######## design 1 ########
design_1/layers.png
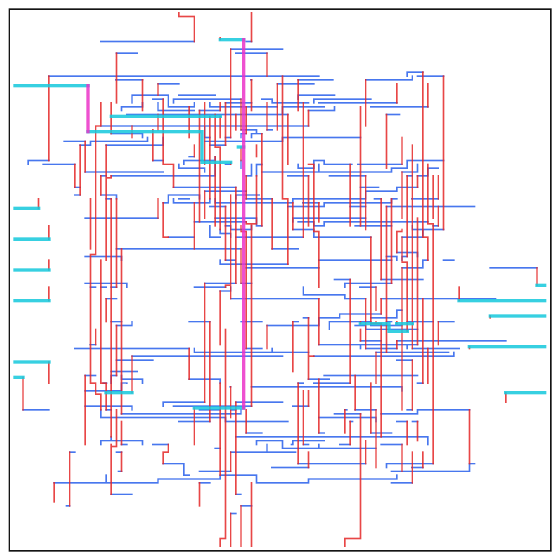

**config.mk**
```make
export PLATFORM = sky130hd
export DESIGN_NAME = rf_read_serializer
export DESIGN_NICKNAME = d
export VERILOG_FILES = /design/src/rtl/rf_read_serializer.sv
export SDC_FILE = /design/constraint.sdc
export NUM_CORES = 1
export LEC_CHECK = 0
export CORE_UTILIZATION = 40
export CTS_CLUSTER_SIZE = 20
export DETAILED_ROUTE_END_ITERATION = 8
export GPL_TIMING_DRIVEN = 0
export PLACE_DENSITY = 0.69
export SYNTH_ARGS = -nofsm -noshare
export SYNTH_HDL_FRONTEND = slang
export SYNTH_SLANG_ARGS = --single-unit
export TNS_END_PERCENT = 20
```
**constraint.sdc**
```tcl
create_clock -name clk -period 2.7 [get_ports clk]
set_input_delay 0.81 -clock clk [delete_from_list [all_inputs] [get_ports clk]]
set_output_delay 0.81 -clock clk [all_outputs]
set_load 0.02 [all_outputs]
```
**src/rtl/rf_read_serializer.sv**
```systemverilog
// rf_read_serializer
//
// Walks registers 0..NREG-1 through the register file's read port. Each word
// is streamed out one bit at a time, MSB first, over a valid/ready link.
//
// Each word costs one READ cycle, which latches rd_data. It is followed by
// WIDTH SHIFT cycles, plus any cycles the sink stalls. After the last bit of
// register NREG-1 is accepted, the machine spends one cycle in DONE, where the
// done pulse is raised, and then returns to IDLE.
//
// Ports
//   clk         rising-edge clock
//   reset       synchronous, active-high reset
//   start       request a full dump (only looked at in IDLE)
//   rd_addr     register file read address (always equals the walk address)
//   rd_data     register file read data, combinational from rd_addr
//   sout        serial data bit (MSB of the shift register)
//   sout_valid  sout holds a bit waiting to be accepted
//   sout_ready  sink accepts the current bit
//   word_last   the current bit is the LSB of its word
//   busy        a dump is in progress (any state other than IDLE)
//   done        one-cycle pulse in the DONE state

module rf_read_serializer #(
    parameter int WIDTH  = 8,
    parameter int NREG   = 4,
    parameter int ADDR_W = 2
) (
    input  logic              clk,
    input  logic              reset,
    input  logic              start,
    output logic [ADDR_W-1:0] rd_addr,
    input  logic [WIDTH-1:0]  rd_data,
    output logic              sout,
    output logic              sout_valid,
    input  logic              sout_ready,
    output logic              word_last,
    output logic              busy,
    output logic              done
);

    // The bit counter needs at least one bit, so that WIDTH=1 still gets a
    // counter; in that case it simply sits at 0.
    localparam int CNT_W = (WIDTH > 1) ? $clog2(WIDTH) : 1;

    localparam logic [ADDR_W-1:0] LAST_ADDR = ADDR_W'(NREG - 1);
    localparam logic [CNT_W-1:0]  TOP_BIT   = CNT_W'(WIDTH - 1);

    typedef enum logic [1:0] {
        S_IDLE  = 2'd0,
        S_READ  = 2'd1,
        S_SHIFT = 2'd2,
        S_DONE  = 2'd3
    } state_t;

    state_t            state_q, state_d;
    logic [ADDR_W-1:0] addr_q, addr_d;
    logic [WIDTH-1:0]  shreg_q, shreg_d;
    logic [CNT_W-1:0]  bitcnt_q, bitcnt_d;

    // A bit leaves the block only while shifting and only when the sink
    // takes it. Every other state ignores sout_ready.
    logic accept;
    assign accept = (state_q == S_SHIFT) && sout_ready;

    // ------------------------------------------------------------------
    // State and datapath registers
    // ------------------------------------------------------------------
    always_ff @(posedge clk) begin
        if (reset) begin
            state_q  <= S_IDLE;
            addr_q   <= '0;
            shreg_q  <= '0;
            bitcnt_q <= '0;
        end else begin
            state_q  <= state_d;
            addr_q   <= addr_d;
            shreg_q  <= shreg_d;
            bitcnt_q <= bitcnt_d;
        end
    end

    // ------------------------------------------------------------------
    // Next-state and datapath update
    // ------------------------------------------------------------------
    always_comb begin
        state_d  = state_q;
        addr_d   = addr_q;
        shreg_d  = shreg_q;
        bitcnt_d = bitcnt_q;

        unique case (state_q)
            S_IDLE: begin
                if (start) begin
                    state_d = S_READ;
                    addr_d  = '0;
                end
            end

            S_READ: begin
                shreg_d  = rd_data;
                bitcnt_d = TOP_BIT;
                state_d  = S_SHIFT;
            end

            S_SHIFT: begin
                if (accept) begin
                    // Zero fill keeps shreg deterministic once a word drains.
                    shreg_d  = shreg_q << 1;
                    bitcnt_d = bitcnt_q - CNT_W'(1);
                    if (bitcnt_q == '0) begin
                        if (addr_q == LAST_ADDR) begin
                            state_d = S_DONE;
                        end else begin
                            addr_d  = addr_q + ADDR_W'(1);
                            state_d = S_READ;
                        end
                    end
                end
            end

            S_DONE: begin
                state_d = S_IDLE;
            end

            default: begin
                state_d = S_IDLE;
            end
        endcase
    end

    // ------------------------------------------------------------------
    // Outputs (Moore: a function of the registered state only)
    // ------------------------------------------------------------------
    always_comb begin
        rd_addr    = addr_q;
        sout       = 1'b0;
        sout_valid = 1'b0;
        word_last  = 1'b0;
        busy       = (state_q != S_IDLE);
        done       = (state_q == S_DONE);

        // Because shreg and bitcnt are registers, sout and word_last cannot
        // change while a stalled bit waits to be accepted.
        if (state_q == S_SHIFT) begin
            sout       = shreg_q[WIDTH-1];
            sout_valid = 1'b1;
            word_last  = (bitcnt_q == '0);
        end
    end

endmodule

```
######## design 2 ########
--- config.mk ---
export PLATFORM = sky130hd
export DESIGN_NAME = priority_encode_pipe
export DESIGN_NICKNAME = d
export VERILOG_FILES = /design/src/rtl/priority_encode_pipe.sv
export SDC_FILE = /design/constraint.sdc
export NUM_CORES = 1
export LEC_CHECK = 0
export ABC_AREA = 1
export ABC_CLOCK_PERIOD_IN_PS = 6300
export CORE_MARGIN = 2
export CORE_UTILIZATION = 54
export DETAILED_ROUTE_END_ITERATION = 8
export PLACE_DENSITY = 0.86
export SKIP_LAST_GASP = 1
export SLEW_MARGIN = 0
export SYNTH_ARGS = -nofsm -noshare
export SYNTH_HDL_FRONTEND = slang
export SYNTH_SLANG_ARGS = --single-unit
export TNS_END_PERCENT = 100
--- constraint.sdc ---
create_clock -name clk -period 6.3 [get_ports clk]
set_input_delay 1.89 -clock clk [delete_from_list [all_inputs] [get_ports clk]]
set_output_delay 1.89 -clock clk [all_outputs]
set_load 0.01 [all_outputs]
--- src/rtl/priority_encode_pipe.sv ---
// Pipelined lowest/highest-set-bit encoder with per-request mode, residual output and
// valid/ready backpressure. Tree levels are grouped LEVELS_PER_STAGE per register stage.
module priority_encode_pipe #(
    parameter int WIDTH            = 32,
    parameter int LOG_WIDTH        = 5,
    parameter int LEVELS_PER_STAGE = 2,
    parameter int TAG_WIDTH        = 8
) (
    input  logic                 clk,
    input  logic                 rst_n,
    input  logic                 in_valid,
    output logic                 in_ready,
    input  logic [WIDTH-1:0]     in_decode,
    input  logic                 in_msb_first,
    input  logic [TAG_WIDTH-1:0] in_tag,
    output logic                 out_valid,
    input  logic                 out_ready,
    output logic                 out_found,
    output logic [LOG_WIDTH-1:0] out_index,
    output logic [WIDTH-1:0]     out_residual,
    output logic [TAG_WIDTH-1:0] out_tag
);

    localparam int N    = 1 << LOG_WIDTH;
    localparam int LPS  = LEVELS_PER_STAGE;
    localparam int LAT  = (LOG_WIDTH + LPS - 1) / LPS;
    localparam int NREG = (LAT > 1) ? LAT - 1 : 1;

    generate
        if (WIDTH < 2) begin : g_bad_width
            $error("priority_encode_pipe: WIDTH must be at least 2");
        end
        if (N < WIDTH) begin : g_bad_log_width
            $error("priority_encode_pipe: 2**LOG_WIDTH must be >= WIDTH");
        end
        if (LPS < 1 || LPS > LOG_WIDTH) begin : g_bad_lps
            $error("priority_encode_pipe: LEVELS_PER_STAGE must be in 1..LOG_WIDTH");
        end
    endgenerate

    typedef logic [LOG_WIDTH-1:0] idx_t;

    // Node j after L merged levels covers bits [j*2**L +: 2**L]; idx holds the low L bits.
    typedef struct packed {
        logic [N-1:0]                any;
        logic [N-1:0][LOG_WIDTH-1:0] idx;
    } tree_t;

    typedef struct packed {
        tree_t                tree;
        logic                 msb;
        logic [WIDTH-1:0]     vec;
        logic [TAG_WIDTH-1:0] tag;
    } stage_t;

    function automatic tree_t leaves(input logic [WIDTH-1:0] vec);
        tree_t t;
        t     = '0;
        t.any = N'(vec);
        return t;
    endfunction

    function automatic tree_t merge_level(input tree_t t, input int lvl, input logic msb);
        tree_t r;
        logic  alo;
        logic  ahi;
        logic  sel_hi;
        r = '0;
        for (int j = 0; j < N / 2; j++) begin
            if (j < (N >> (lvl + 1))) begin
                alo      = t.any[2*j];
                ahi      = t.any[2*j+1];
                // An empty pair never selects the upper half, so not-found yields index 0.
                sel_hi   = msb ? ahi : (ahi & ~alo);
                r.any[j] = alo | ahi;
                r.idx[j] = sel_hi ? (t.idx[2*j+1] | (idx_t'(1) << lvl)) : t.idx[2*j];
            end
        end
        return r;
    endfunction

    function automatic stage_t apply_levels(input stage_t s, input int first, input int last);
        stage_t r;
        r = s;
        for (int l = 0; l < LOG_WIDTH; l++) begin
            if (l >= first && l < last) begin
                r.tree = merge_level(r.tree, l, r.msb);
            end
        end
        return r;
    endfunction

    function automatic logic [WIDTH-1:0] clear_winner(input logic [WIDTH-1:0] vec,
                                                      input logic found, input idx_t idx);
        logic [WIDTH-1:0] r;
        r = vec;
        for (int i = 0; i < WIDTH; i++) begin
            if (found && idx == idx_t'(i)) begin
                r[i] = 1'b0;
            end
        end
        return r;
    endfunction

    logic [LAT-1:0] vld_q;
    logic [LAT-1:0] vld_d;
    logic [LAT-1:0] adv;
    logic [LAT-1:0] load;

    // Advance chain runs from the output back to the input; in_valid never feeds it.
    always_comb begin
        adv        = '0;
        adv[LAT-1] = !vld_q[LAT-1] || out_ready;
        for (int k = LAT - 2; k >= 0; k--) begin
            adv[k] = !vld_q[k] || adv[k+1];
        end
    end

    always_comb begin
        vld_d   = vld_q;
        load    = '0;
        load[0] = adv[0] && in_valid;
        if (adv[0]) begin
            vld_d[0] = in_valid;
        end
        for (int k = 1; k < LAT; k++) begin
            load[k] = adv[k] && vld_q[k-1];
            if (adv[k]) begin
                vld_d[k] = vld_q[k-1];
            end
        end
    end

    always_ff @(posedge clk or negedge rst_n) begin
        if (!rst_n) begin
            vld_q <= '0;
        end else begin
            vld_q <= vld_d;
        end
    end

    assign in_ready  = adv[0];
    assign out_valid = vld_q[LAT-1];

    stage_t stg_q [NREG];
    stage_t src   [LAT];
    stage_t nxt   [LAT];

    generate
        for (genvar k = 0; k < LAT; k++) begin : g_stage
            localparam int FIRST = k * LPS;
            localparam int LAST  = ((k + 1) * LPS > LOG_WIDTH) ? LOG_WIDTH : (k + 1) * LPS;

            if (k == 0) begin : g_src_in
                assign src[k] = {leaves(in_decode), in_msb_first, in_decode, in_tag};
            end else begin : g_src_reg
                assign src[k] = stg_q[k-1];
            end

            assign nxt[k] = apply_levels(src[k], FIRST, LAST);

            if (k < LAT - 1) begin : g_payload
                // Payload registers are not reset; their valid bit qualifies them.
                always_ff @(posedge clk) begin
                    if (load[k]) begin
                        stg_q[k] <= nxt[k];
                    end
                end
            end
        end
    endgenerate

    logic                 out_found_q;
    idx_t                 out_index_q;
    logic [WIDTH-1:0]     out_residual_q;
    logic [TAG_WIDTH-1:0] out_tag_q;

    // Output stage: final tree level plus winner clearing, reset so outputs idle at zero.
    always_ff @(posedge clk or negedge rst_n) begin
        if (!rst_n) begin
            out_found_q    <= 1'b0;
            out_index_q    <= '0;
            out_residual_q <= '0;
            out_tag_q      <= '0;
        end else if (load[LAT-1]) begin
            out_found_q    <= nxt[LAT-1].tree.any[0];
            out_index_q    <= nxt[LAT-1].tree.idx[0];
            out_residual_q <= clear_winner(nxt[LAT-1].vec, nxt[LAT-1].tree.any[0],
                                           nxt[LAT-1].tree.idx[0]);
            out_tag_q      <= nxt[LAT-1].tag;
        end
    end

    assign out_found    = out_found_q;
    assign out_index    = out_index_q;
    assign out_residual = out_residual_q;
    assign out_tag      = out_tag_q;

endmodule

######## design 3 ########
===== src/rtl/conv_mem_reader.sv =====
// conv_mem_reader
//   Responder side of the control-block load handshake. When the controller
//   raises read_enable, the block fetches either the weight block or the image
//   block from a synchronous SRAM (1-cycle read latency). It streams the words
//   out over a valid/ready interface through a 2-entry skid FIFO. When the
//   final word has been accepted, it pulses finish_read for one cycle.
//
// Ports
//   clk            clock
//   rst            reset, asynchronous, active-low
//   read_enable    level request from the controller, held for the whole job
//   img_weight_sel 1 = weights, 0 = image; sampled only at job start
//   mem_rd         SRAM read strobe
//   mem_addr       SRAM read address
//   mem_rdata      SRAM read data, valid one cycle after mem_rd
//   out_valid      output word available (FIFO not empty)
//   out_data       output word (FIFO head)
//   out_sel        job tag (latched img_weight_sel)
//   out_ready      consumer accepts when out_valid && out_ready
//   finish_read    one-cycle pulse once every word of the job is accepted
//   checksum       (only with CONV_MEM_READER_CHECKSUM_EN) 16-bit modular sum
//                  of the accepted words of the current job
//
// Optional build macro: CONV_MEM_READER_CHECKSUM_EN adds the checksum port and
// its accumulator. When the macro is undefined, neither exists.
module conv_mem_reader #(
    parameter int DATA_W      = 8,
    parameter int ADDR_W      = 12,
    parameter int WEIGHT_BASE = 0,
    parameter int WEIGHT_LEN  = 9,
    parameter int IMG_BASE    = 16,
    parameter int IMG_LEN     = 64
) (
    input  logic              clk,
    input  logic              rst,
    input  logic              read_enable,
    input  logic              img_weight_sel,
    output logic              mem_rd,
    output logic [ADDR_W-1:0] mem_addr,
    input  logic [DATA_W-1:0] mem_rdata,
    output logic              out_valid,
    output logic [DATA_W-1:0] out_data,
    output logic              out_sel,
    input  logic              out_ready,
    output logic              finish_read
`ifdef CONV_MEM_READER_CHECKSUM_EN
    ,
    output logic [15:0]       checksum
`endif
);

    localparam int MAX_LEN = (WEIGHT_LEN > IMG_LEN) ? WEIGHT_LEN : IMG_LEN;
    localparam int CNT_W   = $clog2(MAX_LEN + 1);

    typedef enum logic [2:0] {
        IDLE,
        FETCH,
        DRAIN,
        DONE,
        RELEASE
    } state_t;

    state_t             state_reg, state_next;
    logic               sel_reg, sel_next;
    logic [ADDR_W-1:0]  addr_reg, addr_next;
    logic [CNT_W-1:0]   issue_cnt_reg, issue_cnt_next;
    logic [CNT_W-1:0]   accept_cnt_reg, accept_cnt_next;
    logic               in_flight_reg, in_flight_next;

    // FIFO bookkeeping
    logic               wr_ptr_reg, wr_ptr_next;
    logic               rd_ptr_reg, rd_ptr_next;
    logic [1:0]         buf_count_reg, buf_count_next;

    logic               active;
    logic               abort;
    logic               pop;
    logic               push;
    logic               issue;
    logic [1:0]         occupancy;

    // ------------------------------------------------------------------
    // Handshake-level signals
    // ------------------------------------------------------------------
    assign active    = (state_reg == FETCH) || (state_reg == DRAIN);
    assign abort     = active && !read_enable;
    assign out_valid = (buf_count_reg != 2'd0);
    assign pop       = active && out_valid && out_ready;
    // A return is only kept while the job is still alive; on abort it is dropped.
    assign push      = in_flight_reg && !abort;

    // Words already buffered plus the one coming back from SRAM. A new read is
    // only allowed when it is guaranteed a FIFO slot on return, either because
    // there is room now or because a word leaves this cycle.
    assign occupancy = buf_count_reg + {1'b0, in_flight_reg};
    assign issue     = (state_reg == FETCH) && read_enable &&
                       (issue_cnt_reg != '0) &&
                       ((occupancy < 2'd2) || pop);

    assign mem_rd      = issue;
    assign mem_addr    = (state_reg == FETCH) ? addr_reg : '0;
    assign out_sel     = sel_reg;
    assign finish_read = (state_reg == DONE);

    // ------------------------------------------------------------------
    // Control FSM: next-state and counters
    // ------------------------------------------------------------------
    always_comb begin
        state_next      = state_reg;
        sel_next        = sel_reg;
        addr_next       = addr_reg;
        issue_cnt_next  = issue_cnt_reg;
        accept_cnt_next = accept_cnt_reg;
        in_flight_next  = issue;

        case (state_reg)
            IDLE: begin
                if (read_enable) begin
                    state_next      = FETCH;
                    sel_next        = img_weight_sel;
                    addr_next       = img_weight_sel ? ADDR_W'(WEIGHT_BASE)
                                                     : ADDR_W'(IMG_BASE);
                    issue_cnt_next  = img_weight_sel ? CNT_W'(WEIGHT_LEN)
                                                     : CNT_W'(IMG_LEN);
                    accept_cnt_next = img_weight_sel ? CNT_W'(WEIGHT_LEN)
                                                     : CNT_W'(IMG_LEN);
                end
            end

            FETCH, DRAIN: begin
                if (!read_enable) begin
                    // Controller withdrew the request: drop everything.
                    state_next      = IDLE;
                    issue_cnt_next  = '0;
                    accept_cnt_next = '0;
                end else begin
                    if (issue) begin
                        addr_next      = addr_reg + ADDR_W'(1);
                        issue_cnt_next = issue_cnt_reg - CNT_W'(1);
                    end
                    if (pop) begin
                        accept_cnt_next = accept_cnt_reg - CNT_W'(1);
                    end
                    if (pop && (accept_cnt_reg == CNT_W'(1))) begin
                        state_next = DONE;
                    end else if ((state_reg == FETCH) && issue &&
                                 (issue_cnt_reg == CNT_W'(1))) begin
                        state_next = DRAIN;
                    end
                end
            end

            DONE: begin
                state_next = RELEASE;
            end

            RELEASE: begin
                // The controller's read_enable lags by a cycle; wait for it to
                // drop so the same request is not mistaken for a new job.
                if (!read_enable) begin
                    state_next = IDLE;
                end
            end

            default: begin
                state_next = IDLE;
            end
        endcase
    end

    always_ff @(posedge clk or negedge rst) begin
        if (!rst) begin
            state_reg      <= IDLE;
            sel_reg        <= 1'b0;
            addr_reg       <= '0;
            issue_cnt_reg  <= '0;
            accept_cnt_reg <= '0;
            in_flight_reg  <= 1'b0;
        end else begin
            state_reg      <= state_next;
            sel_reg        <= sel_next;
            addr_reg       <= addr_next;
            issue_cnt_reg  <= issue_cnt_next;
            accept_cnt_reg <= accept_cnt_next;
            in_flight_reg  <= in_flight_next;
        end
    end

    // ------------------------------------------------------------------
    // 2-entry output FIFO
    // ------------------------------------------------------------------
    always_comb begin
        wr_ptr_next    = wr_ptr_reg;
        rd_ptr_next    = rd_ptr_reg;
        buf_count_next = buf_count_reg;

        if (abort) begin
            wr_ptr_next    = 1'b0;
            rd_ptr_next    = 1'b0;
            buf_count_next = 2'd0;
        end else begin
            if (push) begin
                wr_ptr_next = ~wr_ptr_reg;
            end
            if (pop) begin
                rd_ptr_next = ~rd_ptr_reg;
            end
            if (push && !pop) begin
                buf_count_next = buf_count_reg + 2'd1;
            end else if (pop && !push) begin
                buf_count_next = buf_count_reg - 2'd1;
            end
        end
    end

    always_ff @(posedge clk or negedge rst) begin
        if (!rst) begin
            wr_ptr_reg    <= 1'b0;
            rd_ptr_reg    <= 1'b0;
            buf_count_reg <= 2'd0;
        end else begin
            wr_ptr_reg    <= wr_ptr_next;
            rd_ptr_reg    <= rd_ptr_next;
            buf_count_reg <= buf_count_next;
        end
    end

    // One register per FIFO slot, written when the returning word lands on it.
    genvar gi;
    generate
        for (gi = 0; gi < 2; gi++) begin : g_buf
            logic [DATA_W-1:0] entry_reg;

            always_ff @(posedge clk or negedge rst) begin
                if (!rst) begin
                    entry_reg <= '0;
                end else if (push && (wr_ptr_reg == 1'(gi))) begin
                    entry_reg <= mem_rdata;
                end
            end
        end
    endgenerate

    assign out_data = rd_ptr_reg ? g_buf[1].entry_reg : g_buf[0].entry_reg;

`ifdef CONV_MEM_READER_CHECKSUM_EN
    // ------------------------------------------------------------------
    // Checksum of accepted words. It is cleared on the job-start edge and only
    // moves on accepts, so it is naturally stable from DONE to the next start.
    // ------------------------------------------------------------------
    logic [15:0] sum_reg, sum_next;

    always_comb begin
        sum_next = sum_reg;
        if ((state_reg == IDLE) && read_enable) begin
            sum_next = '0;
        end else if (pop) begin
            sum_next = sum_reg + 16'(out_data);
        end
    end

    always_ff @(posedge clk or negedge rst) begin
        if (!rst) begin
            sum_reg <= '0;
        end else begin
            sum_reg <= sum_next;
        end
    end

    assign checksum = sum_reg;
`endif

endmodule


===== config.mk =====
export PLATFORM = sky130hd
export DESIGN_NAME = conv_mem_reader
export DESIGN_NICKNAME = d
export VERILOG_FILES = /design/src/rtl/conv_mem_reader.sv
export SDC_FILE = /design/constraint.sdc
export NUM_CORES = 1
export LEC_CHECK = 0
export CAP_MARGIN = 20
export CORE_MARGIN = 1.5
export CORE_UTILIZATION = 59
export DETAILED_ROUTE_END_ITERATION = 16
export MAX_ROUTING_LAYER = met4
export PLACE_DENSITY = 0.92
export SLEW_MARGIN = 20
export SYNTH_ARGS = -nofsm -noshare
export SYNTH_HDL_FRONTEND = slang
export SYNTH_SLANG_ARGS = --single-unit

===== constraint.sdc =====
create_clock -name clk -period 4.9 [get_ports clk]
set_clock_uncertainty 0.1 [all_clocks]
set_input_delay 0.98 -clock clk [delete_from_list [all_inputs] [get_ports clk]]
set_output_delay 0.98 -clock clk [all_outputs]
set_load 0.03 [all_outputs]

design_3/m3.png
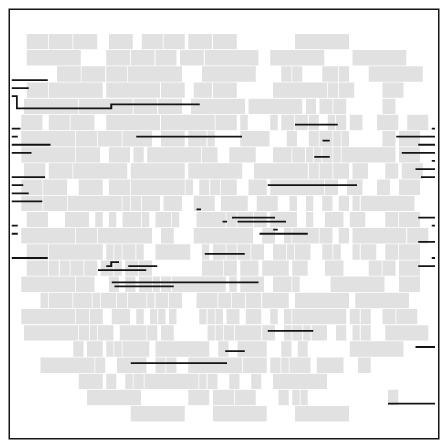
41 nets have wire on it. The layer carries 260 um of wire. The longest straight run is 24.4 um. The wires run mostly horizontal.
via count: 2225
GR Util met3: 0.0431

==> metrics.cfg, design 3 <==
[detailed_routing]
drt-total-wl_mm = 5.99
wl_met1_mm = 2.68

[timing]
min_period_ps = 4090
finalClockPeriodUsage = 0.835

[synthesis]
logic_family = simple AND/OR/NAND/NOR gates
yosysTopAreaCell = dfrtp_1
top_cell = dfrtp_1

[floorplan]
fp.dieW_um = 72.0

[hold_path]
min_to = out_sel$_DFFE_PN0P_
hold_path.class = flop to flop
min_from = out_sel$_DFFE_PN0P_

[final_layout]
inv_count = 10
mi_logic_area_um2 = 1450

[pwr]
switching_power_mw = 0.725
powerClk_mw = 0.237

[clock_network]
cts_sinks = 51

[grt]
grt_usage = 0.259
met1_usage = 0.338

[setup_path]
r2r-end = addr_reg[6]$_DFFE_PN0P_
cp_num_cells = 7

[status]
status = finished clean

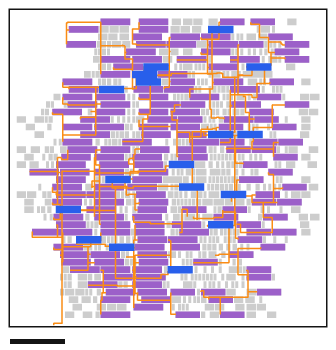
design_2/clock_wires.png
Scale bar: 20 um.
Key: orange = clock wires [length 1680 um]; blue = clock-net drivers [count 17]; purple = flip-flops [count 165]
There are 18 routed clock nets. Position of the flops: spread over the die.
Late-Pin Clk Latency: 430 ps
Clock power frac: 0.286
worst-case clock skew: 8.55 ps
clk pwr: 0.989 mW

design_2/closeup.png
Window x 37 to 77, y 37 to 77 um. Cells in gray, sequential cells in the stronger gray; small squares are vias.
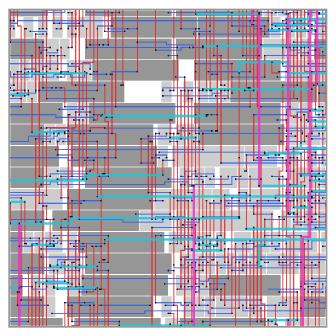
Key: red = M2; magenta = M4; blue = M1; cyan = M3
Sequential cells in the window: 23. 133 logic cells have their middle in the window. Most frequent: inv_1 (22), nand2_1 (22), edfxtp_1 (21). Netlist names of flops here include `stg_q` (21).

==> metrics.cfg, design 2 <==
[floorplan]
die_area_um2 = 13100
rows = 40
core_area_um2 = 12000
die_h_um = 114

[final_layout]
inv_count = 61
largest_reg_flops = 116
final_util = 0.686
dominant-cell-class = registers
flops = 165
seq_share = 0.574
fin_area_um2 = 8200
flop_area_um2 = 4710
buffers = 94

[grt]
grt_pass1_vias = 4510
met1_usage = 0.283

[synthesis]
yosysCellCount = 588
synth_nets = 633
ys.flops = 165
ys_sh_simple = 0.207
synthAoiAreaFrac = 0.0323
synth-edff-count = 116

[detailed_routing]
drt-total-wl_mm = 14.1
dr_wl_met3_um = 996
top_layer = met4
drc = 0

[pwr]
power_density_nw_per_um2 = 421
internal-power_mw = 2.40
combPwrFrac = 0.259
power.group.top = sequential cells

[setup_path]
cp_max_fo = 3
required_ps = 4410
r2r-start = vld_q[2]$_DFFE_PN0P_

[status]
status = finished clean

[timing]
maxSlewHeadroom = 0.276
setup_ws_ps = 1220

[hold_path]
worstHoldPathCells = 0

[clock_network]
cts-root-buf = clkbuf_16
cts_sinks = 165
ctsResizeCount = 0

design_1/clock_wires.png
Scale bar: 10 um.
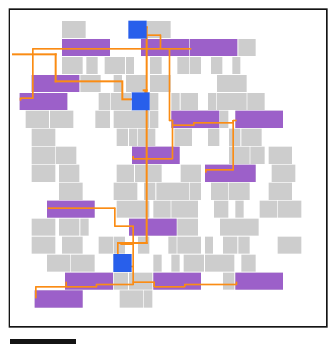
Key: blue = clock-net drivers [count 3]; purple = flip-flops [count 15]; orange = clock wires [length 216 um]
There are 4 routed clock nets.
Late-Pin Clk Latency: 300 ps
Clock power frac: 0.253
worst-case clock skew: 8.45 ps
clk pwr: 0.136 mW

Notes on design_1/layers.png above:
Key: magenta = M4 [wire length 36.7 um]; cyan = M3 [wire length 84.6 um]; blue = M1 [wire length 880 um]; red = M2 [wire length 843 um]

==> metrics.cfg, design 1 <==
[detailed_routing]
vias = 770
drc = 0

[final_layout]
inv_count = 7
final_util = 0.547
n_clock_buffer = 3
top_regs = shreg_q (8), bitcnt_q (3)
dominant-cell-class = multi-input combinational cells
nNetsFinal = 127
nMultiInputCombCells = 62
mi_logic_area_um2 = 470
sh_comb_area = 0.438
largest_register = shreg_q

[synthesis]
yosysTopAreaCell = dfxtp_1
top_cell = dfxtp_1
synthAoiAreaFrac = 0.310
synthXorXnorAreaFrac = 0
yosys_area_um2 = 841

[pwr]
seq-power_mw = 0.260
total_power_mw = 0.538
switching_power_mw = 0.167
power.group.top = sequential cells
comb_cell_power_mw = 0.142

[grt]
antenna_found_initial = 0
grt_max_degree = 11
grt_pass1_wl_mm = 2.87
grt_usage = 0.180
grt_pass1_vias = 638
grt.busiest_layer = met2

[status]
status = finished clean

[hold_path]
hold_path.class = flop to flop

[setup_path]
cp.arrival_ps = 1790
cp_num_cells = 4

[timing]
rsz0062_at_grt = false

[clock_network]
cts_tree = yes


######## design 4 ########
design_4/clock_nets.png
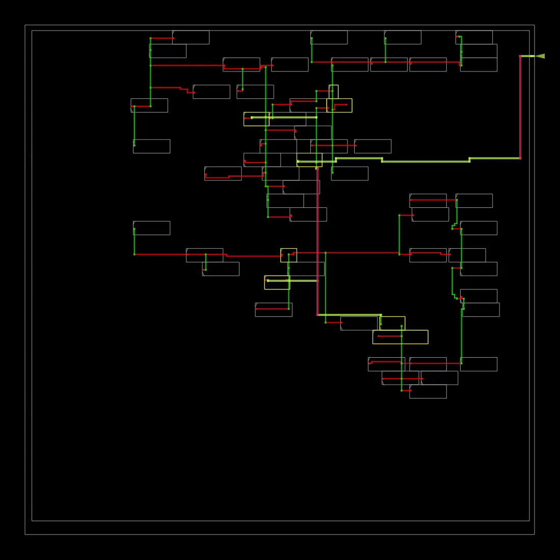

<file path="src/rtl/common_pkg.sv">
// Shared LSU definitions: ROB sizing, load/store func3 encodings, the
// memory-arbiter state type and the store byte-lane formatting helpers.
package common;

    localparam int ROB_WIDTH = 4;

    localparam logic [2:0] LSU_F3_B  = 3'b000;
    localparam logic [2:0] LSU_F3_H  = 3'b001;
    localparam logic [2:0] LSU_F3_W  = 3'b010;
    localparam logic [2:0] LSU_F3_BU = 3'b100;
    localparam logic [2:0] LSU_F3_HU = 3'b101;

    typedef enum logic {ARB_IDLE, ARB_LD_WAIT} lsu_arb_state_t;

    // Byte enables for a store of the given width at byte offset off.
    function automatic logic [3:0] st_be_gen(input logic [2:0] func3, input logic [1:0] off);
        case (func3)
            LSU_F3_B: return 4'b0001 << off;
            LSU_F3_H: return 4'b0011 << {off[1], 1'b0};
            LSU_F3_W: return 4'b1111;
            default:  return 4'b0000;
        endcase
    endfunction

    // Replicate the LSB-aligned store data across every lane it may land in.
    function automatic logic [31:0] st_wdata_gen(input logic [2:0] func3, input logic [31:0] d);
        case (func3)
            LSU_F3_B: return {4{d[7:0]}};
            LSU_F3_H: return {2{d[15:0]}};
            default:  return d;
        endcase
    endfunction

endpackage

</file>
<file path="src/rtl/lsu_mem_arbiter_load_align.sv">
// lsu_load_align: picks the addressed byte/halfword out of a returned memory
// word and sign- or zero-extends it according to the load func3.
module lsu_load_align
    import common::*;
(
    input  logic [31:0] rdata,
    input  logic [2:0]  func3,
    input  logic [1:0]  off,
    output logic [31:0] data
);

    logic [7:0]  sel_byte;
    logic [15:0] sel_half;

    assign sel_byte = 8'(rdata >> {off, 3'b000});
    assign sel_half = off[1] ? rdata[31:16] : rdata[15:0];

    // Extend the selected lane to 32 bits.
    always_comb begin
        // NOTE: default first so every path assigns data and no latch is inferred.
        data = '0;
        case (func3)
            LSU_F3_B:  data = {{24{sel_byte[7]}}, sel_byte};
            LSU_F3_H:  data = {{16{sel_half[15]}}, sel_half};
            LSU_F3_W:  data = rdata;
            LSU_F3_BU: data = {24'b0, sel_byte};
            LSU_F3_HU: data = {16'b0, sel_half};
            default:   data = '0;
        endcase
    end

endmodule

</file>
<file path="src/rtl/lsu_mem_arbiter.sv">
// lsu_mem_arbiter: shares the data-memory port between the load pipe and the
// store-queue drain. Loads have priority and at most one is outstanding;
// stores are posted writes. Optional store starvation guard is enabled by
// defining LSU_ARB_STARVE_GUARD_EN.
module lsu_mem_arbiter
    import common::*;
#(
    parameter int LD_STARVE_MAX = 4
)(
    input  logic                 clk,
    input  logic                 reset_n,
    input  logic                 ld_req_valid,
    input  logic [31:0]          ld_req_addr,
    input  logic [2:0]           ld_req_func3,
    input  logic [ROB_WIDTH:0]   ld_req_robid,
    output logic                 ld_req_ready,
    output logic                 ld_resp_valid,
    output logic [31:0]          ld_resp_data,
    output logic [ROB_WIDTH:0]   ld_resp_robid,
    input  logic                 st_valid,
    input  logic [31:0]          st_addr,
    input  logic [31:0]          st_data,
    input  logic [2:0]           st_func3,
    output logic                 st_ready,
    input  logic                 flush_valid,
    input  logic [ROB_WIDTH:0]   flush_robid,
    output logic                 mem_req_valid,
    output logic                 mem_req_we,
    output logic [31:0]          mem_req_addr,
    output logic [31:0]          mem_req_wdata,
    output logic [3:0]           mem_req_be,
    input  logic                 mem_req_ready,
    input  logic                 mem_resp_valid,
    input  logic [31:0]          mem_resp_rdata
);

    localparam int W = ROB_WIDTH;

    if (LD_STARVE_MAX < 1 || LD_STARVE_MAX > 15) begin : g_bad_starve_max
        $error("LD_STARVE_MAX must be in 1..15");
    end

    lsu_arb_state_t state;
    logic [W:0]     rid;
    logic [2:0]     rf3;
    logic [1:0]     roff;
    logic           killed;

    logic           ld_elig;
    logic           store_wins;
    logic           sel_ld;
    logic           sel_st;
    logic           flush_hit;
    logic [31:0]    aligned;

`ifdef LSU_ARB_STARVE_GUARD_EN
    logic [3:0] starve_cnt;

    assign store_wins = st_valid && (starve_cnt >= 4'(LD_STARVE_MAX));

    // Count load grants that overtook a waiting store; any store grant or an
    // empty store queue restarts the count.
    always_ff @(posedge clk) begin
        if (!reset_n)
            starve_cnt <= '0;
        else if (st_ready || !st_valid)
            starve_cnt <= '0;
        else if (ld_req_ready && starve_cnt != 4'hF)
            starve_cnt <= starve_cnt + 4'd1;
    end
`else
    assign store_wins = 1'b0;
`endif

    // A load arriving alongside a flush may be the flushed one, so it waits.
    assign ld_elig = ld_req_valid && !flush_valid;

    // NOTE: reset is synchronous, so the request side is gated with reset_n to
    // keep the memory port quiet while the state register still holds LD_WAIT.
    assign sel_ld = reset_n && (state == ARB_IDLE) && ld_elig && !store_wins;
    assign sel_st = reset_n && (state == ARB_IDLE) && st_valid && !sel_ld;

    assign mem_req_valid = sel_ld || sel_st;
    assign mem_req_we    = sel_st;
    assign mem_req_addr  = sel_ld ? {ld_req_addr[31:2], 2'b00} : {st_addr[31:2], 2'b00};
    assign mem_req_wdata = st_wdata_gen(st_func3, st_data);
    assign mem_req_be    = sel_st ? st_be_gen(st_func3, st_addr[1:0]) : 4'b0000;

    assign ld_req_ready  = sel_ld && mem_req_ready;
    assign st_ready      = sel_st && mem_req_ready;

    // Outstanding load is younger than the flush point (wrap-bit aware compare).
    assign flush_hit = flush_valid &&
                       (flush_robid[W] ^ rid[W] ^ (rid[W-1:0] > flush_robid[W-1:0]));

    lsu_load_align u_align (
        .rdata (mem_resp_rdata),
        .func3 (rf3),
        .off   (roff),
        .data  (aligned)
    );

    // Arbiter FSM: track the single outstanding load and register its response.
    always_ff @(posedge clk) begin
        // NOTE: sequential state uses non-blocking assignments only.
        if (!reset_n) begin
            state         <= ARB_IDLE;
            rid           <= '0;
            rf3           <= '0;
            roff          <= '0;
            killed        <= 1'b0;
            ld_resp_valid <= 1'b0;
            ld_resp_data  <= '0;
            ld_resp_robid <= '0;
        end else begin
            ld_resp_valid <= 1'b0;
            case (state)
                ARB_IDLE: begin
                    if (ld_req_ready) begin
                        state  <= ARB_LD_WAIT;
                        rid    <= ld_req_robid;
                        rf3    <= ld_req_func3;
                        roff   <= ld_req_addr[1:0];
                        killed <= 1'b0;
                    end
                end
                ARB_LD_WAIT: begin
                    if (mem_resp_valid) begin
                        state <= ARB_IDLE;
                        if (!(killed || flush_hit)) begin
                            ld_resp_valid <= 1'b1;
                            ld_resp_data  <= aligned;
                            ld_resp_robid <= rid;
                        end
                    end else if (flush_hit) begin
                        killed <= 1'b1;
                    end
                end
                default: state <= ARB_IDLE;
            endcase
        end
    end

endmodule

</file>
<file path="config.mk">
export PLATFORM = sky130hd
export DESIGN_NAME = lsu_mem_arbiter
export DESIGN_NICKNAME = d
export VERILOG_FILES = /design/src/rtl/common_pkg.sv /design/src/rtl/lsu_mem_arbiter_load_align.sv /design/src/rtl/lsu_mem_arbiter.sv
export SDC_FILE = /design/constraint.sdc
export NUM_CORES = 1
export LEC_CHECK = 0
export CAP_MARGIN = 20
export CORE_UTILIZATION = 34
export CTS_CLUSTER_DIAMETER = 120
export DETAILED_ROUTE_END_ITERATION = 6
export PLACE_DENSITY = 0.83
export SLEW_MARGIN = 30
export SYNTH_ARGS = -nofsm -noshare
export SYNTH_HDL_FRONTEND = slang
export SYNTH_SLANG_ARGS = --single-unit
</file>
<file path="constraint.sdc">
create_clock -name clk -period 2.4 [get_ports clk]
set_input_delay 0.48 -clock clk [delete_from_list [all_inputs] [get_ports clk]]
set_output_delay 0.48 -clock clk [all_outputs]
set_load 0.01 [all_outputs]
</file>
######## design 5 ########
===== src/rtl/param_store_queue_if.sv =====
// Handshake bundle between the load/store unit and param_store_queue.
// The master side is the pipeline/memory environment; the slave side is the queue.
interface param_store_queue_if #(
  parameter int DEPTH  = 4,
  parameter int ADDR_W = 16,
  parameter int DATA_W = 32,
  parameter int ROB_W  = 4
) ();
  localparam int CNT_W = $clog2(DEPTH) + 1;

  logic              alloc_valid;
  logic              alloc_ready;
  logic [ADDR_W-1:0] alloc_addr;
  logic [DATA_W-1:0] alloc_data;
  logic [ROB_W-1:0]  alloc_rob;
  logic              ld_valid;
  logic [ADDR_W-1:0] ld_addr;
  logic              fwd_hit;
  logic [DATA_W-1:0] fwd_data;
  logic              ld_stall;
  logic              retire_valid;
  logic [ROB_W-1:0]  retire_rob;
  logic              flush_valid;
  logic              mem_req;
  logic [ADDR_W-1:0] mem_addr;
  logic [DATA_W-1:0] mem_data;
  logic              mem_ack;
  logic [CNT_W-1:0]  count;
  logic              empty;

  modport master (
    output alloc_valid, alloc_addr, alloc_data, alloc_rob, ld_valid, ld_addr,
           retire_valid, retire_rob, flush_valid, mem_ack,
    input  alloc_ready, fwd_hit, fwd_data, ld_stall, mem_req, mem_addr, mem_data,
           count, empty
  );

  modport slave (
    input  alloc_valid, alloc_addr, alloc_data, alloc_rob, ld_valid, ld_addr,
           retire_valid, retire_rob, flush_valid, mem_ack,
    output alloc_ready, fwd_hit, fwd_data, ld_stall, mem_req, mem_addr, mem_data,
           count, empty
  );
endinterface


===== src/rtl/param_store_queue.sv =====
// Age-ordered store queue: holds stores until retire, drains them in order, and
// looks up the youngest matching store for loads. Define PSQ_FWD_EN to forward data.
module param_store_queue #(
  parameter int DEPTH  = 4,
  parameter int ADDR_W = 16,
  parameter int DATA_W = 32,
  parameter int ROB_W  = 4
) (
  input  logic                 clk,
  input  logic                 rst,
  param_store_queue_if.slave   bus
);
  localparam int PW = $clog2(DEPTH);
  localparam int CW = PW + 1;

  logic [DEPTH-1:0]  r_vld;
  logic [DEPTH-1:0]  r_com;
  logic [ADDR_W-1:0] r_addr [DEPTH];
  logic [DATA_W-1:0] r_data [DEPTH];
  logic [ROB_W-1:0]  r_rob  [DEPTH];
  logic [PW-1:0]     r_head;
  logic [PW-1:0]     r_tail;
  logic [CW-1:0]     r_count;

  logic              w_alloc_ready;
  logic              w_alloc;
  logic              w_mem_req;
  logic              w_pop;
  logic [DEPTH-1:0]  w_com_nxt;
  logic [CW-1:0]     w_ccnt;
  logic              w_found;
  logic [PW-1:0]     w_idx;
`ifdef PSQ_FWD_EN
  logic [PW-1:0]     w_sel;
`endif

  assign w_alloc_ready = (r_count < CW'(DEPTH));
  assign w_alloc       = bus.alloc_valid && w_alloc_ready && !bus.flush_valid;
  assign w_mem_req     = r_vld[r_head] && r_com[r_head] && !bus.ld_valid;
  assign w_pop         = w_mem_req && bus.mem_ack;

  // Retire marks are folded in before the flush looks at committed state.
  always_comb begin
    w_com_nxt = r_com;
    w_ccnt    = '0;
    for (int i = 0; i < DEPTH; i++) begin
      if (bus.retire_valid && r_vld[i] && !r_com[i] && (r_rob[i] == bus.retire_rob))
        w_com_nxt[i] = 1'b1;
      if (r_vld[i] && w_com_nxt[i])
        w_ccnt = w_ccnt + 1'b1;
    end
  end

  // Walk backward from tail so the first hit is the youngest matching store.
  always_comb begin
    w_found = 1'b0;
    w_idx   = '0;
`ifdef PSQ_FWD_EN
    w_sel   = '0;
`endif
    for (int k = 1; k <= DEPTH; k++) begin
      w_idx = r_tail - PW'(k);
      if (!w_found && r_vld[w_idx] && (r_addr[w_idx] == bus.ld_addr)) begin
        w_found = 1'b1;
`ifdef PSQ_FWD_EN
        w_sel   = w_idx;
`endif
      end
    end
  end

`ifdef PSQ_FWD_EN
  assign bus.fwd_hit  = bus.ld_valid && w_found;
  assign bus.fwd_data = (bus.ld_valid && w_found) ? r_data[w_sel] : '0;
  assign bus.ld_stall = 1'b0;
`else
  assign bus.fwd_hit  = 1'b0;
  assign bus.fwd_data = '0;
  assign bus.ld_stall = bus.ld_valid && w_found;
`endif

  assign bus.alloc_ready = w_alloc_ready;
  assign bus.mem_req     = w_mem_req;
  assign bus.mem_addr    = r_addr[r_head];
  assign bus.mem_data    = r_data[r_head];
  assign bus.count       = r_count;
  assign bus.empty       = (r_count == '0);

  always_ff @(posedge clk) begin
    if (rst) begin
      r_vld   <= '0;
      r_com   <= '0;
      r_head  <= '0;
      r_tail  <= '0;
      r_count <= '0;
    end else begin
      r_com <= w_com_nxt;
      if (bus.flush_valid) begin
        r_vld   <= r_vld & w_com_nxt;
        r_tail  <= r_head + w_ccnt[PW-1:0];
        r_count <= w_ccnt - CW'(w_pop);
      end else begin
        if (w_alloc) begin
          r_vld[r_tail] <= 1'b1;
          r_com[r_tail] <= 1'b0;
          r_tail        <= r_tail + 1'b1;
        end
        r_count <= r_count + CW'(w_alloc) - CW'(w_pop);
      end
      // A pop always completes, even alongside a flush.
      if (w_pop) begin
        r_vld[r_head] <= 1'b0;
        r_com[r_head] <= 1'b0;
        r_head        <= r_head + 1'b1;
      end
    end
  end

  always_ff @(posedge clk) begin
    if (w_alloc) begin
      r_addr[r_tail] <= bus.alloc_addr;
      r_data[r_tail] <= bus.alloc_data;
      r_rob[r_tail]  <= bus.alloc_rob;
    end
  end
endmodule


===== src/flat_wrapper.sv =====
// flat-port wrapper written by rule: the top's interface ports become plain ports
module param_store_queue_flat 
#(
  parameter int DEPTH  = 4,
  parameter int ADDR_W = 16,
  parameter int DATA_W = 32,
  parameter int ROB_W  = 4
)
  (clk, rst, bus_alloc_valid, bus_alloc_addr, bus_alloc_data, bus_alloc_rob, bus_ld_valid, bus_ld_addr, bus_retire_valid, bus_retire_rob, bus_flush_valid, bus_mem_ack, bus_alloc_ready, bus_fwd_hit, bus_fwd_data, bus_ld_stall, bus_mem_req, bus_mem_addr, bus_mem_data, bus_count, bus_empty);
  param_store_queue_if #(.DEPTH(DEPTH), .ADDR_W(ADDR_W), .DATA_W(DATA_W), .ROB_W(ROB_W)) bus_i ();
  input  logic clk;
  input  logic rst;
  input wire logic [$bits(bus_i.alloc_valid)-1:0] bus_alloc_valid;
  input wire logic [$bits(bus_i.alloc_addr)-1:0] bus_alloc_addr;
  input wire logic [$bits(bus_i.alloc_data)-1:0] bus_alloc_data;
  input wire logic [$bits(bus_i.alloc_rob)-1:0] bus_alloc_rob;
  input wire logic [$bits(bus_i.ld_valid)-1:0] bus_ld_valid;
  input wire logic [$bits(bus_i.ld_addr)-1:0] bus_ld_addr;
  input wire logic [$bits(bus_i.retire_valid)-1:0] bus_retire_valid;
  input wire logic [$bits(bus_i.retire_rob)-1:0] bus_retire_rob;
  input wire logic [$bits(bus_i.flush_valid)-1:0] bus_flush_valid;
  input wire logic [$bits(bus_i.mem_ack)-1:0] bus_mem_ack;
  output wire logic [$bits(bus_i.alloc_ready)-1:0] bus_alloc_ready;
  output wire logic [$bits(bus_i.fwd_hit)-1:0] bus_fwd_hit;
  output wire logic [$bits(bus_i.fwd_data)-1:0] bus_fwd_data;
  output wire logic [$bits(bus_i.ld_stall)-1:0] bus_ld_stall;
  output wire logic [$bits(bus_i.mem_req)-1:0] bus_mem_req;
  output wire logic [$bits(bus_i.mem_addr)-1:0] bus_mem_addr;
  output wire logic [$bits(bus_i.mem_data)-1:0] bus_mem_data;
  output wire logic [$bits(bus_i.count)-1:0] bus_count;
  output wire logic [$bits(bus_i.empty)-1:0] bus_empty;
  assign bus_i.alloc_valid = bus_alloc_valid;
  assign bus_i.alloc_addr = bus_alloc_addr;
  assign bus_i.alloc_data = bus_alloc_data;
  assign bus_i.alloc_rob = bus_alloc_rob;
  assign bus_i.ld_valid = bus_ld_valid;
  assign bus_i.ld_addr = bus_ld_addr;
  assign bus_i.retire_valid = bus_retire_valid;
  assign bus_i.retire_rob = bus_retire_rob;
  assign bus_i.flush_valid = bus_flush_valid;
  assign bus_i.mem_ack = bus_mem_ack;
  assign bus_alloc_ready = bus_i.alloc_ready;
  assign bus_fwd_hit = bus_i.fwd_hit;
  assign bus_fwd_data = bus_i.fwd_data;
  assign bus_ld_stall = bus_i.ld_stall;
  assign bus_mem_req = bus_i.mem_req;
  assign bus_mem_addr = bus_i.mem_addr;
  assign bus_mem_data = bus_i.mem_data;
  assign bus_count = bus_i.count;
  assign bus_empty = bus_i.empty;
  param_store_queue #(.DEPTH(DEPTH), .ADDR_W(ADDR_W), .DATA_W(DATA_W), .ROB_W(ROB_W)) u_core (.clk(clk), .rst(rst), .bus(bus_i));
endmodule

===== config.mk =====
export PLATFORM = sky130hd
export DESIGN_NAME = param_store_queue_flat
export DESIGN_NICKNAME = d
export VERILOG_FILES = /design/src/rtl/param_store_queue_if.sv /design/src/rtl/param_store_queue.sv /design/src/flat_wrapper.sv
export SDC_FILE = /design/constraint.sdc
export NUM_CORES = 1
export LEC_CHECK = 0
export CORE_UTILIZATION = 30
export CTS_CLUSTER_SIZE = 30
export DETAILED_ROUTE_END_ITERATION = 10
export GPL_TIMING_DRIVEN = 0
export PLACE_DENSITY = 0.55
export SYNTH_ARGS = -nofsm -noshare
export SYNTH_HDL_FRONTEND = slang
export SYNTH_SLANG_ARGS = --single-unit

===== constraint.sdc =====
create_clock -name clk -period 7.1 [get_ports clk]
set_input_delay 2.13 -clock clk [delete_from_list [all_inputs] [get_ports clk]]
set_output_delay 2.13 -clock clk [all_outputs]
set_load 0.005 [all_outputs]

design_5/clock_nets.png
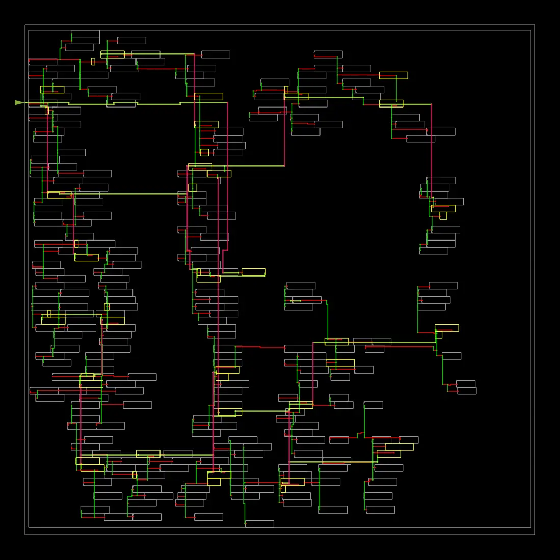
Seq cells: 227
clk pwr: 1.37 mW
cts bufs inserted: 25
worst-case clock skew: 7.11 ps

==> metrics.cfg, design 5 <==
[status]
status = finished clean

[synthesis]
ys_seq_frac = 0.576
ff_type = edfxtp_1
synth.distinct_cells = 50
syn_area_um2 = 11500

[clock_network]
cts_setup_buffers = 0

[final_layout]
fin_area_um2 = 14500
antenna_cells = 1
seq_share = 0.456
final_common_cell = edfxtp_1
final_util = 0.386

[pwr]
power.group.top = sequential cells
ir_worst_vdd_mv = 0.212
internal-power_mw = 2.53
power.leakage_nw = 4.70
combPwrFrac = 0.109

[timing]
tns_ps = 0
whs_ps = 672

[setup_path]
path_buffers = 6

[grt]
grt_max_degree = 44

[floorplan]
taps = 511
die_h_um = 198
fp.dieW_um = 198

[detailed_routing]
drt_iter0_drc = 322

[run]
warnings = 33

[hold_path]
min_to = u_core.r_vld[1]$_SDFF_PP0_

design_4/m3.png
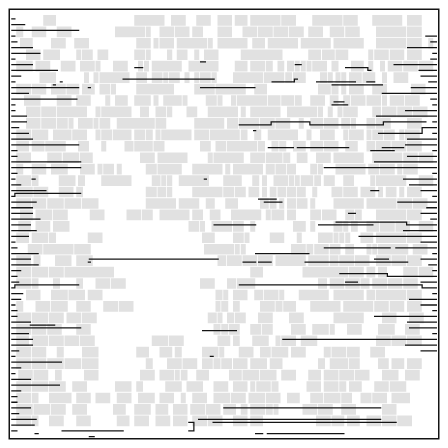
162 nets have wire on it. The layer carries 1250 um of wire.

Notes on design_4/clock_nets.png above:
Seq cells: 50
worst-case clock skew: 8.65 ps

==> metrics.cfg, design 4 <==
[synthesis]
area_leaders = dfxtp_1 30%, mux2_2 15%, nand2_1 7.3%, mux2i_1 4.4%, o211a_1 3.8%
synth-edff-count = 0
ff_type = dfxtp_1
ys_seq_frac = 0.296
ys_async_sr_fraction = 0
top_cell = nand2_1
synthXorXnorAreaFrac = 0.00259
yosys_area_um2 = 3380
fa_ha_area_frac = 0.0148
ys.flops = 50
synth.distinct_cells = 46

[pwr]
switching_power_mw = 0.588
switching_share = 0.268
power_density_nw_per_um2 = 341
seqPwrFrac = 0.386
combPwrFrac = 0.338

[clock_network]
cts-root-buf = clkbuf_8
clockBufferDepth = 2

[final_layout]
dominant-cell-class = buffers
inv_count = 8
nMultiInputCombCells = 300
final_util = 0.661

[placed_design]
place_congestion = 0.991
place_area_um2 = 6130
place_inst = 779

[timing]
hold_viol = 0
max_freq_mhz = 423
rsz0062_at_grt = true
setup_ws_ps = 34.7
maxSlewHeadroom = 0.557
min_period_ps = 2370

[status]
status = finished clean

[grt]
grt_max_degree = 54

[detailed_routing]
vias = 4126
wl_per_cell_um = 18.4
drt_iter0_drc = 151

[setup_path]
r2r-end = ld_resp_data[30]$_SDFFE_PN0P_
crit_top_cell = buf_12
required_ps = 2600

[floorplan]
core_area_um2 = 9730

[hold_path]
min_to = ld_resp_robid[3]$_SDFFE_PN0P_
hold_path.class = flop to flop


######## design 6 ########
design_6/route_heat.png
Scale bar: 50 um. 25 x 20 tiles, from white (low) to dark blue (high), scaled to the fullest tile. Values are wire area over tile area, all layers added.
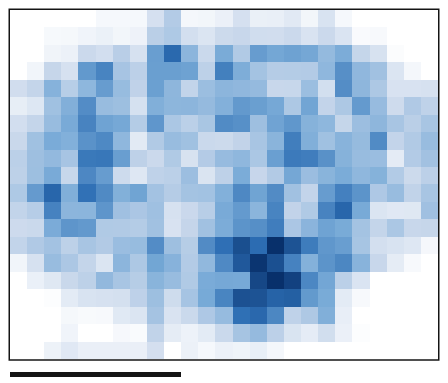

<file path="config.mk">
export PLATFORM = sky130hd
export DESIGN_NAME = window_gen_3x3
export DESIGN_NICKNAME = d
export VERILOG_FILES = /design/src/rtl/window_gen_3x3.sv
export SDC_FILE = /design/constraint.sdc
export NUM_CORES = 1
export LEC_CHECK = 0
export ABC_AREA = 1
export ABC_CLOCK_PERIOD_IN_PS = 4400
export CORE_ASPECT_RATIO = 0.8
export CORE_MARGIN = 5
export CORE_UTILIZATION = 57
export CTS_BUF_LIST = sky130_fd_sc_hd__clkbuf_8 sky130_fd_sc_hd__clkbuf_16
export DETAILED_ROUTE_END_ITERATION = 8
export PLACE_DENSITY = 0.95
export SLEW_MARGIN = 20
export SYNTH_ARGS = -nofsm -noshare
export SYNTH_HDL_FRONTEND = slang
export SYNTH_SLANG_ARGS = --single-unit
</file>
<file path="constraint.sdc">
create_clock -name clk -period 4.4 [get_ports clk]
set_input_delay 0.88 -clock clk [delete_from_list [all_inputs] [get_ports clk]]
set_output_delay 0.88 -clock clk [all_outputs]
set_load 0.005 [all_outputs]
</file>
<file path="src/rtl/window_gen_3x3.sv">
// 3x3 neighbourhood generator: combines the live pixel with two line-delayed taps and emits
// one registered window per interior pixel, tagged with frame/line markers.
module window_gen_3x3 #(
  parameter int unsigned DATA_WIDTH = 8,
  parameter int unsigned IMG_WIDTH  = 640,
  parameter int unsigned IMG_HEIGHT = 480
) (
  input  logic                    clk,
  input  logic                    rst_n,
  input  logic                    in_valid,
  input  logic                    in_sof,
  input  logic [DATA_WIDTH-1:0]   data_in,
  input  logic [DATA_WIDTH-1:0]   row1_in,
  input  logic [DATA_WIDTH-1:0]   row2_in,
  output logic                    out_valid,
  output logic                    out_sof,
  output logic                    out_eol,
  output logic [9*DATA_WIDTH-1:0] window
);

  localparam int unsigned XW = $clog2(IMG_WIDTH);
  localparam int unsigned YW = $clog2(IMG_HEIGHT);
  localparam int unsigned CW = 3 * DATA_WIDTH;

  logic [XW-1:0] x_q, x_d, cur_x;
  logic [YW-1:0] y_q, y_d, cur_y;

  // Each column packs rows at [r*DATA_WIDTH], r=0 oldest line (row2), r=2 current line.
  logic [CW-1:0]           col_q [3];
  logic [CW-1:0]           col_n [3];
  logic [9*DATA_WIDTH-1:0] win_d;
  logic [9*DATA_WIDTH-1:0] window_q;
  logic                    emit, sof_d, eol_d;
  logic                    out_valid_q, out_sof_q, out_eol_q;

  always_comb begin
    cur_x = in_sof ? '0 : x_q;
    cur_y = in_sof ? '0 : y_q;
    x_d   = x_q;
    y_d   = y_q;
    if (in_valid) begin
      if (cur_x == XW'(IMG_WIDTH - 1)) begin
        x_d = '0;
        y_d = (cur_y == YW'(IMG_HEIGHT - 1)) ? '0 : cur_y + 1'b1;
      end else begin
        x_d = cur_x + 1'b1;
        y_d = cur_y;
      end
    end
  end

  always_comb begin
    col_n[0] = col_q[1];
    col_n[1] = col_q[2];
    col_n[2] = {data_in, row1_in, row2_in};
    win_d    = '0;
    for (int r = 0; r < 3; r++) begin
      for (int c = 0; c < 3; c++) begin
        win_d[(r*3+c)*DATA_WIDTH +: DATA_WIDTH] = col_n[c][r*DATA_WIDTH +: DATA_WIDTH];
      end
    end
  end

  always_comb begin
    emit  = in_valid && (cur_x >= XW'(2)) && (cur_y >= YW'(2));
    sof_d = emit && (cur_x == XW'(2)) && (cur_y == YW'(2));
    eol_d = emit && (cur_x == XW'(IMG_WIDTH - 1));
  end

  always_ff @(posedge clk or negedge rst_n) begin
    if (!rst_n) begin
      x_q <= '0;
      y_q <= '0;
      for (int c = 0; c < 3; c++) begin
        col_q[c] <= '0;
      end
    end else if (in_valid) begin
      x_q <= x_d;
      y_q <= y_d;
      for (int c = 0; c < 3; c++) begin
        col_q[c] <= col_n[c];
      end
    end
  end

  always_ff @(posedge clk or negedge rst_n) begin
    if (!rst_n) begin
      out_valid_q <= 1'b0;
      out_sof_q   <= 1'b0;
      out_eol_q   <= 1'b0;
      window_q    <= '0;
    end else begin
      out_valid_q <= emit;
      out_sof_q   <= sof_d;
      out_eol_q   <= eol_d;
      if (emit) begin
        window_q <= win_d;
      end
    end
  end

  assign out_valid = out_valid_q;
  assign out_sof   = out_sof_q;
  assign out_eol   = out_eol_q;
  assign window    = window_q;

endmodule

</file>
######## design 7 ########
File: src/rtl/mem_wb_stage.sv
// Memory-access stage and MEM/WB pipeline register with optional wait-state stalling.
// Define MEMWB_STALL_EN to enable the WAIT_CYCLES wait-state FSM; otherwise every access completes in one cycle.
module mem_wb_stage #(
    parameter int ADDR_W      = 6,
    parameter int WAIT_CYCLES = 2
) (
    input  logic        clk,
    input  logic        clrn,
    input  logic        mem_wreg,
    input  logic        mem_m2reg,
    input  logic        mem_wmem,
    input  logic [31:0] mem_alu,
    input  logic [31:0] mem_b,
    input  logic [4:0]  mem_rn,
    input  logic        mem_branch,
    input  logic [31:0] mem_bpc,
    output logic        mem_stall,
    output logic        pc_redirect,
    output logic [31:0] redirect_pc,
    output logic        wb_wreg,
    output logic        wb_m2reg,
    output logic [4:0]  wb_rn,
    output logic [31:0] wb_alu,
    output logic [31:0] wb_mdata,
    output logic [31:0] wb_wdata,
    output logic [4:0]  dbg_fsm
);

    logic [31:0]       dmem [0:(1<<ADDR_W)-1];
    logic [ADDR_W-1:0] addr;
    logic              access;
    logic              complete;

    assign addr   = mem_alu[ADDR_W+1:2];
    assign access = mem_m2reg | mem_wmem;

`ifdef MEMWB_STALL_EN
    typedef enum logic {S_IDLE, S_WAIT} state_t;

    localparam logic [3:0] WAIT_N = 4'(WAIT_CYCLES);

    state_t     state;
    logic [3:0] cnt;

    always_comb begin
        complete = 1'b1;
        if (state == S_WAIT)
            complete = (cnt == WAIT_N);
        else if (access && (WAIT_N != 4'd0))
            complete = 1'b0;
    end

    always_ff @(posedge clk or negedge clrn) begin
        if (!clrn) begin
            state <= S_IDLE;
            cnt   <= 4'd0;
        end else if (state == S_IDLE) begin
            if (!complete) begin
                state <= S_WAIT;
                cnt   <= 4'd1;
            end
        end else if (complete) begin
            state <= S_IDLE;
            cnt   <= 4'd0;
        end else begin
            cnt <= cnt + 4'd1;
        end
    end

    assign dbg_fsm = {state == S_WAIT, cnt};
`else
    logic [3:0] unused_wait;

    // Without wait states the access is single-cycle and the parameter has no effect.
    assign unused_wait = 4'(WAIT_CYCLES);
    assign complete    = 1'b1;
    assign dbg_fsm     = 5'd0;
`endif

    logic unused_addr_bits;
    assign unused_addr_bits = &{1'b0, mem_alu[31:ADDR_W+2], mem_alu[1:0]};

    assign mem_stall   = ~complete;
    assign pc_redirect = mem_branch & ~mem_stall;
    assign redirect_pc = mem_bpc;
    assign wb_wdata    = wb_m2reg ? wb_mdata : wb_alu;

    // Stalled edges insert a bubble by dropping the write-back controls only.
    always_ff @(posedge clk or negedge clrn) begin
        if (!clrn) begin
            wb_wreg  <= 1'b0;
            wb_m2reg <= 1'b0;
            wb_rn    <= 5'd0;
            wb_alu   <= 32'd0;
            wb_mdata <= 32'd0;
        end else if (complete) begin
            wb_wreg  <= mem_wreg;
            wb_m2reg <= mem_m2reg;
            wb_rn    <= mem_rn;
            wb_alu   <= mem_alu;
            wb_mdata <= dmem[addr];
        end else begin
            wb_wreg  <= 1'b0;
            wb_m2reg <= 1'b0;
        end
    end

    // Store commits once, at completion; the clrn gate keeps reset from landing a pending store.
    always_ff @(posedge clk) begin
        if (complete && mem_wmem && clrn)
            dmem[addr] <= mem_b;
    end

endmodule

File: config.mk
export PLATFORM = sky130hd
export DESIGN_NAME = mem_wb_stage
export DESIGN_NICKNAME = d
export VERILOG_FILES = /design/src/rtl/mem_wb_stage.sv
export SDC_FILE = /design/constraint.sdc
export NUM_CORES = 2
export LEC_CHECK = 0
export CAP_MARGIN = 15
export CORE_MARGIN = 3
export CORE_UTILIZATION = 44
export DETAILED_ROUTE_END_ITERATION = 8
export PLACE_DENSITY = 0.64
export SYNTH_ARGS = -nofsm -noshare
export SYNTH_HDL_FRONTEND = slang
export SYNTH_SLANG_ARGS = --single-unit
File: constraint.sdc
create_clock -name clk -period 1.8 [get_ports clk]
set_input_delay 0.36 -clock clk [delete_from_list [all_inputs] [get_ports clk]]
set_output_delay 0.36 -clock clk [all_outputs]
set_load 0.02 [all_outputs]
######## design 8 ########
===== src/rtl/vga_sync_receiver.sv =====
// rtl/vga_sync_receiver.sv - sync-locked video receiver with pixel stream and frame CRC
// Optional frame signature built only when VGA_RX_FRAME_CRC_EN is defined; frame_crc reads 0 otherwise.
module vga_sync_receiver #(
    parameter int H_DISPLAY = 256,
    parameter int H_BACK    = 23,
    parameter int V_DISPLAY = 240,
    parameter int V_TOP     = 5
) (
    input  logic        clk,
    input  logic        reset,
    input  logic        hsync,
    input  logic        vsync,
    input  logic [2:0]  rgb,
    output logic        locked,
    output logic        sync_err,
    output logic        pix_valid,
    output logic [8:0]  pix_x,
    output logic [8:0]  pix_y,
    output logic [2:0]  pix_rgb,
    output logic [9:0]  line_len,
    output logic [9:0]  frame_lines,
    output logic        frame_done,
    output logic [15:0] frame_crc
);
    localparam logic [9:0] H_LO    = 10'(H_BACK);
    localparam logic [9:0] H_HI    = 10'(H_BACK + H_DISPLAY);
    localparam logic [9:0] K_LO    = 10'(V_TOP);
    localparam logic [9:0] K_HI    = 10'(V_TOP + V_DISPLAY);
    localparam logic [9:0] CNT_MAX = 10'd1023;

    typedef enum logic [1:0] {SEARCH, TRAIN, LOCKED} state_t;
    state_t state, state_n;

    logic       hs_r, vs_r, hs_p, vs_p;
    logic [2:0] rgb_r;
    logic [9:0] cnt, lines, train_len;
    logic       have_len, bad;

    logic       hs_fall, vs_fall, timeout, bad_now;
    logic       visible, valid_now, err, go_lock, frame_end;
    logic [9:0] cur_h, lines_inc, cur_k;

    always_ff @(posedge clk) begin
        if (reset) begin
            {hs_r, vs_r, hs_p, vs_p} <= '0;
            rgb_r <= '0;
        end else begin
            hs_p  <= hs_r;
            vs_p  <= vs_r;
            hs_r  <= hsync;
            vs_r  <= vsync;
            rgb_r <= rgb;
        end
    end

    assign hs_fall   = hs_p & ~hs_r;
    assign vs_fall   = vs_p & ~vs_r;
    assign timeout   = (cnt == CNT_MAX) & ~hs_fall;
    // cnt equals the offset from the first hsync-low sample, except on the fall cycle itself
    assign cur_h     = hs_fall ? 10'd0 : cnt;
    assign lines_inc = (lines == CNT_MAX) ? CNT_MAX : lines + 10'd1;
    assign bad_now   = bad | (hs_fall & have_len & (cnt != train_len));

    always_comb begin
        cur_k = lines;
        if (vs_fall)
            cur_k = hs_fall ? 10'd1 : 10'd0;
        else if (hs_fall)
            cur_k = lines_inc;
    end

    assign visible   = (cur_h >= H_LO) && (cur_h < H_HI) && (cur_k >= K_LO) && (cur_k < K_HI);
    assign valid_now = (state == LOCKED) && visible;
    assign locked    = (state == LOCKED);

    always_comb begin
        state_n   = state;
        err       = 1'b0;
        go_lock   = 1'b0;
        frame_end = 1'b0;
        case (state)
            SEARCH: begin
                if (vs_fall)
                    state_n = TRAIN;
            end
            TRAIN: begin
                if (timeout) begin
                    state_n = SEARCH;
                end else if (vs_fall && !bad_now && (lines >= K_HI)) begin
                    state_n = LOCKED;
                    go_lock = 1'b1;
                end
            end
            LOCKED: begin
                if (timeout || (hs_fall && (cnt != line_len)) ||
                    (vs_fall && (lines != frame_lines)) || (cur_k > frame_lines)) begin
                    state_n = SEARCH;
                    err     = 1'b1;
                end else if (vs_fall) begin
                    frame_end = 1'b1;
                end
            end
            default: state_n = SEARCH;
        endcase
    end

    always_ff @(posedge clk) begin
        if (reset) begin
            state     <= SEARCH;
            cnt       <= '0;
            lines     <= '0;
            train_len <= '0;
            have_len  <= 1'b0;
            bad       <= 1'b0;
        end else begin
            state <= state_n;
            cnt   <= hs_fall ? 10'd1 : ((cnt == CNT_MAX) ? CNT_MAX : cnt + 10'd1);
            if (vs_fall)
                lines <= hs_fall ? 10'd1 : 10'd0;
            else if (hs_fall)
                lines <= lines_inc;
            // each training frame re-measures its reference period from scratch
            if ((state != TRAIN) || vs_fall) begin
                have_len <= 1'b0;
                bad      <= 1'b0;
            end else if (hs_fall) begin
                if (!have_len) begin
                    train_len <= cnt;
                    have_len  <= 1'b1;
                end else if (cnt != train_len) begin
                    bad <= 1'b1;
                end
            end
        end
    end

    always_ff @(posedge clk) begin
        if (reset) begin
            pix_valid   <= 1'b0;
            pix_x       <= '0;
            pix_y       <= '0;
            pix_rgb     <= '0;
            line_len    <= '0;
            frame_lines <= '0;
            sync_err    <= 1'b0;
            frame_done  <= 1'b0;
        end else begin
            pix_valid  <= valid_now;
            sync_err   <= err;
            frame_done <= frame_end;
            if (valid_now) begin
                pix_x   <= 9'(cur_h - H_LO);
                pix_y   <= 9'(cur_k - K_LO);
                pix_rgb <= rgb_r;
            end
            if (go_lock) begin
                line_len    <= train_len;
                frame_lines <= lines;
            end
        end
    end

`ifdef VGA_RX_FRAME_CRC_EN
    logic [15:0] crc_acc;

    function automatic logic [15:0] crc_step(input logic [15:0] c, input logic [2:0] d);
        logic [15:0] r;
        logic        fb;
        r = c;
        for (int i = 2; i >= 0; i--) begin
            fb = r[15] ^ d[i];
            r  = {r[14:0], 1'b0} ^ (fb ? 16'h1021 : 16'h0000);
        end
        return r;
    endfunction

    always_ff @(posedge clk) begin
        if (reset) begin
            crc_acc   <= 16'hFFFF;
            frame_crc <= 16'h0000;
        end else if (go_lock) begin
            crc_acc <= 16'hFFFF;
        end else if (frame_end) begin
            frame_crc <= crc_acc;
            crc_acc   <= valid_now ? crc_step(16'hFFFF, rgb_r) : 16'hFFFF;
        end else if (valid_now) begin
            crc_acc <= crc_step(crc_acc, rgb_r);
        end
    end
`else
    assign frame_crc = 16'h0000;
`endif

endmodule


===== config.mk =====
export PLATFORM = sky130hd
export DESIGN_NAME = vga_sync_receiver
export DESIGN_NICKNAME = d
export VERILOG_FILES = /design/src/rtl/vga_sync_receiver.sv
export SDC_FILE = /design/constraint.sdc
export NUM_CORES = 1
export LEC_CHECK = 0
export CELL_PAD_IN_SITES_DETAIL_PLACEMENT = 1
export CELL_PAD_IN_SITES_GLOBAL_PLACEMENT = 2
export CORE_MARGIN = 2
export CORE_UTILIZATION = 30
export DETAILED_ROUTE_END_ITERATION = 8
export PLACE_DENSITY_LB_ADDON = 0.1
export SYNTH_ARGS = -nofsm -noshare
export SYNTH_HDL_FRONTEND = slang
export SYNTH_SLANG_ARGS = --single-unit

===== constraint.sdc =====
create_clock -name clk -period 3.1 [get_ports clk]
set_input_delay 0.62 -clock clk [delete_from_list [all_inputs] [get_ports clk]]
set_output_delay 0.62 -clock clk [all_outputs]
set_load 0.01 [all_outputs]

######## design 9 ########
<file path="config.mk">
export PLATFORM = sky130hd
export DESIGN_NAME = program_loader
export DESIGN_NICKNAME = d
export VERILOG_FILES = /design/src/rtl/pipeline_defs.sv /design/src/rtl/word_assembler.sv /design/src/rtl/program_loader.sv
export SDC_FILE = /design/constraint.sdc
export NUM_CORES = 1
export LEC_CHECK = 0
export ABC_AREA = 1
export CAP_MARGIN = 20
export CORE_ASPECT_RATIO = 0.9
export CORE_UTILIZATION = 57
export DETAILED_ROUTE_END_ITERATION = 7
export GPL_TIMING_DRIVEN = 0
export HOLD_SLACK_MARGIN = 0.05
export PLACE_DENSITY = 0.92
export SETUP_SLACK_MARGIN = 0.2
export SYNTH_ARGS = -nofsm -noshare
export SYNTH_HDL_FRONTEND = slang
export SYNTH_HIERARCHICAL = 1
export SYNTH_SLANG_ARGS = --single-unit
export TNS_END_PERCENT = 20
</file>
<file path="constraint.sdc">
create_clock -name clock -period 7 [get_ports clock]
set_clock_uncertainty 0.1 [all_clocks]
set_input_delay 1.4 -clock clock [delete_from_list [all_inputs] [get_ports clock]]
set_output_delay 1.4 -clock clock [all_outputs]
set_load 0.01 [all_outputs]
</file>
<file path="src/rtl/pipeline_defs.sv">
// -----------------------------------------------------------------------------
// pipeline_defs
// Shared definitions for the program loader: default parameter values, the
// load terminator word and the loader FSM state encoding.
//
// Configuration macro: LOADER_CHECKSUM_EN adds the CHECK state to the
// encoding; without it the state does not exist.
// -----------------------------------------------------------------------------
package pipeline_defs;

   localparam int          ADDR_W_DEF     = 11;        // matches the 11-bit PC
   localparam logic [7:0]  START_BYTE_DEF = 8'hA5;     // begins a load
   localparam logic [7:0]  STOP_BYTE_DEF  = 8'h5A;     // halts the pipeline
   localparam logic [31:0] TERMINATOR     = 32'hFFFF_FFFF;

   typedef enum logic [2:0] {
      ST_IDLE,
      ST_LOAD,
`ifdef LOADER_CHECKSUM_EN
      ST_CHECK,
`endif
      ST_RUN,
      ST_ERR
   } state_t;

endpackage

</file>
<file path="src/rtl/word_assembler.sv">
// -----------------------------------------------------------------------------
// word_assembler
// Packs a stream of bytes into 32-bit words, big-endian (first byte lands in
// [31:24]). The completed word and its strobe are presented combinationally in
// the cycle the fourth byte arrives, so the consumer can register the write
// and have it appear exactly one cycle later.
//
// Configuration macro: LOADER_CHECKSUM_EN (not used in this file).
//
// Ports
//   clock      system clock, rising edge
//   reset      asynchronous, active-high
//   clear      synchronous restart of the byte index (new load)
//   enable     accept bytes only while high (LOAD state)
//   rx_data    received byte
//   rx_valid   one-cycle strobe qualifying rx_data
//   word       assembled word; valid when word_done is high
//   word_done  high in the cycle the fourth byte of a word is accepted
// -----------------------------------------------------------------------------
module word_assembler (
   input  logic        clock,
   input  logic        reset,
   input  logic        clear,
   input  logic        enable,
   input  logic [7:0]  rx_data,
   input  logic        rx_valid,
   output logic [31:0] word,
   output logic        word_done
);

   logic [1:0]  byte_idx;
   logic [23:0] shift;

   // NOTE: non-blocking assignments so both registers see pre-edge values.
   always_ff @(posedge clock or posedge reset) begin
      if (reset) begin
         byte_idx <= 2'd0;
         shift    <= 24'd0;
      end else if (clear) begin
         byte_idx <= 2'd0;
         shift    <= 24'd0;
      end else if (enable && rx_valid) begin
         shift    <= {shift[15:0], rx_data};
         byte_idx <= byte_idx + 2'd1;
      end
   end

   // The fourth byte is appended on the fly rather than waiting a cycle.
   assign word      = {shift, rx_data};
   assign word_done = enable && rx_valid && (byte_idx == 2'd3);

endmodule

</file>
<file path="src/rtl/program_loader.sv">
// -----------------------------------------------------------------------------
// program_loader
// Loads a program received over UART into instruction memory, then releases
// the pipeline. A START_BYTE opens a load; bytes are packed into big-endian
// words and written at consecutive addresses until the all-ones terminator
// word. STOP_BYTE while running halts the pipeline and returns to IDLE.
// Overflowing the memory goes to ERR, from which a START_BYTE restarts.
//
// Configuration macro: LOADER_CHECKSUM_EN -- when defined, a running XOR of
// every byte after START_BYTE (terminator included) is kept and the byte after
// the terminator must match it (CHECK state) before the pipeline runs.
//
// Ports
//   clock        system clock, rising edge
//   reset        asynchronous, active-high
//   rx_data      received UART byte
//   rx_valid     one-cycle strobe qualifying rx_data
//   imem_we      instruction-memory write strobe (one cycle per word)
//   imem_addr    instruction-memory word address
//   imem_wdata   instruction word to write
//   pipe_enable  high only while running
//   busy         high while loading (and checking)
//   error        high in ERR
//   word_count   words written by the last or current load
// -----------------------------------------------------------------------------
module program_loader
   import pipeline_defs::*;
#(
   parameter int         ADDR_W     = ADDR_W_DEF,
   parameter logic [7:0] START_BYTE = START_BYTE_DEF,
   parameter logic [7:0] STOP_BYTE  = STOP_BYTE_DEF
) (
   input  logic              clock,
   input  logic              reset,
   input  logic [7:0]        rx_data,
   input  logic              rx_valid,
   output logic              imem_we,
   output logic [ADDR_W-1:0] imem_addr,
   output logic [31:0]       imem_wdata,
   output logic              pipe_enable,
   output logic              busy,
   output logic              error,
   output logic [ADDR_W:0]   word_count
);

   localparam logic [ADDR_W:0] MAX_WORDS = {1'b1, {ADDR_W{1'b0}}};

   state_t      state;
   logic [31:0] word;
   logic        word_done;
   logic        start_hit;

`ifdef LOADER_CHECKSUM_EN
   logic [7:0]  checksum;
`endif

   // A load can be opened from IDLE or ERR only.
   assign start_hit = rx_valid && (rx_data == START_BYTE) &&
                      ((state == ST_IDLE) || (state == ST_ERR));

   word_assembler u_assembler (
      .clock     (clock),
      .reset     (reset),
      .clear     (start_hit),
      .enable    (state == ST_LOAD),
      .rx_data   (rx_data),
      .rx_valid  (rx_valid),
      .word      (word),
      .word_done (word_done)
   );

   // word_count doubles as the address counter: the next write address is
   // always the number of words already written, so it can never wrap.
   // NOTE: only control registers are reset; the instruction memory is
   // external and keeps its contents across reset.
   always_ff @(posedge clock or posedge reset) begin
      if (reset) begin
         state       <= ST_IDLE;
         imem_we     <= 1'b0;
         imem_addr   <= '0;
         imem_wdata  <= '0;
         pipe_enable <= 1'b0;
         busy        <= 1'b0;
         error       <= 1'b0;
         word_count  <= '0;
`ifdef LOADER_CHECKSUM_EN
         checksum    <= 8'd0;
`endif
      end else begin
         imem_we <= 1'b0;
         case (state)
            ST_IDLE, ST_ERR: begin
               if (start_hit) begin
                  state       <= ST_LOAD;
                  imem_addr   <= '0;
                  word_count  <= '0;
                  busy        <= 1'b1;
                  error       <= 1'b0;
                  pipe_enable <= 1'b0;
`ifdef LOADER_CHECKSUM_EN
                  checksum    <= 8'd0;
`endif
               end
            end

            ST_LOAD: begin
`ifdef LOADER_CHECKSUM_EN
               if (rx_valid) checksum <= checksum ^ rx_data;
`endif
               if (word_done) begin
                  if (word == TERMINATOR) begin
`ifdef LOADER_CHECKSUM_EN
                     state       <= ST_CHECK;
`else
                     state       <= ST_RUN;
                     pipe_enable <= 1'b1;
                     busy        <= 1'b0;
`endif
                  end else if (word_count == MAX_WORDS) begin
                     state <= ST_ERR;
                     error <= 1'b1;
                     busy  <= 1'b0;
                  end else begin
                     imem_we    <= 1'b1;
                     imem_addr  <= word_count[ADDR_W-1:0];
                     imem_wdata <= word;
                     word_count <= word_count + 1'b1;
                  end
               end
            end

`ifdef LOADER_CHECKSUM_EN
            ST_CHECK: begin
               if (rx_valid) begin
                  busy <= 1'b0;
                  if (rx_data == checksum) begin
                     state       <= ST_RUN;
                     pipe_enable <= 1'b1;
                  end else begin
                     state <= ST_ERR;
                     error <= 1'b1;
                  end
               end
            end
`endif

            ST_RUN: begin
               if (rx_valid && (rx_data == STOP_BYTE)) begin
                  state       <= ST_IDLE;
                  pipe_enable <= 1'b0;
               end
            end

            // NOTE: unused encodings fall back to IDLE so a corrupted state
            // register cannot leave the loader stuck.
            default: begin
               state       <= ST_IDLE;
               pipe_enable <= 1'b0;
               busy        <= 1'b0;
            end
         endcase
      end
   end

endmodule

</file>
######## design 10 ########
### src/rtl/tdm_demux4.sv
// tdm_demux4 -- four-channel time-division demultiplexer.
//
// Receive end of the 4:1 select-mux link. A serial stream of W-bit samples,
// one per valid beat, is framed by a sync marker on slot 0. An internal slot
// counter, locked to sync, routes slots 0..3 into channel outputs a..d. All
// four outputs are published together once per complete frame.
//
// Optional feature: define TDM_DEMUX_PARITY_EN to add a fifth slot carrying
// an even-parity bit over slots 0..3. Frames whose parity does not match are
// discarded and reported on par_err. Without the macro, par_err is tied low
// and no parity logic exists.
module tdm_demux4 #(
  parameter int W = 1
) (
  input  logic         clk,
  input  logic         rst_n,
  input  logic [W-1:0] din,
  input  logic         din_valid,
  input  logic         sync,
  output logic [W-1:0] a,
  output logic [W-1:0] b,
  output logic [W-1:0] c,
  output logic [W-1:0] d,
  output logic         frame_valid,
  output logic         locked,
  output logic         sync_err,
  output logic         par_err
);

  // Frame geometry: the last slot index is where a frame completes.
`ifdef TDM_DEMUX_PARITY_EN
  localparam logic [2:0] LAST_SLOT = 3'd4;
`else
  localparam logic [2:0] LAST_SLOT = 3'd3;
`endif

  // Framing FSM states.
  localparam logic [0:0] ST_UNLOCKED = 1'b0;
  localparam logic [0:0] ST_LOCKED   = 1'b1;

  logic [0:0]   state;
  logic [2:0]   slot;
  logic [W-1:0] shadow0;
  logic [W-1:0] shadow1;
  logic [W-1:0] shadow2;
`ifdef TDM_DEMUX_PARITY_EN
  logic [W-1:0] shadow3;
  logic         parity_calc;
  logic         parity_ok;
  logic         par_err_q;
`endif

  // Beat classification, all qualified by din_valid.
  logic sync_beat;
  logic early_sync;
  logic missing_sync;
  logic mid_store;
  logic final_beat;
  logic frame_commit;
  logic parity_fail;

`ifdef TDM_DEMUX_PARITY_EN
  // Even parity over every bit of slots 0..3 compared against bit 0 of slot 4.
  always_comb begin
    parity_calc = ^{shadow0, shadow1, shadow2, shadow3};
    parity_ok   = (din[0] == parity_calc);
  end
`endif

  // Classify the current beat against the framing state.
  always_comb begin
    sync_beat    = 1'b0;
    early_sync   = 1'b0;
    missing_sync = 1'b0;
    mid_store    = 1'b0;
    final_beat   = 1'b0;
    frame_commit = 1'b0;
    parity_fail  = 1'b0;
    if (din_valid) begin
      if (sync) begin
        // Any valid sync beat is taken as slot 0, locked or not.
        sync_beat  = 1'b1;
        early_sync = (state == ST_LOCKED) && (slot != 3'd0);
      end else if (state == ST_LOCKED) begin
        if (slot == 3'd0) begin
          missing_sync = 1'b1;
        end else if (slot == LAST_SLOT) begin
          final_beat = 1'b1;
        end else begin
          mid_store = 1'b1;
        end
      end
    end
`ifdef TDM_DEMUX_PARITY_EN
    frame_commit = final_beat && parity_ok;
    parity_fail  = final_beat && !parity_ok;
`else
    frame_commit = final_beat;
    parity_fail  = 1'b0;
`endif
  end

  // Framing FSM: lock on the first sync, drop lock when slot 0 lacks sync.
  always_ff @(posedge clk) begin
    if (!rst_n) begin
      state <= ST_UNLOCKED;
    end else if (sync_beat) begin
      state <= ST_LOCKED;
    end else if (missing_sync) begin
      state <= ST_UNLOCKED;
    end
  end

  // Slot counter: sync restarts at 1, stores advance, the last slot wraps.
  always_ff @(posedge clk) begin
    if (!rst_n) begin
      slot <= 3'd0;
    end else if (sync_beat) begin
      slot <= 3'd1;
    end else if (missing_sync || final_beat) begin
      slot <= 3'd0;
    end else if (mid_store) begin
      slot <= slot + 3'd1;
    end
  end

  // Shadow registers hold the in-flight frame until its last slot arrives.
  always_ff @(posedge clk) begin
    if (!rst_n) begin
      shadow0 <= '0;
      shadow1 <= '0;
      shadow2 <= '0;
`ifdef TDM_DEMUX_PARITY_EN
      shadow3 <= '0;
`endif
    end else if (sync_beat) begin
      shadow0 <= din;
    end else if (mid_store) begin
      case (slot)
        3'd1:    shadow1 <= din;
        3'd2:    shadow2 <= din;
`ifdef TDM_DEMUX_PARITY_EN
        3'd3:    shadow3 <= din;
`endif
        default: ;
      endcase
    end
  end

  // Channel outputs load all together, only on a completed good frame.
  always_ff @(posedge clk) begin
    if (!rst_n) begin
      a <= '0;
      b <= '0;
      c <= '0;
      d <= '0;
    end else if (frame_commit) begin
      a <= shadow0;
      b <= shadow1;
      c <= shadow2;
`ifdef TDM_DEMUX_PARITY_EN
      d <= shadow3;
`else
      d <= din;
`endif
    end
  end

  // Single-cycle status pulses for frame completion and framing errors.
  always_ff @(posedge clk) begin
    if (!rst_n) begin
      frame_valid <= 1'b0;
      sync_err    <= 1'b0;
    end else begin
      frame_valid <= frame_commit;
      sync_err    <= early_sync || missing_sync;
    end
  end

`ifdef TDM_DEMUX_PARITY_EN
  // Parity mismatch pulse; the frame is dropped but lock is kept.
  always_ff @(posedge clk) begin
    if (!rst_n) begin
      par_err_q <= 1'b0;
    end else begin
      par_err_q <= parity_fail;
    end
  end

  assign par_err = par_err_q;
`else
  assign par_err = parity_fail;
`endif

  assign locked = (state == ST_LOCKED);

endmodule

### config.mk
export PLATFORM = sky130hd
export DESIGN_NAME = tdm_demux4
export DESIGN_NICKNAME = d
export VERILOG_FILES = /design/src/rtl/tdm_demux4.sv
export SDC_FILE = /design/constraint.sdc
export NUM_CORES = 1
export LEC_CHECK = 0
export CORE_UTILIZATION = 44
export CTS_CLUSTER_DIAMETER = 30
export DETAILED_ROUTE_END_ITERATION = 7
export PLACE_DENSITY = 0.7
export SYNTH_ARGS = -nofsm -noshare
export SYNTH_HDL_FRONTEND = slang
export SYNTH_SLANG_ARGS = --single-unit
export TNS_END_PERCENT = 20
### constraint.sdc
create_clock -name clk -period 1.7 [get_ports clk]
set_clock_uncertainty 0.15 [all_clocks]
set_input_delay 0.255 -clock clk [delete_from_list [all_inputs] [get_ports clk]]
set_output_delay 0.255 -clock clk [all_outputs]
set_load 0.1 [all_outputs]
design_7/clock_wires.png
Scale bar: 100 um.
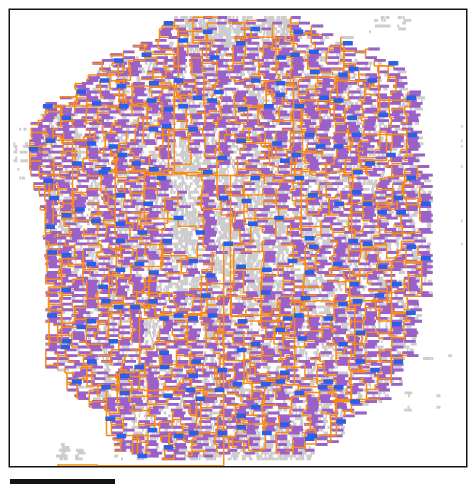
Key: purple = flip-flops [count 2119]; orange = clock wires [length 22.6 mm]; blue = clock-net drivers [count 201]
Position of the flops: spread over the die.

==> metrics.cfg, design 7 <==
[status]
status = finished with violations
violations = setup timing

[timing]
finalClockSkew_ps = 54.2
setup_ws_ps = -653
setup_violations = 179

[final_layout]
nonClkBufAreaFrac = 0.120
clk_share = 0.0649
final_cell_mix = 2048 x edfxtp_1, 571 x buf_4, 336 x a22oi_1

[setup_path]
required_ps = 1440
cp_num_cells = 4

[pwr]
internal-power_mw = 81.8
switching_power_mw = 24.0
power.leakage_nw = 33.6

[floorplan]
rows = 155
die_area_um2 = 187000

[synthesis]
logic_family = AND-OR/OR-AND gates

[placed_design]
place_area_um2 = 92700

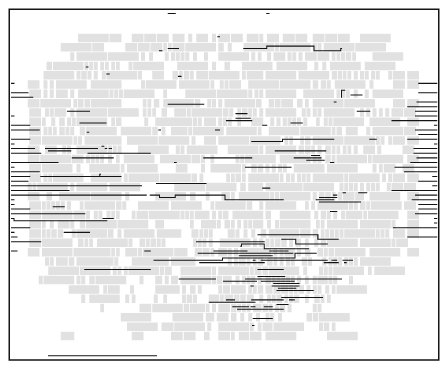
design_6/m3.png
The wires run mostly horizontal. The longest straight run is 39.3 um.
final WL: 14.9 mm
via count: 5087
GR Util met3: 0.0721

## Picture notes: design_6/route_heat.png
The mean over all tiles is 0.19. 13% of the tiles are nearly empty. The fullest tile reaches 0.61.

==> metrics.cfg, design 6 <==
[clock_network]
hold_buffers = 0
ctsResizeCount = 0

[synthesis]
syn_inst = 712
synthXorXnorAreaFrac = 0.00871
yosysCellCount = 712
fa_ha_area_frac = 0.00830
mux_area_frac = 0
top_cell = nand2_1
syn_avg_cell_area_um2 = 8.47

[grt]
grt_util_met2 = 0.406
grt_max_degree = 80

[timing]
finalClockPeriodUsage = 0.707
maxSlewHeadroom = 0.523

[hold_path]
worstHoldPathCells = 2

[pwr]
total_power_mw = 3.35
combPwrFrac = 0.079
clockPowerShare = 0.489

[status]
status = finished clean

[detailed_routing]
top_layer = met4
met2_length_mm = 7.14
wl_met1_mm = 6.18
via_per_inst = 5.30
dr_wl_met3_mm = 1.25

[final_layout]
clk_share = 0.0873
area.growth.synth_to_final_pct = 28.9
inv_count = 49
final_util = 0.756

[setup_path]
r2r-end = y_q[4]$_DFFE_PN0P_
reg2reg_slack_ps = 2380

[floorplan]
core_area_um2 = 10300
fp.dieW_um = 125
die_area_um2 = 12800

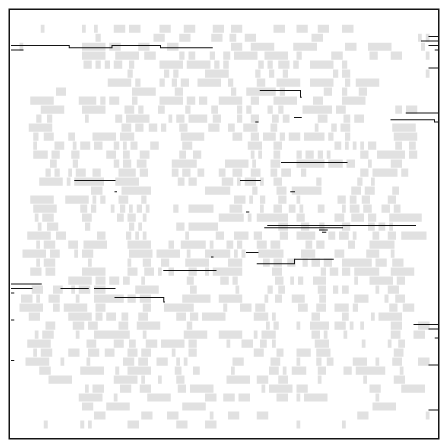
design_8/m3.png
28 nets have wire on it. The longest straight run is 44.6 um. The layer holds 2.4% of the routed length. The wires run mostly horizontal. The layer carries 339 um of wire.
GR Util met3: 0.0306
via count: 4083
final WL: 14.2 mm

==> metrics.cfg, design 8 <==
[final_layout]
nNetsFinal = 640
final_cell_mix = 73 x dfxtp_1, 54 x nor2_1, 53 x buf_4
fill_cells = 1780
area.growth.synth_to_final_pct = 28.9
antenna_cells = 0
sh_comb_area = 0.454
final_util = 0.397
nonClkBufAreaFrac = 0.154
seq_share = 0.283

[synthesis]
ys_seq_frac = 0.361
yosysCellCount = 542
yosys-top-cells-count = 85 x dfxtp_1, 54 x nor2_1, 32 x mux2i_1
top_cell = dfxtp_1

[detailed_routing]
top_layer = met4
wl_per_cell_um = 17.0

[setup_path]
reg2regPathDepth = 15
startpoint = lines[1]$_SDFF_PP0_
cp_max_fo = 7

[placed_design]
dp_hpwl_mm = 10.4
place_congestion = 0.806

[timing]
worst_slew_pin_slew_ps = 841
setup_ws_ps = 140

[status]
status = finished clean

[floorplan]
core_area_um2 = 15300
rows = 45

[clock_network]
clockBufferDepth = 2
cts_tree = yes
cts_setup_buffers = 4
h-tree-depth = 3

[grt]
grt_max_degree = 78

[pwr]
total_power_mw = 2.39

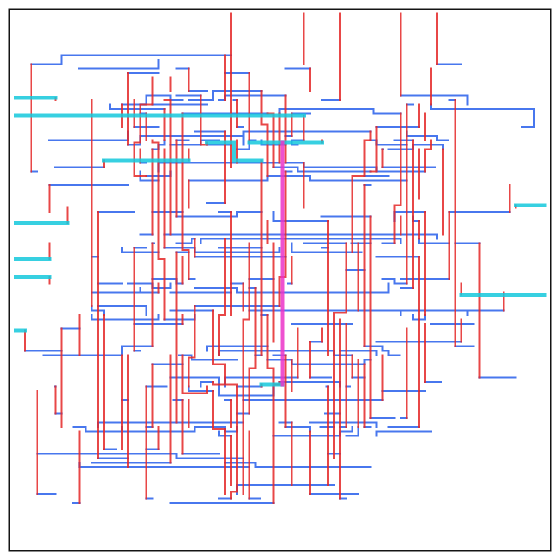
design_10/layers.png
Key: cyan = M3 [wire length 62.1 um]; red = M2 [wire length 759 um]; blue = M1 [wire length 693 um]; magenta = M4 [wire length 18.4 um]

==> metrics.cfg, design 10 <==
[grt]
grt_usage = 0.220
antenna_found_initial = 0

[timing]
finalClockPeriodUsage = 0.958
rsz0062_at_grt = false
max_freq_mhz = 614

[clock_network]
cts_setup_buffers = 0
ctsResizeCount = 1
clk_pin_slew_ps = 80

[floorplan]
die_area_um2 = 1680
die_h_um = 41.0

[final_layout]
mi_logic_area_um2 = 393
nNetsFinal = 111
drive_gt1_frac = 0.350
largest_register = slot

[run]
drv_cap = 0

[setup_path]
reg2regPathDepth = 5
r2r-end = slot[2]$_SDFFE_PP0P_
cp.arrival_ps = 1670
cp_num_cells = 5

[status]
status = finished clean

[pwr]
combPwrFrac = 0.189

[placed_design]
dp_slack_ps = -69.1

design_9/closeup.png
Window x 28 to 68, y 23 to 63 um. Cells in gray, sequential cells in the stronger gray; small squares are vias.
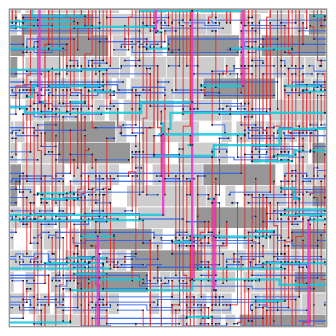
Key: cyan = M3; magenta = M4; blue = M1; red = M2
Netlist names of flops here include `u_assembler/shift` (6), `word_count` (3), `u_assembler/byte_idx` (2). Most frequent: nand2_1 (77), nor2_1 (29), inv_1 (23). Sequential cells in the window: 13. 202 logic cells have their middle in the window.

==> metrics.cfg, design 9 <==
[synthesis]
yosysCellCount = 580
synthXorXnorAreaFrac = 0.00974
top_cell = nand2_1
fa_ha_area_frac = 0.0167
ys_warn_count = 6
syn_area_um2 = 4500

[grt]
gr-usage-met3 = 0.0851
grt_max_degree = 36

[setup_path]
reg2reg_slack_ps = 4340
path_buffers = 6
r2r-end = imem_wdata[20]$_DFFE_PP0P_
worstSetupPathType = primary input to flop
crit_path_start_kind = primary input
cp_max_fo = 10

[hold_path]
hold_path.class = flop to flop

[final_layout]
antenna_cells = 0
clk_share = 0.0402
nMultiInputCombCells = 410
seq_share = 0.390
flop_area_um2 = 2180

[pwr]
total_power_mw = 1.90
internal-power_mw = 1.19
combPwrFrac = 0.397
seqPwrFrac = 0.396

[clock_network]
cts_buffers = 9
cts_tree = yes

[detailed_routing]
ant_nets = 0
drt-total-wl_mm = 10.7
vias = 3993
top_layer = met4
dr_wl_met3_um = 905

[timing]
slew_violations = 0

[placed_design]
place_inst = 746
place_congestion = 0.947

[status]
status = finished clean

[floorplan]
rows = 30


######## design 11 ########
<file path="config.mk">
export PLATFORM = sky130hd
export DESIGN_NAME = sdr_app_arb
export DESIGN_NICKNAME = d
export VERILOG_FILES = /design/src/rtl/sdr_app_arb.sv
export SDC_FILE = /design/constraint.sdc
export NUM_CORES = 1
export LEC_CHECK = 0
export ABC_AREA = 1
export ABC_CLOCK_PERIOD_IN_PS = 1750
export CAP_MARGIN = 20
export CELL_PAD_IN_SITES_DETAIL_PLACEMENT = 2
export CELL_PAD_IN_SITES_GLOBAL_PLACEMENT = 2
export CORE_MARGIN = 1
export CORE_UTILIZATION = 13
export CTS_CLUSTER_DIAMETER = 150
export DETAILED_ROUTE_END_ITERATION = 8
export HOLD_SLACK_MARGIN = 0.03
export PLACE_DENSITY = 0.81
export SKIP_LAST_GASP = 1
export SLEW_MARGIN = 20
export SYNTH_ARGS = -nofsm -noshare
export SYNTH_HDL_FRONTEND = slang
export SYNTH_SLANG_ARGS = --single-unit
</file>
<file path="constraint.sdc">
create_clock -name sdram_clk -period 1.75 [get_ports sdram_clk]
set_clock_uncertainty 0.15 [all_clocks]
set_input_delay 0.2625 -clock sdram_clk [delete_from_list [all_inputs] [get_ports sdram_clk]]
set_output_delay 0.2625 -clock sdram_clk [all_outputs]
set_load 0.01 [all_outputs]
</file>
<file path="src/rtl/sdr_app_arb.sv">
// Two-port arbiter in front of an SDRAM controller application interface.
// One transaction is in flight at a time. Arbitration is either fixed-priority (port 0) or round-robin.
module sdr_app_arb #(
   parameter int APP_AW = 26,
   parameter int APP_DW = 32,
   parameter int APP_BW = 4,
   parameter int APP_RW = 9
) (
   input  logic                  sdram_clk,
   input  logic                  reset_n,
   input  logic                  cfg_fixed_pri,
   input  logic [1:0]            m_req,
   input  logic [2*APP_AW-1:0]   m_addr,
   input  logic [2*APP_RW-1:0]   m_len,
   input  logic [1:0]            m_wr_n,
   input  logic [1:0]            m_wrap,
   input  logic [2*APP_DW-1:0]   m_wr_data,
   input  logic [2*APP_BW-1:0]   m_wr_en_n,
   output logic [1:0]            m_ack,
   output logic [1:0]            m_wr_next,
   output logic [1:0]            m_rd_valid,
   output logic [1:0]            m_last,
   output logic [APP_DW-1:0]     m_rd_data,
   output logic                  app_req,
   output logic [APP_AW-1:0]     app_req_addr,
   output logic [APP_RW-1:0]     app_req_len,
   output logic                  app_req_wr_n,
   output logic                  app_req_wrap,
   output logic [APP_DW-1:0]     app_wr_data,
   output logic [APP_BW-1:0]     app_wr_en_n,
   input  logic                  app_req_ack,
   input  logic                  app_wr_next_req,
   input  logic                  app_rd_valid,
   input  logic                  app_last_rd,
   input  logic                  app_last_wr,
   input  logic [APP_DW-1:0]     app_rd_data
);

   typedef enum logic [1:0] {
      ST_IDLE = 2'd0,
      ST_REQ  = 2'd1,
      ST_WR   = 2'd2,
      ST_RD   = 2'd3
   } state_t;

   state_t              state_r;
   state_t              state_nxt_s;
   logic                gnt_r;
   logic                last_gnt_r;
   logic                win_s;
   logic [APP_AW-1:0]   addr_r;
   logic [APP_RW-1:0]   len_r;
   logic                wr_n_r;
   logic                wrap_r;

   // Winner selection: a lone requester always wins; a tie is settled by priority mode.
   always_comb begin
      win_s = 1'b0;
      if (m_req == 2'b11) begin
         if (cfg_fixed_pri) begin
            win_s = 1'b0;
         end else begin
            win_s = ~last_gnt_r;
         end
      end else if (m_req[1]) begin
         win_s = 1'b1;
      end else begin
         win_s = 1'b0;
      end
   end

   // State register, grant and latched request fields.
   always_ff @(posedge sdram_clk or negedge reset_n) begin
      if (!reset_n) begin
         state_r    <= ST_IDLE;
         gnt_r      <= 1'b0;
         last_gnt_r <= 1'b1;
         addr_r     <= {APP_AW{1'b0}};
         len_r      <= {APP_RW{1'b0}};
         wr_n_r     <= 1'b0;
         wrap_r     <= 1'b0;
      end else begin
         state_r <= state_nxt_s;
         if ((state_r == ST_IDLE) && (m_req != 2'b00)) begin
            gnt_r  <= win_s;
            addr_r <= win_s ? m_addr[2*APP_AW-1:APP_AW] : m_addr[APP_AW-1:0];
            len_r  <= win_s ? m_len[2*APP_RW-1:APP_RW]  : m_len[APP_RW-1:0];
            wr_n_r <= win_s ? m_wr_n[1] : m_wr_n[0];
            wrap_r <= win_s ? m_wrap[1] : m_wrap[0];
         end
         if (((state_r == ST_WR) && app_last_wr) || ((state_r == ST_RD) && app_last_rd)) begin
            last_gnt_r <= gnt_r;
         end
      end
   end

   // Next-state logic; a write whose last beat coincides with ack skips the WR state.
   always_comb begin
      state_nxt_s = state_r;
      case (state_r)
         ST_IDLE: begin
            if (m_req != 2'b00) state_nxt_s = ST_REQ;
            else                state_nxt_s = ST_IDLE;
         end
         ST_REQ: begin
            if (!app_req_ack)     state_nxt_s = ST_REQ;
            else if (wr_n_r)      state_nxt_s = ST_RD;
            else if (app_last_wr) state_nxt_s = ST_IDLE;
            else                  state_nxt_s = ST_WR;
         end
         ST_WR: begin
            if (app_last_wr) state_nxt_s = ST_IDLE;
            else             state_nxt_s = ST_WR;
         end
         ST_RD: begin
            if (app_last_rd) state_nxt_s = ST_IDLE;
            else             state_nxt_s = ST_RD;
         end
         default: state_nxt_s = ST_IDLE;
      endcase
   end

   assign app_req      = (state_r == ST_REQ);
   assign app_req_addr = addr_r;
   assign app_req_len  = len_r;
   assign app_req_wr_n = wr_n_r;
   assign app_req_wrap = wrap_r;

   // Response routing to the granted port only; idle values elsewhere.
   always_comb begin
      m_ack       = 2'b00;
      m_wr_next   = 2'b00;
      m_rd_valid  = 2'b00;
      m_last      = 2'b00;
      m_rd_data   = {APP_DW{1'b0}};
      app_wr_data = {APP_DW{1'b0}};
      app_wr_en_n = {APP_BW{1'b1}};
      case (state_r)
         ST_REQ: begin
            m_ack[gnt_r]  = app_req_ack;
            m_last[gnt_r] = app_req_ack & ~wr_n_r & app_last_wr;
         end
         ST_WR: begin
            app_wr_data      = gnt_r ? m_wr_data[2*APP_DW-1:APP_DW] : m_wr_data[APP_DW-1:0];
            app_wr_en_n      = gnt_r ? m_wr_en_n[2*APP_BW-1:APP_BW] : m_wr_en_n[APP_BW-1:0];
            m_wr_next[gnt_r] = app_wr_next_req;
            m_last[gnt_r]    = app_last_wr;
         end
         ST_RD: begin
            m_rd_valid[gnt_r] = app_rd_valid;
            m_last[gnt_r]     = app_last_rd;
            m_rd_data         = app_rd_data;
         end
         default: begin
            m_ack = 2'b00;
         end
      endcase
   end

endmodule

</file>
######## design 12 ########
<file path="src/rtl/reg_file_pkg.sv">
// Shared constants and types for the multi-port integer register file.
package reg_file_pkg;

  localparam int XLEN_DEFAULT     = 32;
  localparam int NUM_REGS_DEFAULT = 32;
  localparam int AW_DEFAULT       = $clog2(NUM_REGS_DEFAULT);
  localparam int ZERO_REG         = 0;

  typedef logic [AW_DEFAULT-1:0]   reg_idx_t;
  typedef logic [XLEN_DEFAULT-1:0] xword_t;

endpackage

</file>
<file path="src/rtl/reg_busy_tracker.sv">
// Per-register busy scoreboard: reserve sets, any write clears, reserve wins a same-cycle tie.
module reg_busy_tracker
  import reg_file_pkg::*;
#(
  parameter int NUM_REGS     = NUM_REGS_DEFAULT,
  parameter int NUM_RD_PORTS = 2,
  parameter int NUM_WR_PORTS = 1,
  parameter int AW           = $clog2(NUM_REGS)
) (
  input  logic                       clk,
  input  logic                       rst_n,
  input  logic [NUM_WR_PORTS-1:0]    wr_en,
  input  logic [NUM_WR_PORTS*AW-1:0] wr_reg,
  input  logic                       rsv_en,
  input  logic [AW-1:0]              rsv_reg,
  input  logic [NUM_RD_PORTS*AW-1:0] rd_reg,
  output logic [NUM_RD_PORTS-1:0]    rd_busy
);

  logic [NUM_REGS-1:0] busy_q;
  logic [NUM_REGS-1:0] busy_d;

  always_comb begin
    busy_d = busy_q;
    for (int p = 0; p < NUM_WR_PORTS; p++) begin
      if (wr_en[p]) busy_d[wr_reg[p*AW +: AW]] = 1'b0;
    end
    // Applied after the clears: a reserve marks a newer producer than the write landing now.
    if (rsv_en) busy_d[rsv_reg] = 1'b1;
    busy_d[ZERO_REG] = 1'b0;
  end

  always_ff @(posedge clk or negedge rst_n) begin
    if (!rst_n) busy_q <= '0;
    else        busy_q <= busy_d;
  end

  always_comb begin
    rd_busy = '0;
    for (int r = 0; r < NUM_RD_PORTS; r++) begin
      rd_busy[r] = busy_q[rd_reg[r*AW +: AW]];
    end
  end

endmodule

</file>
<file path="src/rtl/reg_file_mp.sv">
// Multi-port register file with hardwired x0, highest-port-wins writes and optional same-cycle bypass.
module reg_file_mp
  import reg_file_pkg::*;
#(
  parameter int XLEN         = XLEN_DEFAULT,
  parameter int NUM_REGS     = NUM_REGS_DEFAULT,
  parameter int NUM_RD_PORTS = 2,
  parameter int NUM_WR_PORTS = 1,
  parameter int BYPASS       = 1,
  parameter int AW           = $clog2(NUM_REGS)
) (
  input  logic                         clk,
  input  logic                         rst_n,
  input  logic [NUM_WR_PORTS-1:0]      wr_en,
  input  logic [NUM_WR_PORTS*AW-1:0]   wr_reg,
  input  logic [NUM_WR_PORTS*XLEN-1:0] wr_data,
  input  logic [NUM_RD_PORTS*AW-1:0]   rd_reg,
  output logic [NUM_RD_PORTS*XLEN-1:0] rd_data,
  output logic [NUM_RD_PORTS-1:0]      rd_busy,
  input  logic                         rsv_en,
  input  logic [AW-1:0]                rsv_reg
);

  logic [XLEN-1:0] regs_q [NUM_REGS];
  logic [XLEN-1:0] regs_d [NUM_REGS];

  // Ascending port loop makes the highest enabled port the winner on a shared target.
  always_comb begin
    regs_d = regs_q;
    for (int p = 0; p < NUM_WR_PORTS; p++) begin
      if (wr_en[p]) regs_d[wr_reg[p*AW +: AW]] = wr_data[p*XLEN +: XLEN];
    end
    regs_d[ZERO_REG] = '0;
  end

  always_ff @(posedge clk or negedge rst_n) begin
    if (!rst_n) begin
      for (int i = 0; i < NUM_REGS; i++) regs_q[i] <= '0;
    end else begin
      regs_q <= regs_d;
    end
  end

  // regs_d already carries the resolved same-cycle write, so it doubles as the bypass source.
  // Reads are forced to zero during reset so a driven write cannot leak through the bypass.
  always_comb begin
    rd_data = '0;
    for (int r = 0; r < NUM_RD_PORTS; r++) begin
      if (rst_n) begin
        if (BYPASS != 0) rd_data[r*XLEN +: XLEN] = regs_d[rd_reg[r*AW +: AW]];
        else             rd_data[r*XLEN +: XLEN] = regs_q[rd_reg[r*AW +: AW]];
      end
    end
  end

  reg_busy_tracker #(
    .NUM_REGS     (NUM_REGS),
    .NUM_RD_PORTS (NUM_RD_PORTS),
    .NUM_WR_PORTS (NUM_WR_PORTS),
    .AW           (AW)
  ) u_busy (
    .clk     (clk),
    .rst_n   (rst_n),
    .wr_en   (wr_en),
    .wr_reg  (wr_reg),
    .rsv_en  (rsv_en & (rsv_reg != AW'(ZERO_REG))),
    .rsv_reg (rsv_reg),
    .rd_reg  (rd_reg),
    .rd_busy (rd_busy)
  );

endmodule
</file>
<file path="config.mk">
export PLATFORM = sky130hd
export DESIGN_NAME = reg_file_mp
export DESIGN_NICKNAME = d
export VERILOG_FILES = /design/src/rtl/reg_file_pkg.sv /design/src/rtl/reg_busy_tracker.sv /design/src/rtl/reg_file_mp.sv
export SDC_FILE = /design/constraint.sdc
export NUM_CORES = 2
export LEC_CHECK = 0
export CELL_PAD_IN_SITES_DETAIL_PLACEMENT = 1
export CELL_PAD_IN_SITES_GLOBAL_PLACEMENT = 2
export CORE_UTILIZATION = 25
export DETAILED_ROUTE_END_ITERATION = 7
export PLACE_DENSITY = 0.59
export SLEW_MARGIN = 20
export SYNTH_ARGS = -nofsm -noshare
export SYNTH_HDL_FRONTEND = slang
export SYNTH_SLANG_ARGS = --single-unit
</file>
<file path="constraint.sdc">
create_clock -name clk -period 5.5 [get_ports clk]
set_clock_uncertainty 0.2 [all_clocks]
set_input_delay 1.375 -clock clk [delete_from_list [all_inputs] [get_ports clk]]
set_output_delay 1.375 -clock clk [all_outputs]
set_load 0.005 [all_outputs]
</file>
design_11/m3.png
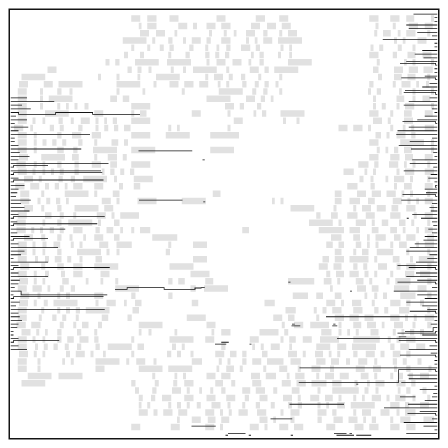
The wires run mostly horizontal. The longest straight run is 51.1 um. The layer holds 8.6% of the routed length.

design_11/clock_wires.png
Scale bar: 50 um.
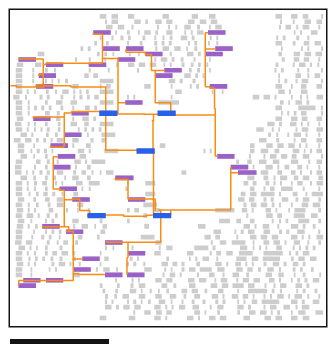
Key: orange = clock wires [length 889 um]; purple = flip-flops [count 41]; blue = clock-net drivers [count 5]
There are 6 routed clock nets.
Clock power frac: 0.115
clk pwr: 1.11 mW
Late-Pin Clk Latency: 290 ps

==> metrics.cfg, design 11 <==
[pwr]
total_power_mw = 9.68
internal-power_mw = 5.52
combPwrFrac = 0.703
power.leakage_nw = 3.88

[final_layout]
flop_area_um2 = 1030
drive_gt1_frac = 0.216

[status]
violations = setup timing
status = finished with violations

[setup_path]
endpoint_kind = output port
cp.arrival_ps = 1580
startpoint = state_r[0]$_DFF_PN0_
cp_cell_sequence = buf_6, nor2_4, clkinv_4, buf_12, a21oi_1, buf_2
reg2reg_slack_ps = 40
crit_end = app_wr_data[1]

[floorplan]
core_area_um2 = 24300
die_area_um2 = 25500
rows = 57

[placed_design]
place_congestion = 0.777
place_inst = 1198
dp_slack_ps = -596

[timing]
finalClockPeriodUsage = 1.14
setup_violations = 76
setup_ws_ps = -242

[synthesis]
ys.flops = 41
yosysTopAreaCell = dfrtp_1
synthXorXnorAreaFrac = 0
fa_ha_area_frac = 0
yosys_area_um2 = 3230

[grt]
overflow = 0
grt_pass1_vias = 5609
gr-usage-met3 = 0.0545
grt_util_met2 = 0.292

[run]
drv_cap = 0

[detailed_routing]
drc = 0
wl_met1_mm = 8.46

[clock_network]
h-tree-depth = 2
cts-root-buf = clkbuf_16

design_12/route_heat.png
Scale bar: 100 um. 24 x 24 tiles, from white (low) to dark blue (high), scaled to the fullest tile. Values are wire area over tile area, all layers added.
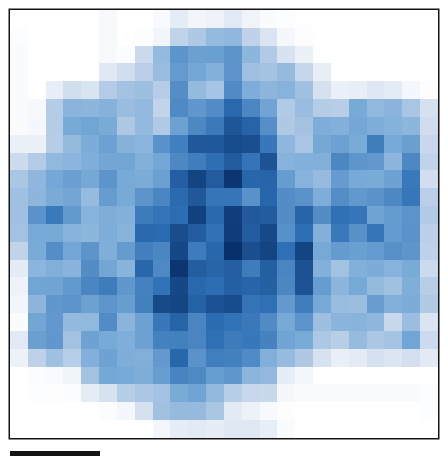
40% of the tiles are over half the peak. The mean over all tiles is 0.24. 17% of the tiles are nearly empty. The fullest tile reaches 0.62.

==> metrics.cfg, design 12 <==
[grt]
grt_pass1_wl_mm = 471
gr-usage-met3 = 0.0451
grt.busiest_layer = met2
overflow = 0
grt_max_degree = 154

[synthesis]
top_area_frac = 0.454
synthAoiAreaFrac = 0.171
top_cell = dfrtp_1
syn_area_um2 = 56400

[status]
violations = DRC, setup timing
status = finished with violations

[pwr]
power.group.top = sequential cells
switching_share = 0.314

[placed_design]
place_inst = 10000
place_congestion = 0.963

[final_layout]
nMultiInputCombCells = 3798
antenna_cells = 9

[detailed_routing]
drt-total-wl_mm = 337
drc = 1

[floorplan]
rows = 174
taps = 2992
core_area_um2 = 224000
io_pins = 122

[setup_path]
crit_family = simple AND/OR/NAND/NOR gates
r2r-end = regs_q[976]$_DFF_PN0_
cp_cell_sequence = buf_8, buf_6, or4b_4, nor2_4, buf_6, buf_6, mux2_4, nand3_2, o211ai_1, or4_4, or4_4, buf_6

[timing]
setup_ws_ps = -440
setup_violations = 64

[clock_network]
cts_sinks = 1023


## Gallery

Zoomed window.
shot_01.png
Window x 219 to 259, y 219 to 259 um. Cells in gray, sequential cells in the stronger gray; small squares are vias.
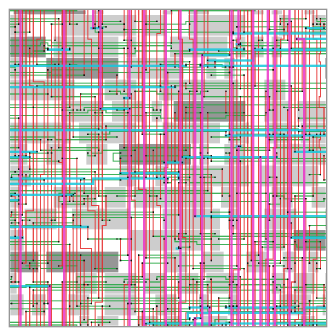
shot_02.png
Window x 60 to 100, y 60 to 100 um. Cells in gray, sequential cells in the stronger gray; small squares are vias.
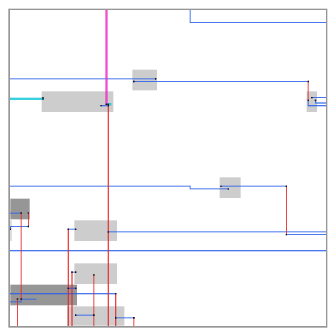
shot_02.png comes from design 11.
shot_01.png comes from design 12.


######## design 13 ########
[config.mk]
export PLATFORM = sky130hd
export DESIGN_NAME = memory_write_unit
export DESIGN_NICKNAME = d
export VERILOG_FILES = /design/src/rtl/memory_write_unit_pkg.sv /design/src/rtl/memory_write_unit_store_aligner.sv /design/src/rtl/memory_write_unit.sv
export SDC_FILE = /design/constraint.sdc
export NUM_CORES = 1
export LEC_CHECK = 0
export CORE_UTILIZATION = 43
export DETAILED_ROUTE_END_ITERATION = 10
export PLACE_DENSITY_LB_ADDON = 0.2
export SYNTH_ARGS = -nofsm -noshare
export SYNTH_HDL_FRONTEND = slang
export SYNTH_HIERARCHICAL = 1
export SYNTH_SLANG_ARGS = --single-unit
[constraint.sdc]
create_clock -name clk -period 3.2 [get_ports clk]
set_input_delay 0.64 -clock clk [delete_from_list [all_inputs] [get_ports clk]]
set_output_delay 0.64 -clock clk [all_outputs]
set_load 0.01 [all_outputs]
[src/rtl/memory_write_unit_pkg.sv]
// Shared store/load definitions: access-size codes, write-unit states and lane payload.
package memory_write_unit_pkg;

  localparam int unsigned DATA_W = 32;
  localparam int unsigned BE_W   = DATA_W / 8;

  // Size codes are shared with the load-side extension logic.
  typedef enum logic [1:0] {
    SZ_BYTE = 2'b00,
    SZ_HALF = 2'b01,
    SZ_WORD = 2'b10,
    SZ_ILL  = 2'b11
  } size_e;

  typedef enum logic [1:0] {
    ST_IDLE = 2'b00,
    ST_REQ  = 2'b01,
    ST_FIN  = 2'b10
  } state_e;

  typedef struct packed {
    logic [DATA_W-1:0] data;
    logic [BE_W-1:0]   be;
  } store_lane_t;

endpackage

[src/rtl/memory_write_unit_store_aligner.sv]
// Places right-justified store data into byte lanes and flags misaligned or illegal accesses.
module store_aligner
  import memory_write_unit_pkg::*;
(
  input  logic [1:0]        addr_lo_i,
  input  logic [1:0]        size_i,
  input  logic [DATA_W-1:0] wdata_i,
  output store_lane_t       lane_o,
  output logic              misaligned_o
);

  always_comb begin
    lane_o       = '0;
    misaligned_o = 1'b0;
    case (size_e'(size_i))
      SZ_BYTE: begin
        lane_o.data = {4{wdata_i[7:0]}};
        lane_o.be   = 4'b0001 << addr_lo_i;
      end
      SZ_HALF: begin
        lane_o.data  = {2{wdata_i[15:0]}};
        lane_o.be    = addr_lo_i[1] ? 4'b1100 : 4'b0011;
        misaligned_o = addr_lo_i[0];
      end
      SZ_WORD: begin
        lane_o.data  = wdata_i;
        lane_o.be    = 4'b1111;
        misaligned_o = |addr_lo_i;
      end
      default: misaligned_o = 1'b1;
    endcase
  end

endmodule

[src/rtl/memory_write_unit.sv]
// Store-side memory unit: aligns a controller store request and runs the req/ack write
// handshake to data memory, reporting done/err back to the controller.
module memory_write_unit
  import memory_write_unit_pkg::*;
#(
  parameter int unsigned ADDR_W         = 32,
  parameter int unsigned TIMEOUT_CYCLES = 16
) (
  input  logic              clk,
  input  logic              reset,
  input  logic              start,
  input  logic [ADDR_W-1:0] addr,
  input  logic [31:0]       wdata,
  input  logic [1:0]        size,
  output logic              busy,
  output logic              done,
  output logic              err,
  output logic              mem_req,
  output logic              mem_we,
  output logic [ADDR_W-1:0] mem_addr,
  output logic [31:0]       mem_wdata,
  output logic [3:0]        mem_be,
  input  logic              mem_ack
);

  localparam int unsigned CNT_W = (TIMEOUT_CYCLES == 0) ? 1 : $clog2(TIMEOUT_CYCLES + 1);
  localparam logic [CNT_W-1:0] CNT_LAST =
    CNT_W'((TIMEOUT_CYCLES == 0) ? 0 : TIMEOUT_CYCLES - 1);
  localparam bit TIMEOUT_EN = (TIMEOUT_CYCLES != 0);

  state_e             state_q, state_d;
  logic [CNT_W-1:0]   cnt_q, cnt_d;
  logic               busy_q, busy_d;
  logic               done_q, done_d;
  logic               err_q, err_d;
  logic               mem_req_q, mem_req_d;
  logic               mem_we_q, mem_we_d;
  logic [ADDR_W-1:0]  mem_addr_q, mem_addr_d;
  logic [31:0]        mem_wdata_q, mem_wdata_d;
  logic [3:0]         mem_be_q, mem_be_d;

  store_lane_t lane;
  logic        misaligned;

  store_aligner u_aligner (
    .addr_lo_i    (addr[1:0]),
    .size_i       (size),
    .wdata_i      (wdata),
    .lane_o       (lane),
    .misaligned_o (misaligned)
  );

  // Next-state and registered-output computation.
  always_comb begin
    state_d     = state_q;
    cnt_d       = cnt_q;
    busy_d      = busy_q;
    done_d      = 1'b0;
    err_d       = err_q;
    mem_req_d   = mem_req_q;
    mem_addr_d  = mem_addr_q;
    mem_wdata_d = mem_wdata_q;
    mem_be_d    = mem_be_q;

    case (state_q)
      ST_IDLE: begin
        busy_d    = 1'b0;
        err_d     = 1'b0;
        mem_req_d = 1'b0;
        if (start) begin
          busy_d = 1'b1;
          if (misaligned) begin
            state_d = ST_FIN;
            done_d  = 1'b1;
            err_d   = 1'b1;
          end else begin
            state_d     = ST_REQ;
            mem_req_d   = 1'b1;
            mem_addr_d  = {addr[ADDR_W-1:2], 2'b00};
            mem_wdata_d = lane.data;
            mem_be_d    = lane.be;
            cnt_d       = '0;
          end
        end
      end
      ST_REQ: begin
        // Ack takes priority over a timeout landing on the same cycle.
        if (mem_ack) begin
          state_d   = ST_FIN;
          mem_req_d = 1'b0;
          done_d    = 1'b1;
          err_d     = 1'b0;
        end else if (TIMEOUT_EN && (cnt_q == CNT_LAST)) begin
          state_d   = ST_FIN;
          mem_req_d = 1'b0;
          done_d    = 1'b1;
          err_d     = 1'b1;
        end else if (TIMEOUT_EN) begin
          cnt_d = cnt_q + CNT_W'(1);
        end
      end
      ST_FIN: begin
        state_d = ST_IDLE;
        busy_d  = 1'b0;
        err_d   = 1'b0;
      end
      default: begin
        state_d   = ST_IDLE;
        busy_d    = 1'b0;
        err_d     = 1'b0;
        mem_req_d = 1'b0;
      end
    endcase

    mem_we_d = mem_req_d;
  end

  always_ff @(posedge clk or posedge reset) begin
    if (reset) begin
      state_q     <= ST_IDLE;
      cnt_q       <= '0;
      busy_q      <= 1'b0;
      done_q      <= 1'b0;
      err_q       <= 1'b0;
      mem_req_q   <= 1'b0;
      mem_we_q    <= 1'b0;
      mem_addr_q  <= '0;
      mem_wdata_q <= '0;
      mem_be_q    <= '0;
    end else begin
      state_q     <= state_d;
      cnt_q       <= cnt_d;
      busy_q      <= busy_d;
      done_q      <= done_d;
      err_q       <= err_d;
      mem_req_q   <= mem_req_d;
      mem_we_q    <= mem_we_d;
      mem_addr_q  <= mem_addr_d;
      mem_wdata_q <= mem_wdata_d;
      mem_be_q    <= mem_be_d;
    end
  end

  assign busy      = busy_q;
  assign done      = done_q;
  assign err       = err_q;
  assign mem_req   = mem_req_q;
  assign mem_we    = mem_we_q;
  assign mem_addr  = mem_addr_q;
  assign mem_wdata = mem_wdata_q;
  assign mem_be    = mem_be_q;

endmodule

design_13/closeup.png
Window x 26 to 66, y 26 to 66 um. Cells in gray, sequential cells in the stronger gray; small squares are vias.
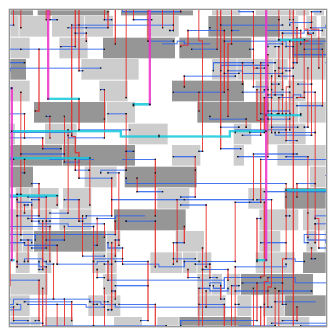
Key: red = M2; cyan = M3; magenta = M4; blue = M1
77 logic cells have their middle in the window. Sequential cells in the window: 14. Most frequent: dfrtp_1 (14), clkdlybuf4s50_1 (10), mux2_2 (8). Netlist names of flops here include `mem_wdata` (8), `cnt_q` (3).

==> metrics.cfg <==
[placed_design]
place_congestion = 0.785
place_area_um2 = 4950

[hold_path]
hold_path.class = flop to flop

[status]
status = finished clean

[synthesis]
ys_seq_frac = 0.553
yosysCellCount = 277
synthXorXnorAreaFrac = 0
mux_area_frac = 0.219
area_leaders = dfrtp_1 55%, mux2_2 21%, a21oi_1 3.2%, o21ai_1 2.0%, a21o_1 1.9%
yosysTopAreaCell = dfrtp_1
yosys_area_um2 = 3480
ys_async_sr_fraction = 1.00
fa_ha_area_frac = 0.00718
logic_family = multiplexers

[grt]
grt_pass1_wl_mm = 13.4
antenna_found_initial = 0

[timing]
tns_ps = 0
finalClockSkew_ps = 5.96
setup_ws_ps = 854

[setup_path]
cp.arrival_ps = 2560
startpoint = addr[0]
cp_max_fo = 56
cp_cell_sequence = clkdlybuf4s50_1, o21ai_2, a21oi_2, nor4b_4, buf_12, nor2_1, a221o_1
cp_slowest_stage_delay_ps = 500

[pwr]
combPwrFrac = 0.409
power_density_nw_per_um2 = 707
total_power_mw = 3.61
seq-power_mw = 1.52
power.group.top = sequential cells
powerClk_mw = 0.614
ir_worst_vdd_mv = 0.504

[final_layout]
final_util = 0.657
sh_comb_area = 0.275
seq_share = 0.377
flops = 77
drive_gt1_frac = 0.220
nonClkBufAreaFrac = 0.287

[floorplan]
die_area_um2 = 8470
initial_core_util = 0.449

[detailed_routing]
wl_per_cell_um = 15.6
wl_met1_mm = 3.26

[clock_network]
hold_buffers = 0
clk_pin_slew_ps = 70
ctsResizeCount = 0

[run]
drv_cap = 0



==> gallery <==
Wiring heat map.
Plate I
Scale bar: 20 um. 19 x 17 tiles, from white (low) to dark blue (high), scaled to the fullest tile. Values are wire area over tile area, all layers added.
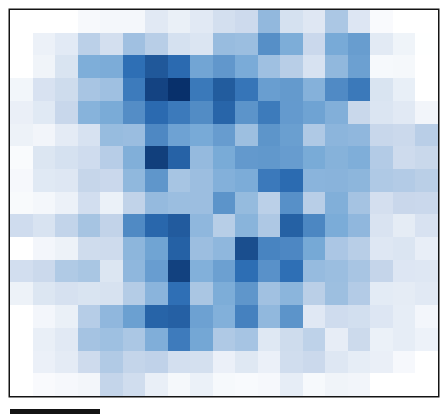
Plate II
Scale bar: 20 um. 23 x 23 tiles, from white (low) to dark blue (high), scaled to the fullest tile. Values are wire area over tile area, all layers added.
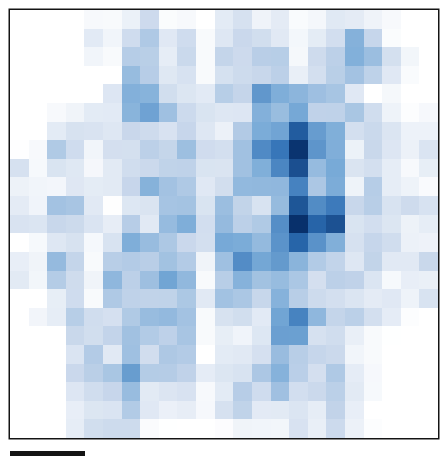
Plate III
Scale bar: 20 um. 18 x 18 tiles, from white (low) to dark blue (high), scaled to the fullest tile. Values are wire area over tile area, all layers added.
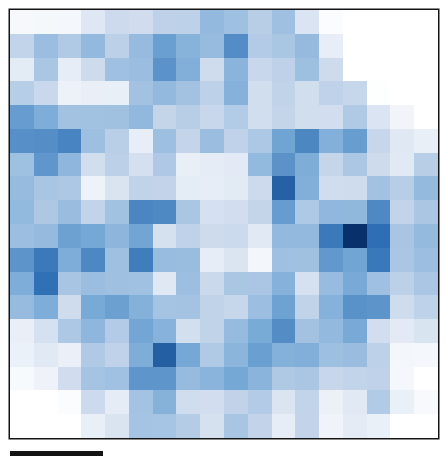
Plate IV
Scale bar: 50 um. 40 x 40 tiles, from white (low) to dark blue (high), scaled to the fullest tile. Values are wire area over tile area, all layers added.
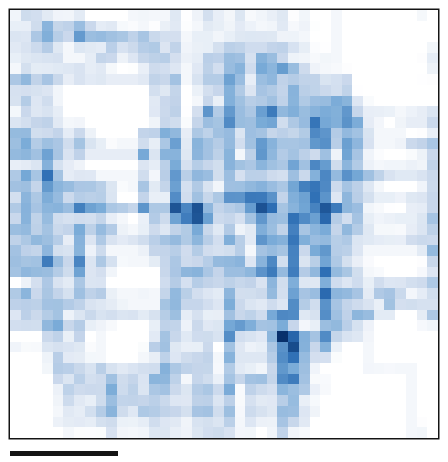
Plate V
Scale bar: 20 um. 20 x 20 tiles, from white (low) to dark blue (high), scaled to the fullest tile. Values are wire area over tile area, all layers added.
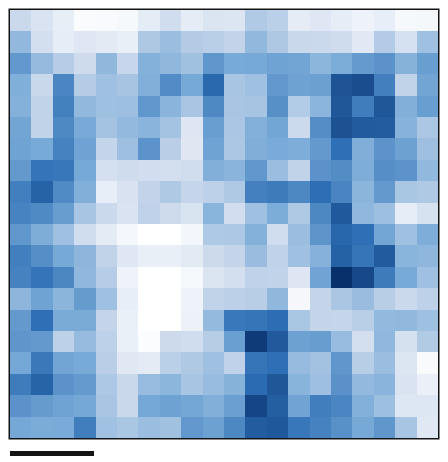
Plate VI
Scale bar: 20 um. 14 x 14 tiles, from white (low) to dark blue (high), scaled to the fullest tile. Values are wire area over tile area, all layers added.
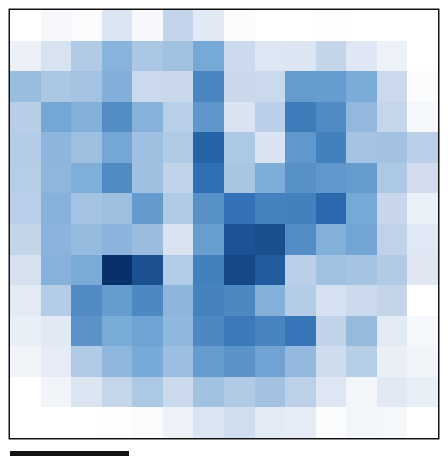
Plate VI comes from design 3.
Plate I comes from design 9.
Plate II comes from design 2.
Plate IV comes from design 5.
Plate V comes from design 4.
Plate III comes from design 13.
The one with the largest die is Plate IV.
The one with the smallest die is Plate VI.

Key to Plate II:
The emptiest ninth of the die: north-west. The fullest tile reaches 0.86. The densest ninth of the die: center. The mean over all tiles is 0.18. 17% of the tiles are nearly empty.


==> screenshots <==
Zoomed window.
image #1
Window x 43 to 83, y 31 to 71 um. Cells in gray, sequential cells in the stronger gray; small squares are vias.
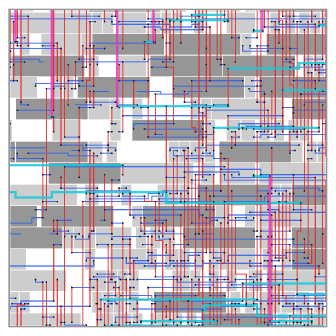
image #2
Window x 31 to 71, y 31 to 71 um. Cells in gray, sequential cells in the stronger gray; small squares are vias.
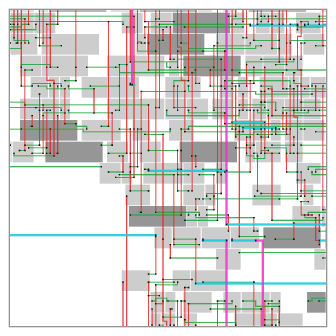
image #3
Window x 16 to 56, y 16 to 56 um. Cells in gray, sequential cells in the stronger gray; small squares are vias.
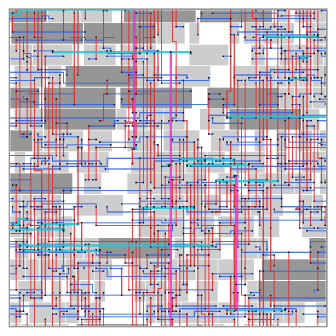
image #4
Window x 79 to 119, y 79 to 119 um. Cells in gray, sequential cells in the stronger gray; small squares are vias.
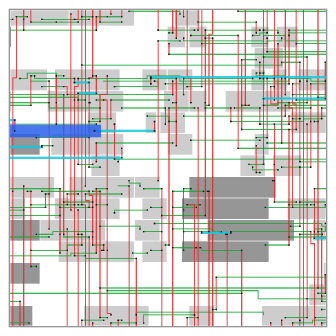
image #5
Window x 45 to 85, y 45 to 85 um. Cells in gray, sequential cells in the stronger gray; small squares are vias.
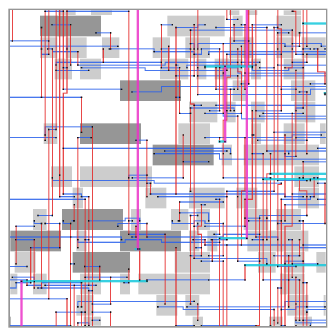
image #6
Window x 196 to 236, y 196 to 236 um. Cells in gray, sequential cells in the stronger gray; small squares are vias.
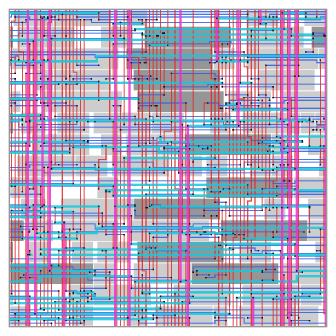
Image #6 is design 7.
Image #2 is design 4.
Image #5 is design 8.
Image #4 is design 5.
Image #1 is design 6.
Image #3 is design 3.

Key to image #6:
Key: red = M2; cyan = M3; blue = M1; magenta = M4
Netlist names of flops here include `dmem` (11). Most frequent: buf_12 (20), buf_4 (18), edfxtp_1 (11). 84 logic cells have their middle in the window. Sequential cells in the window: 11.

Power and IR drop assume default switching activity.
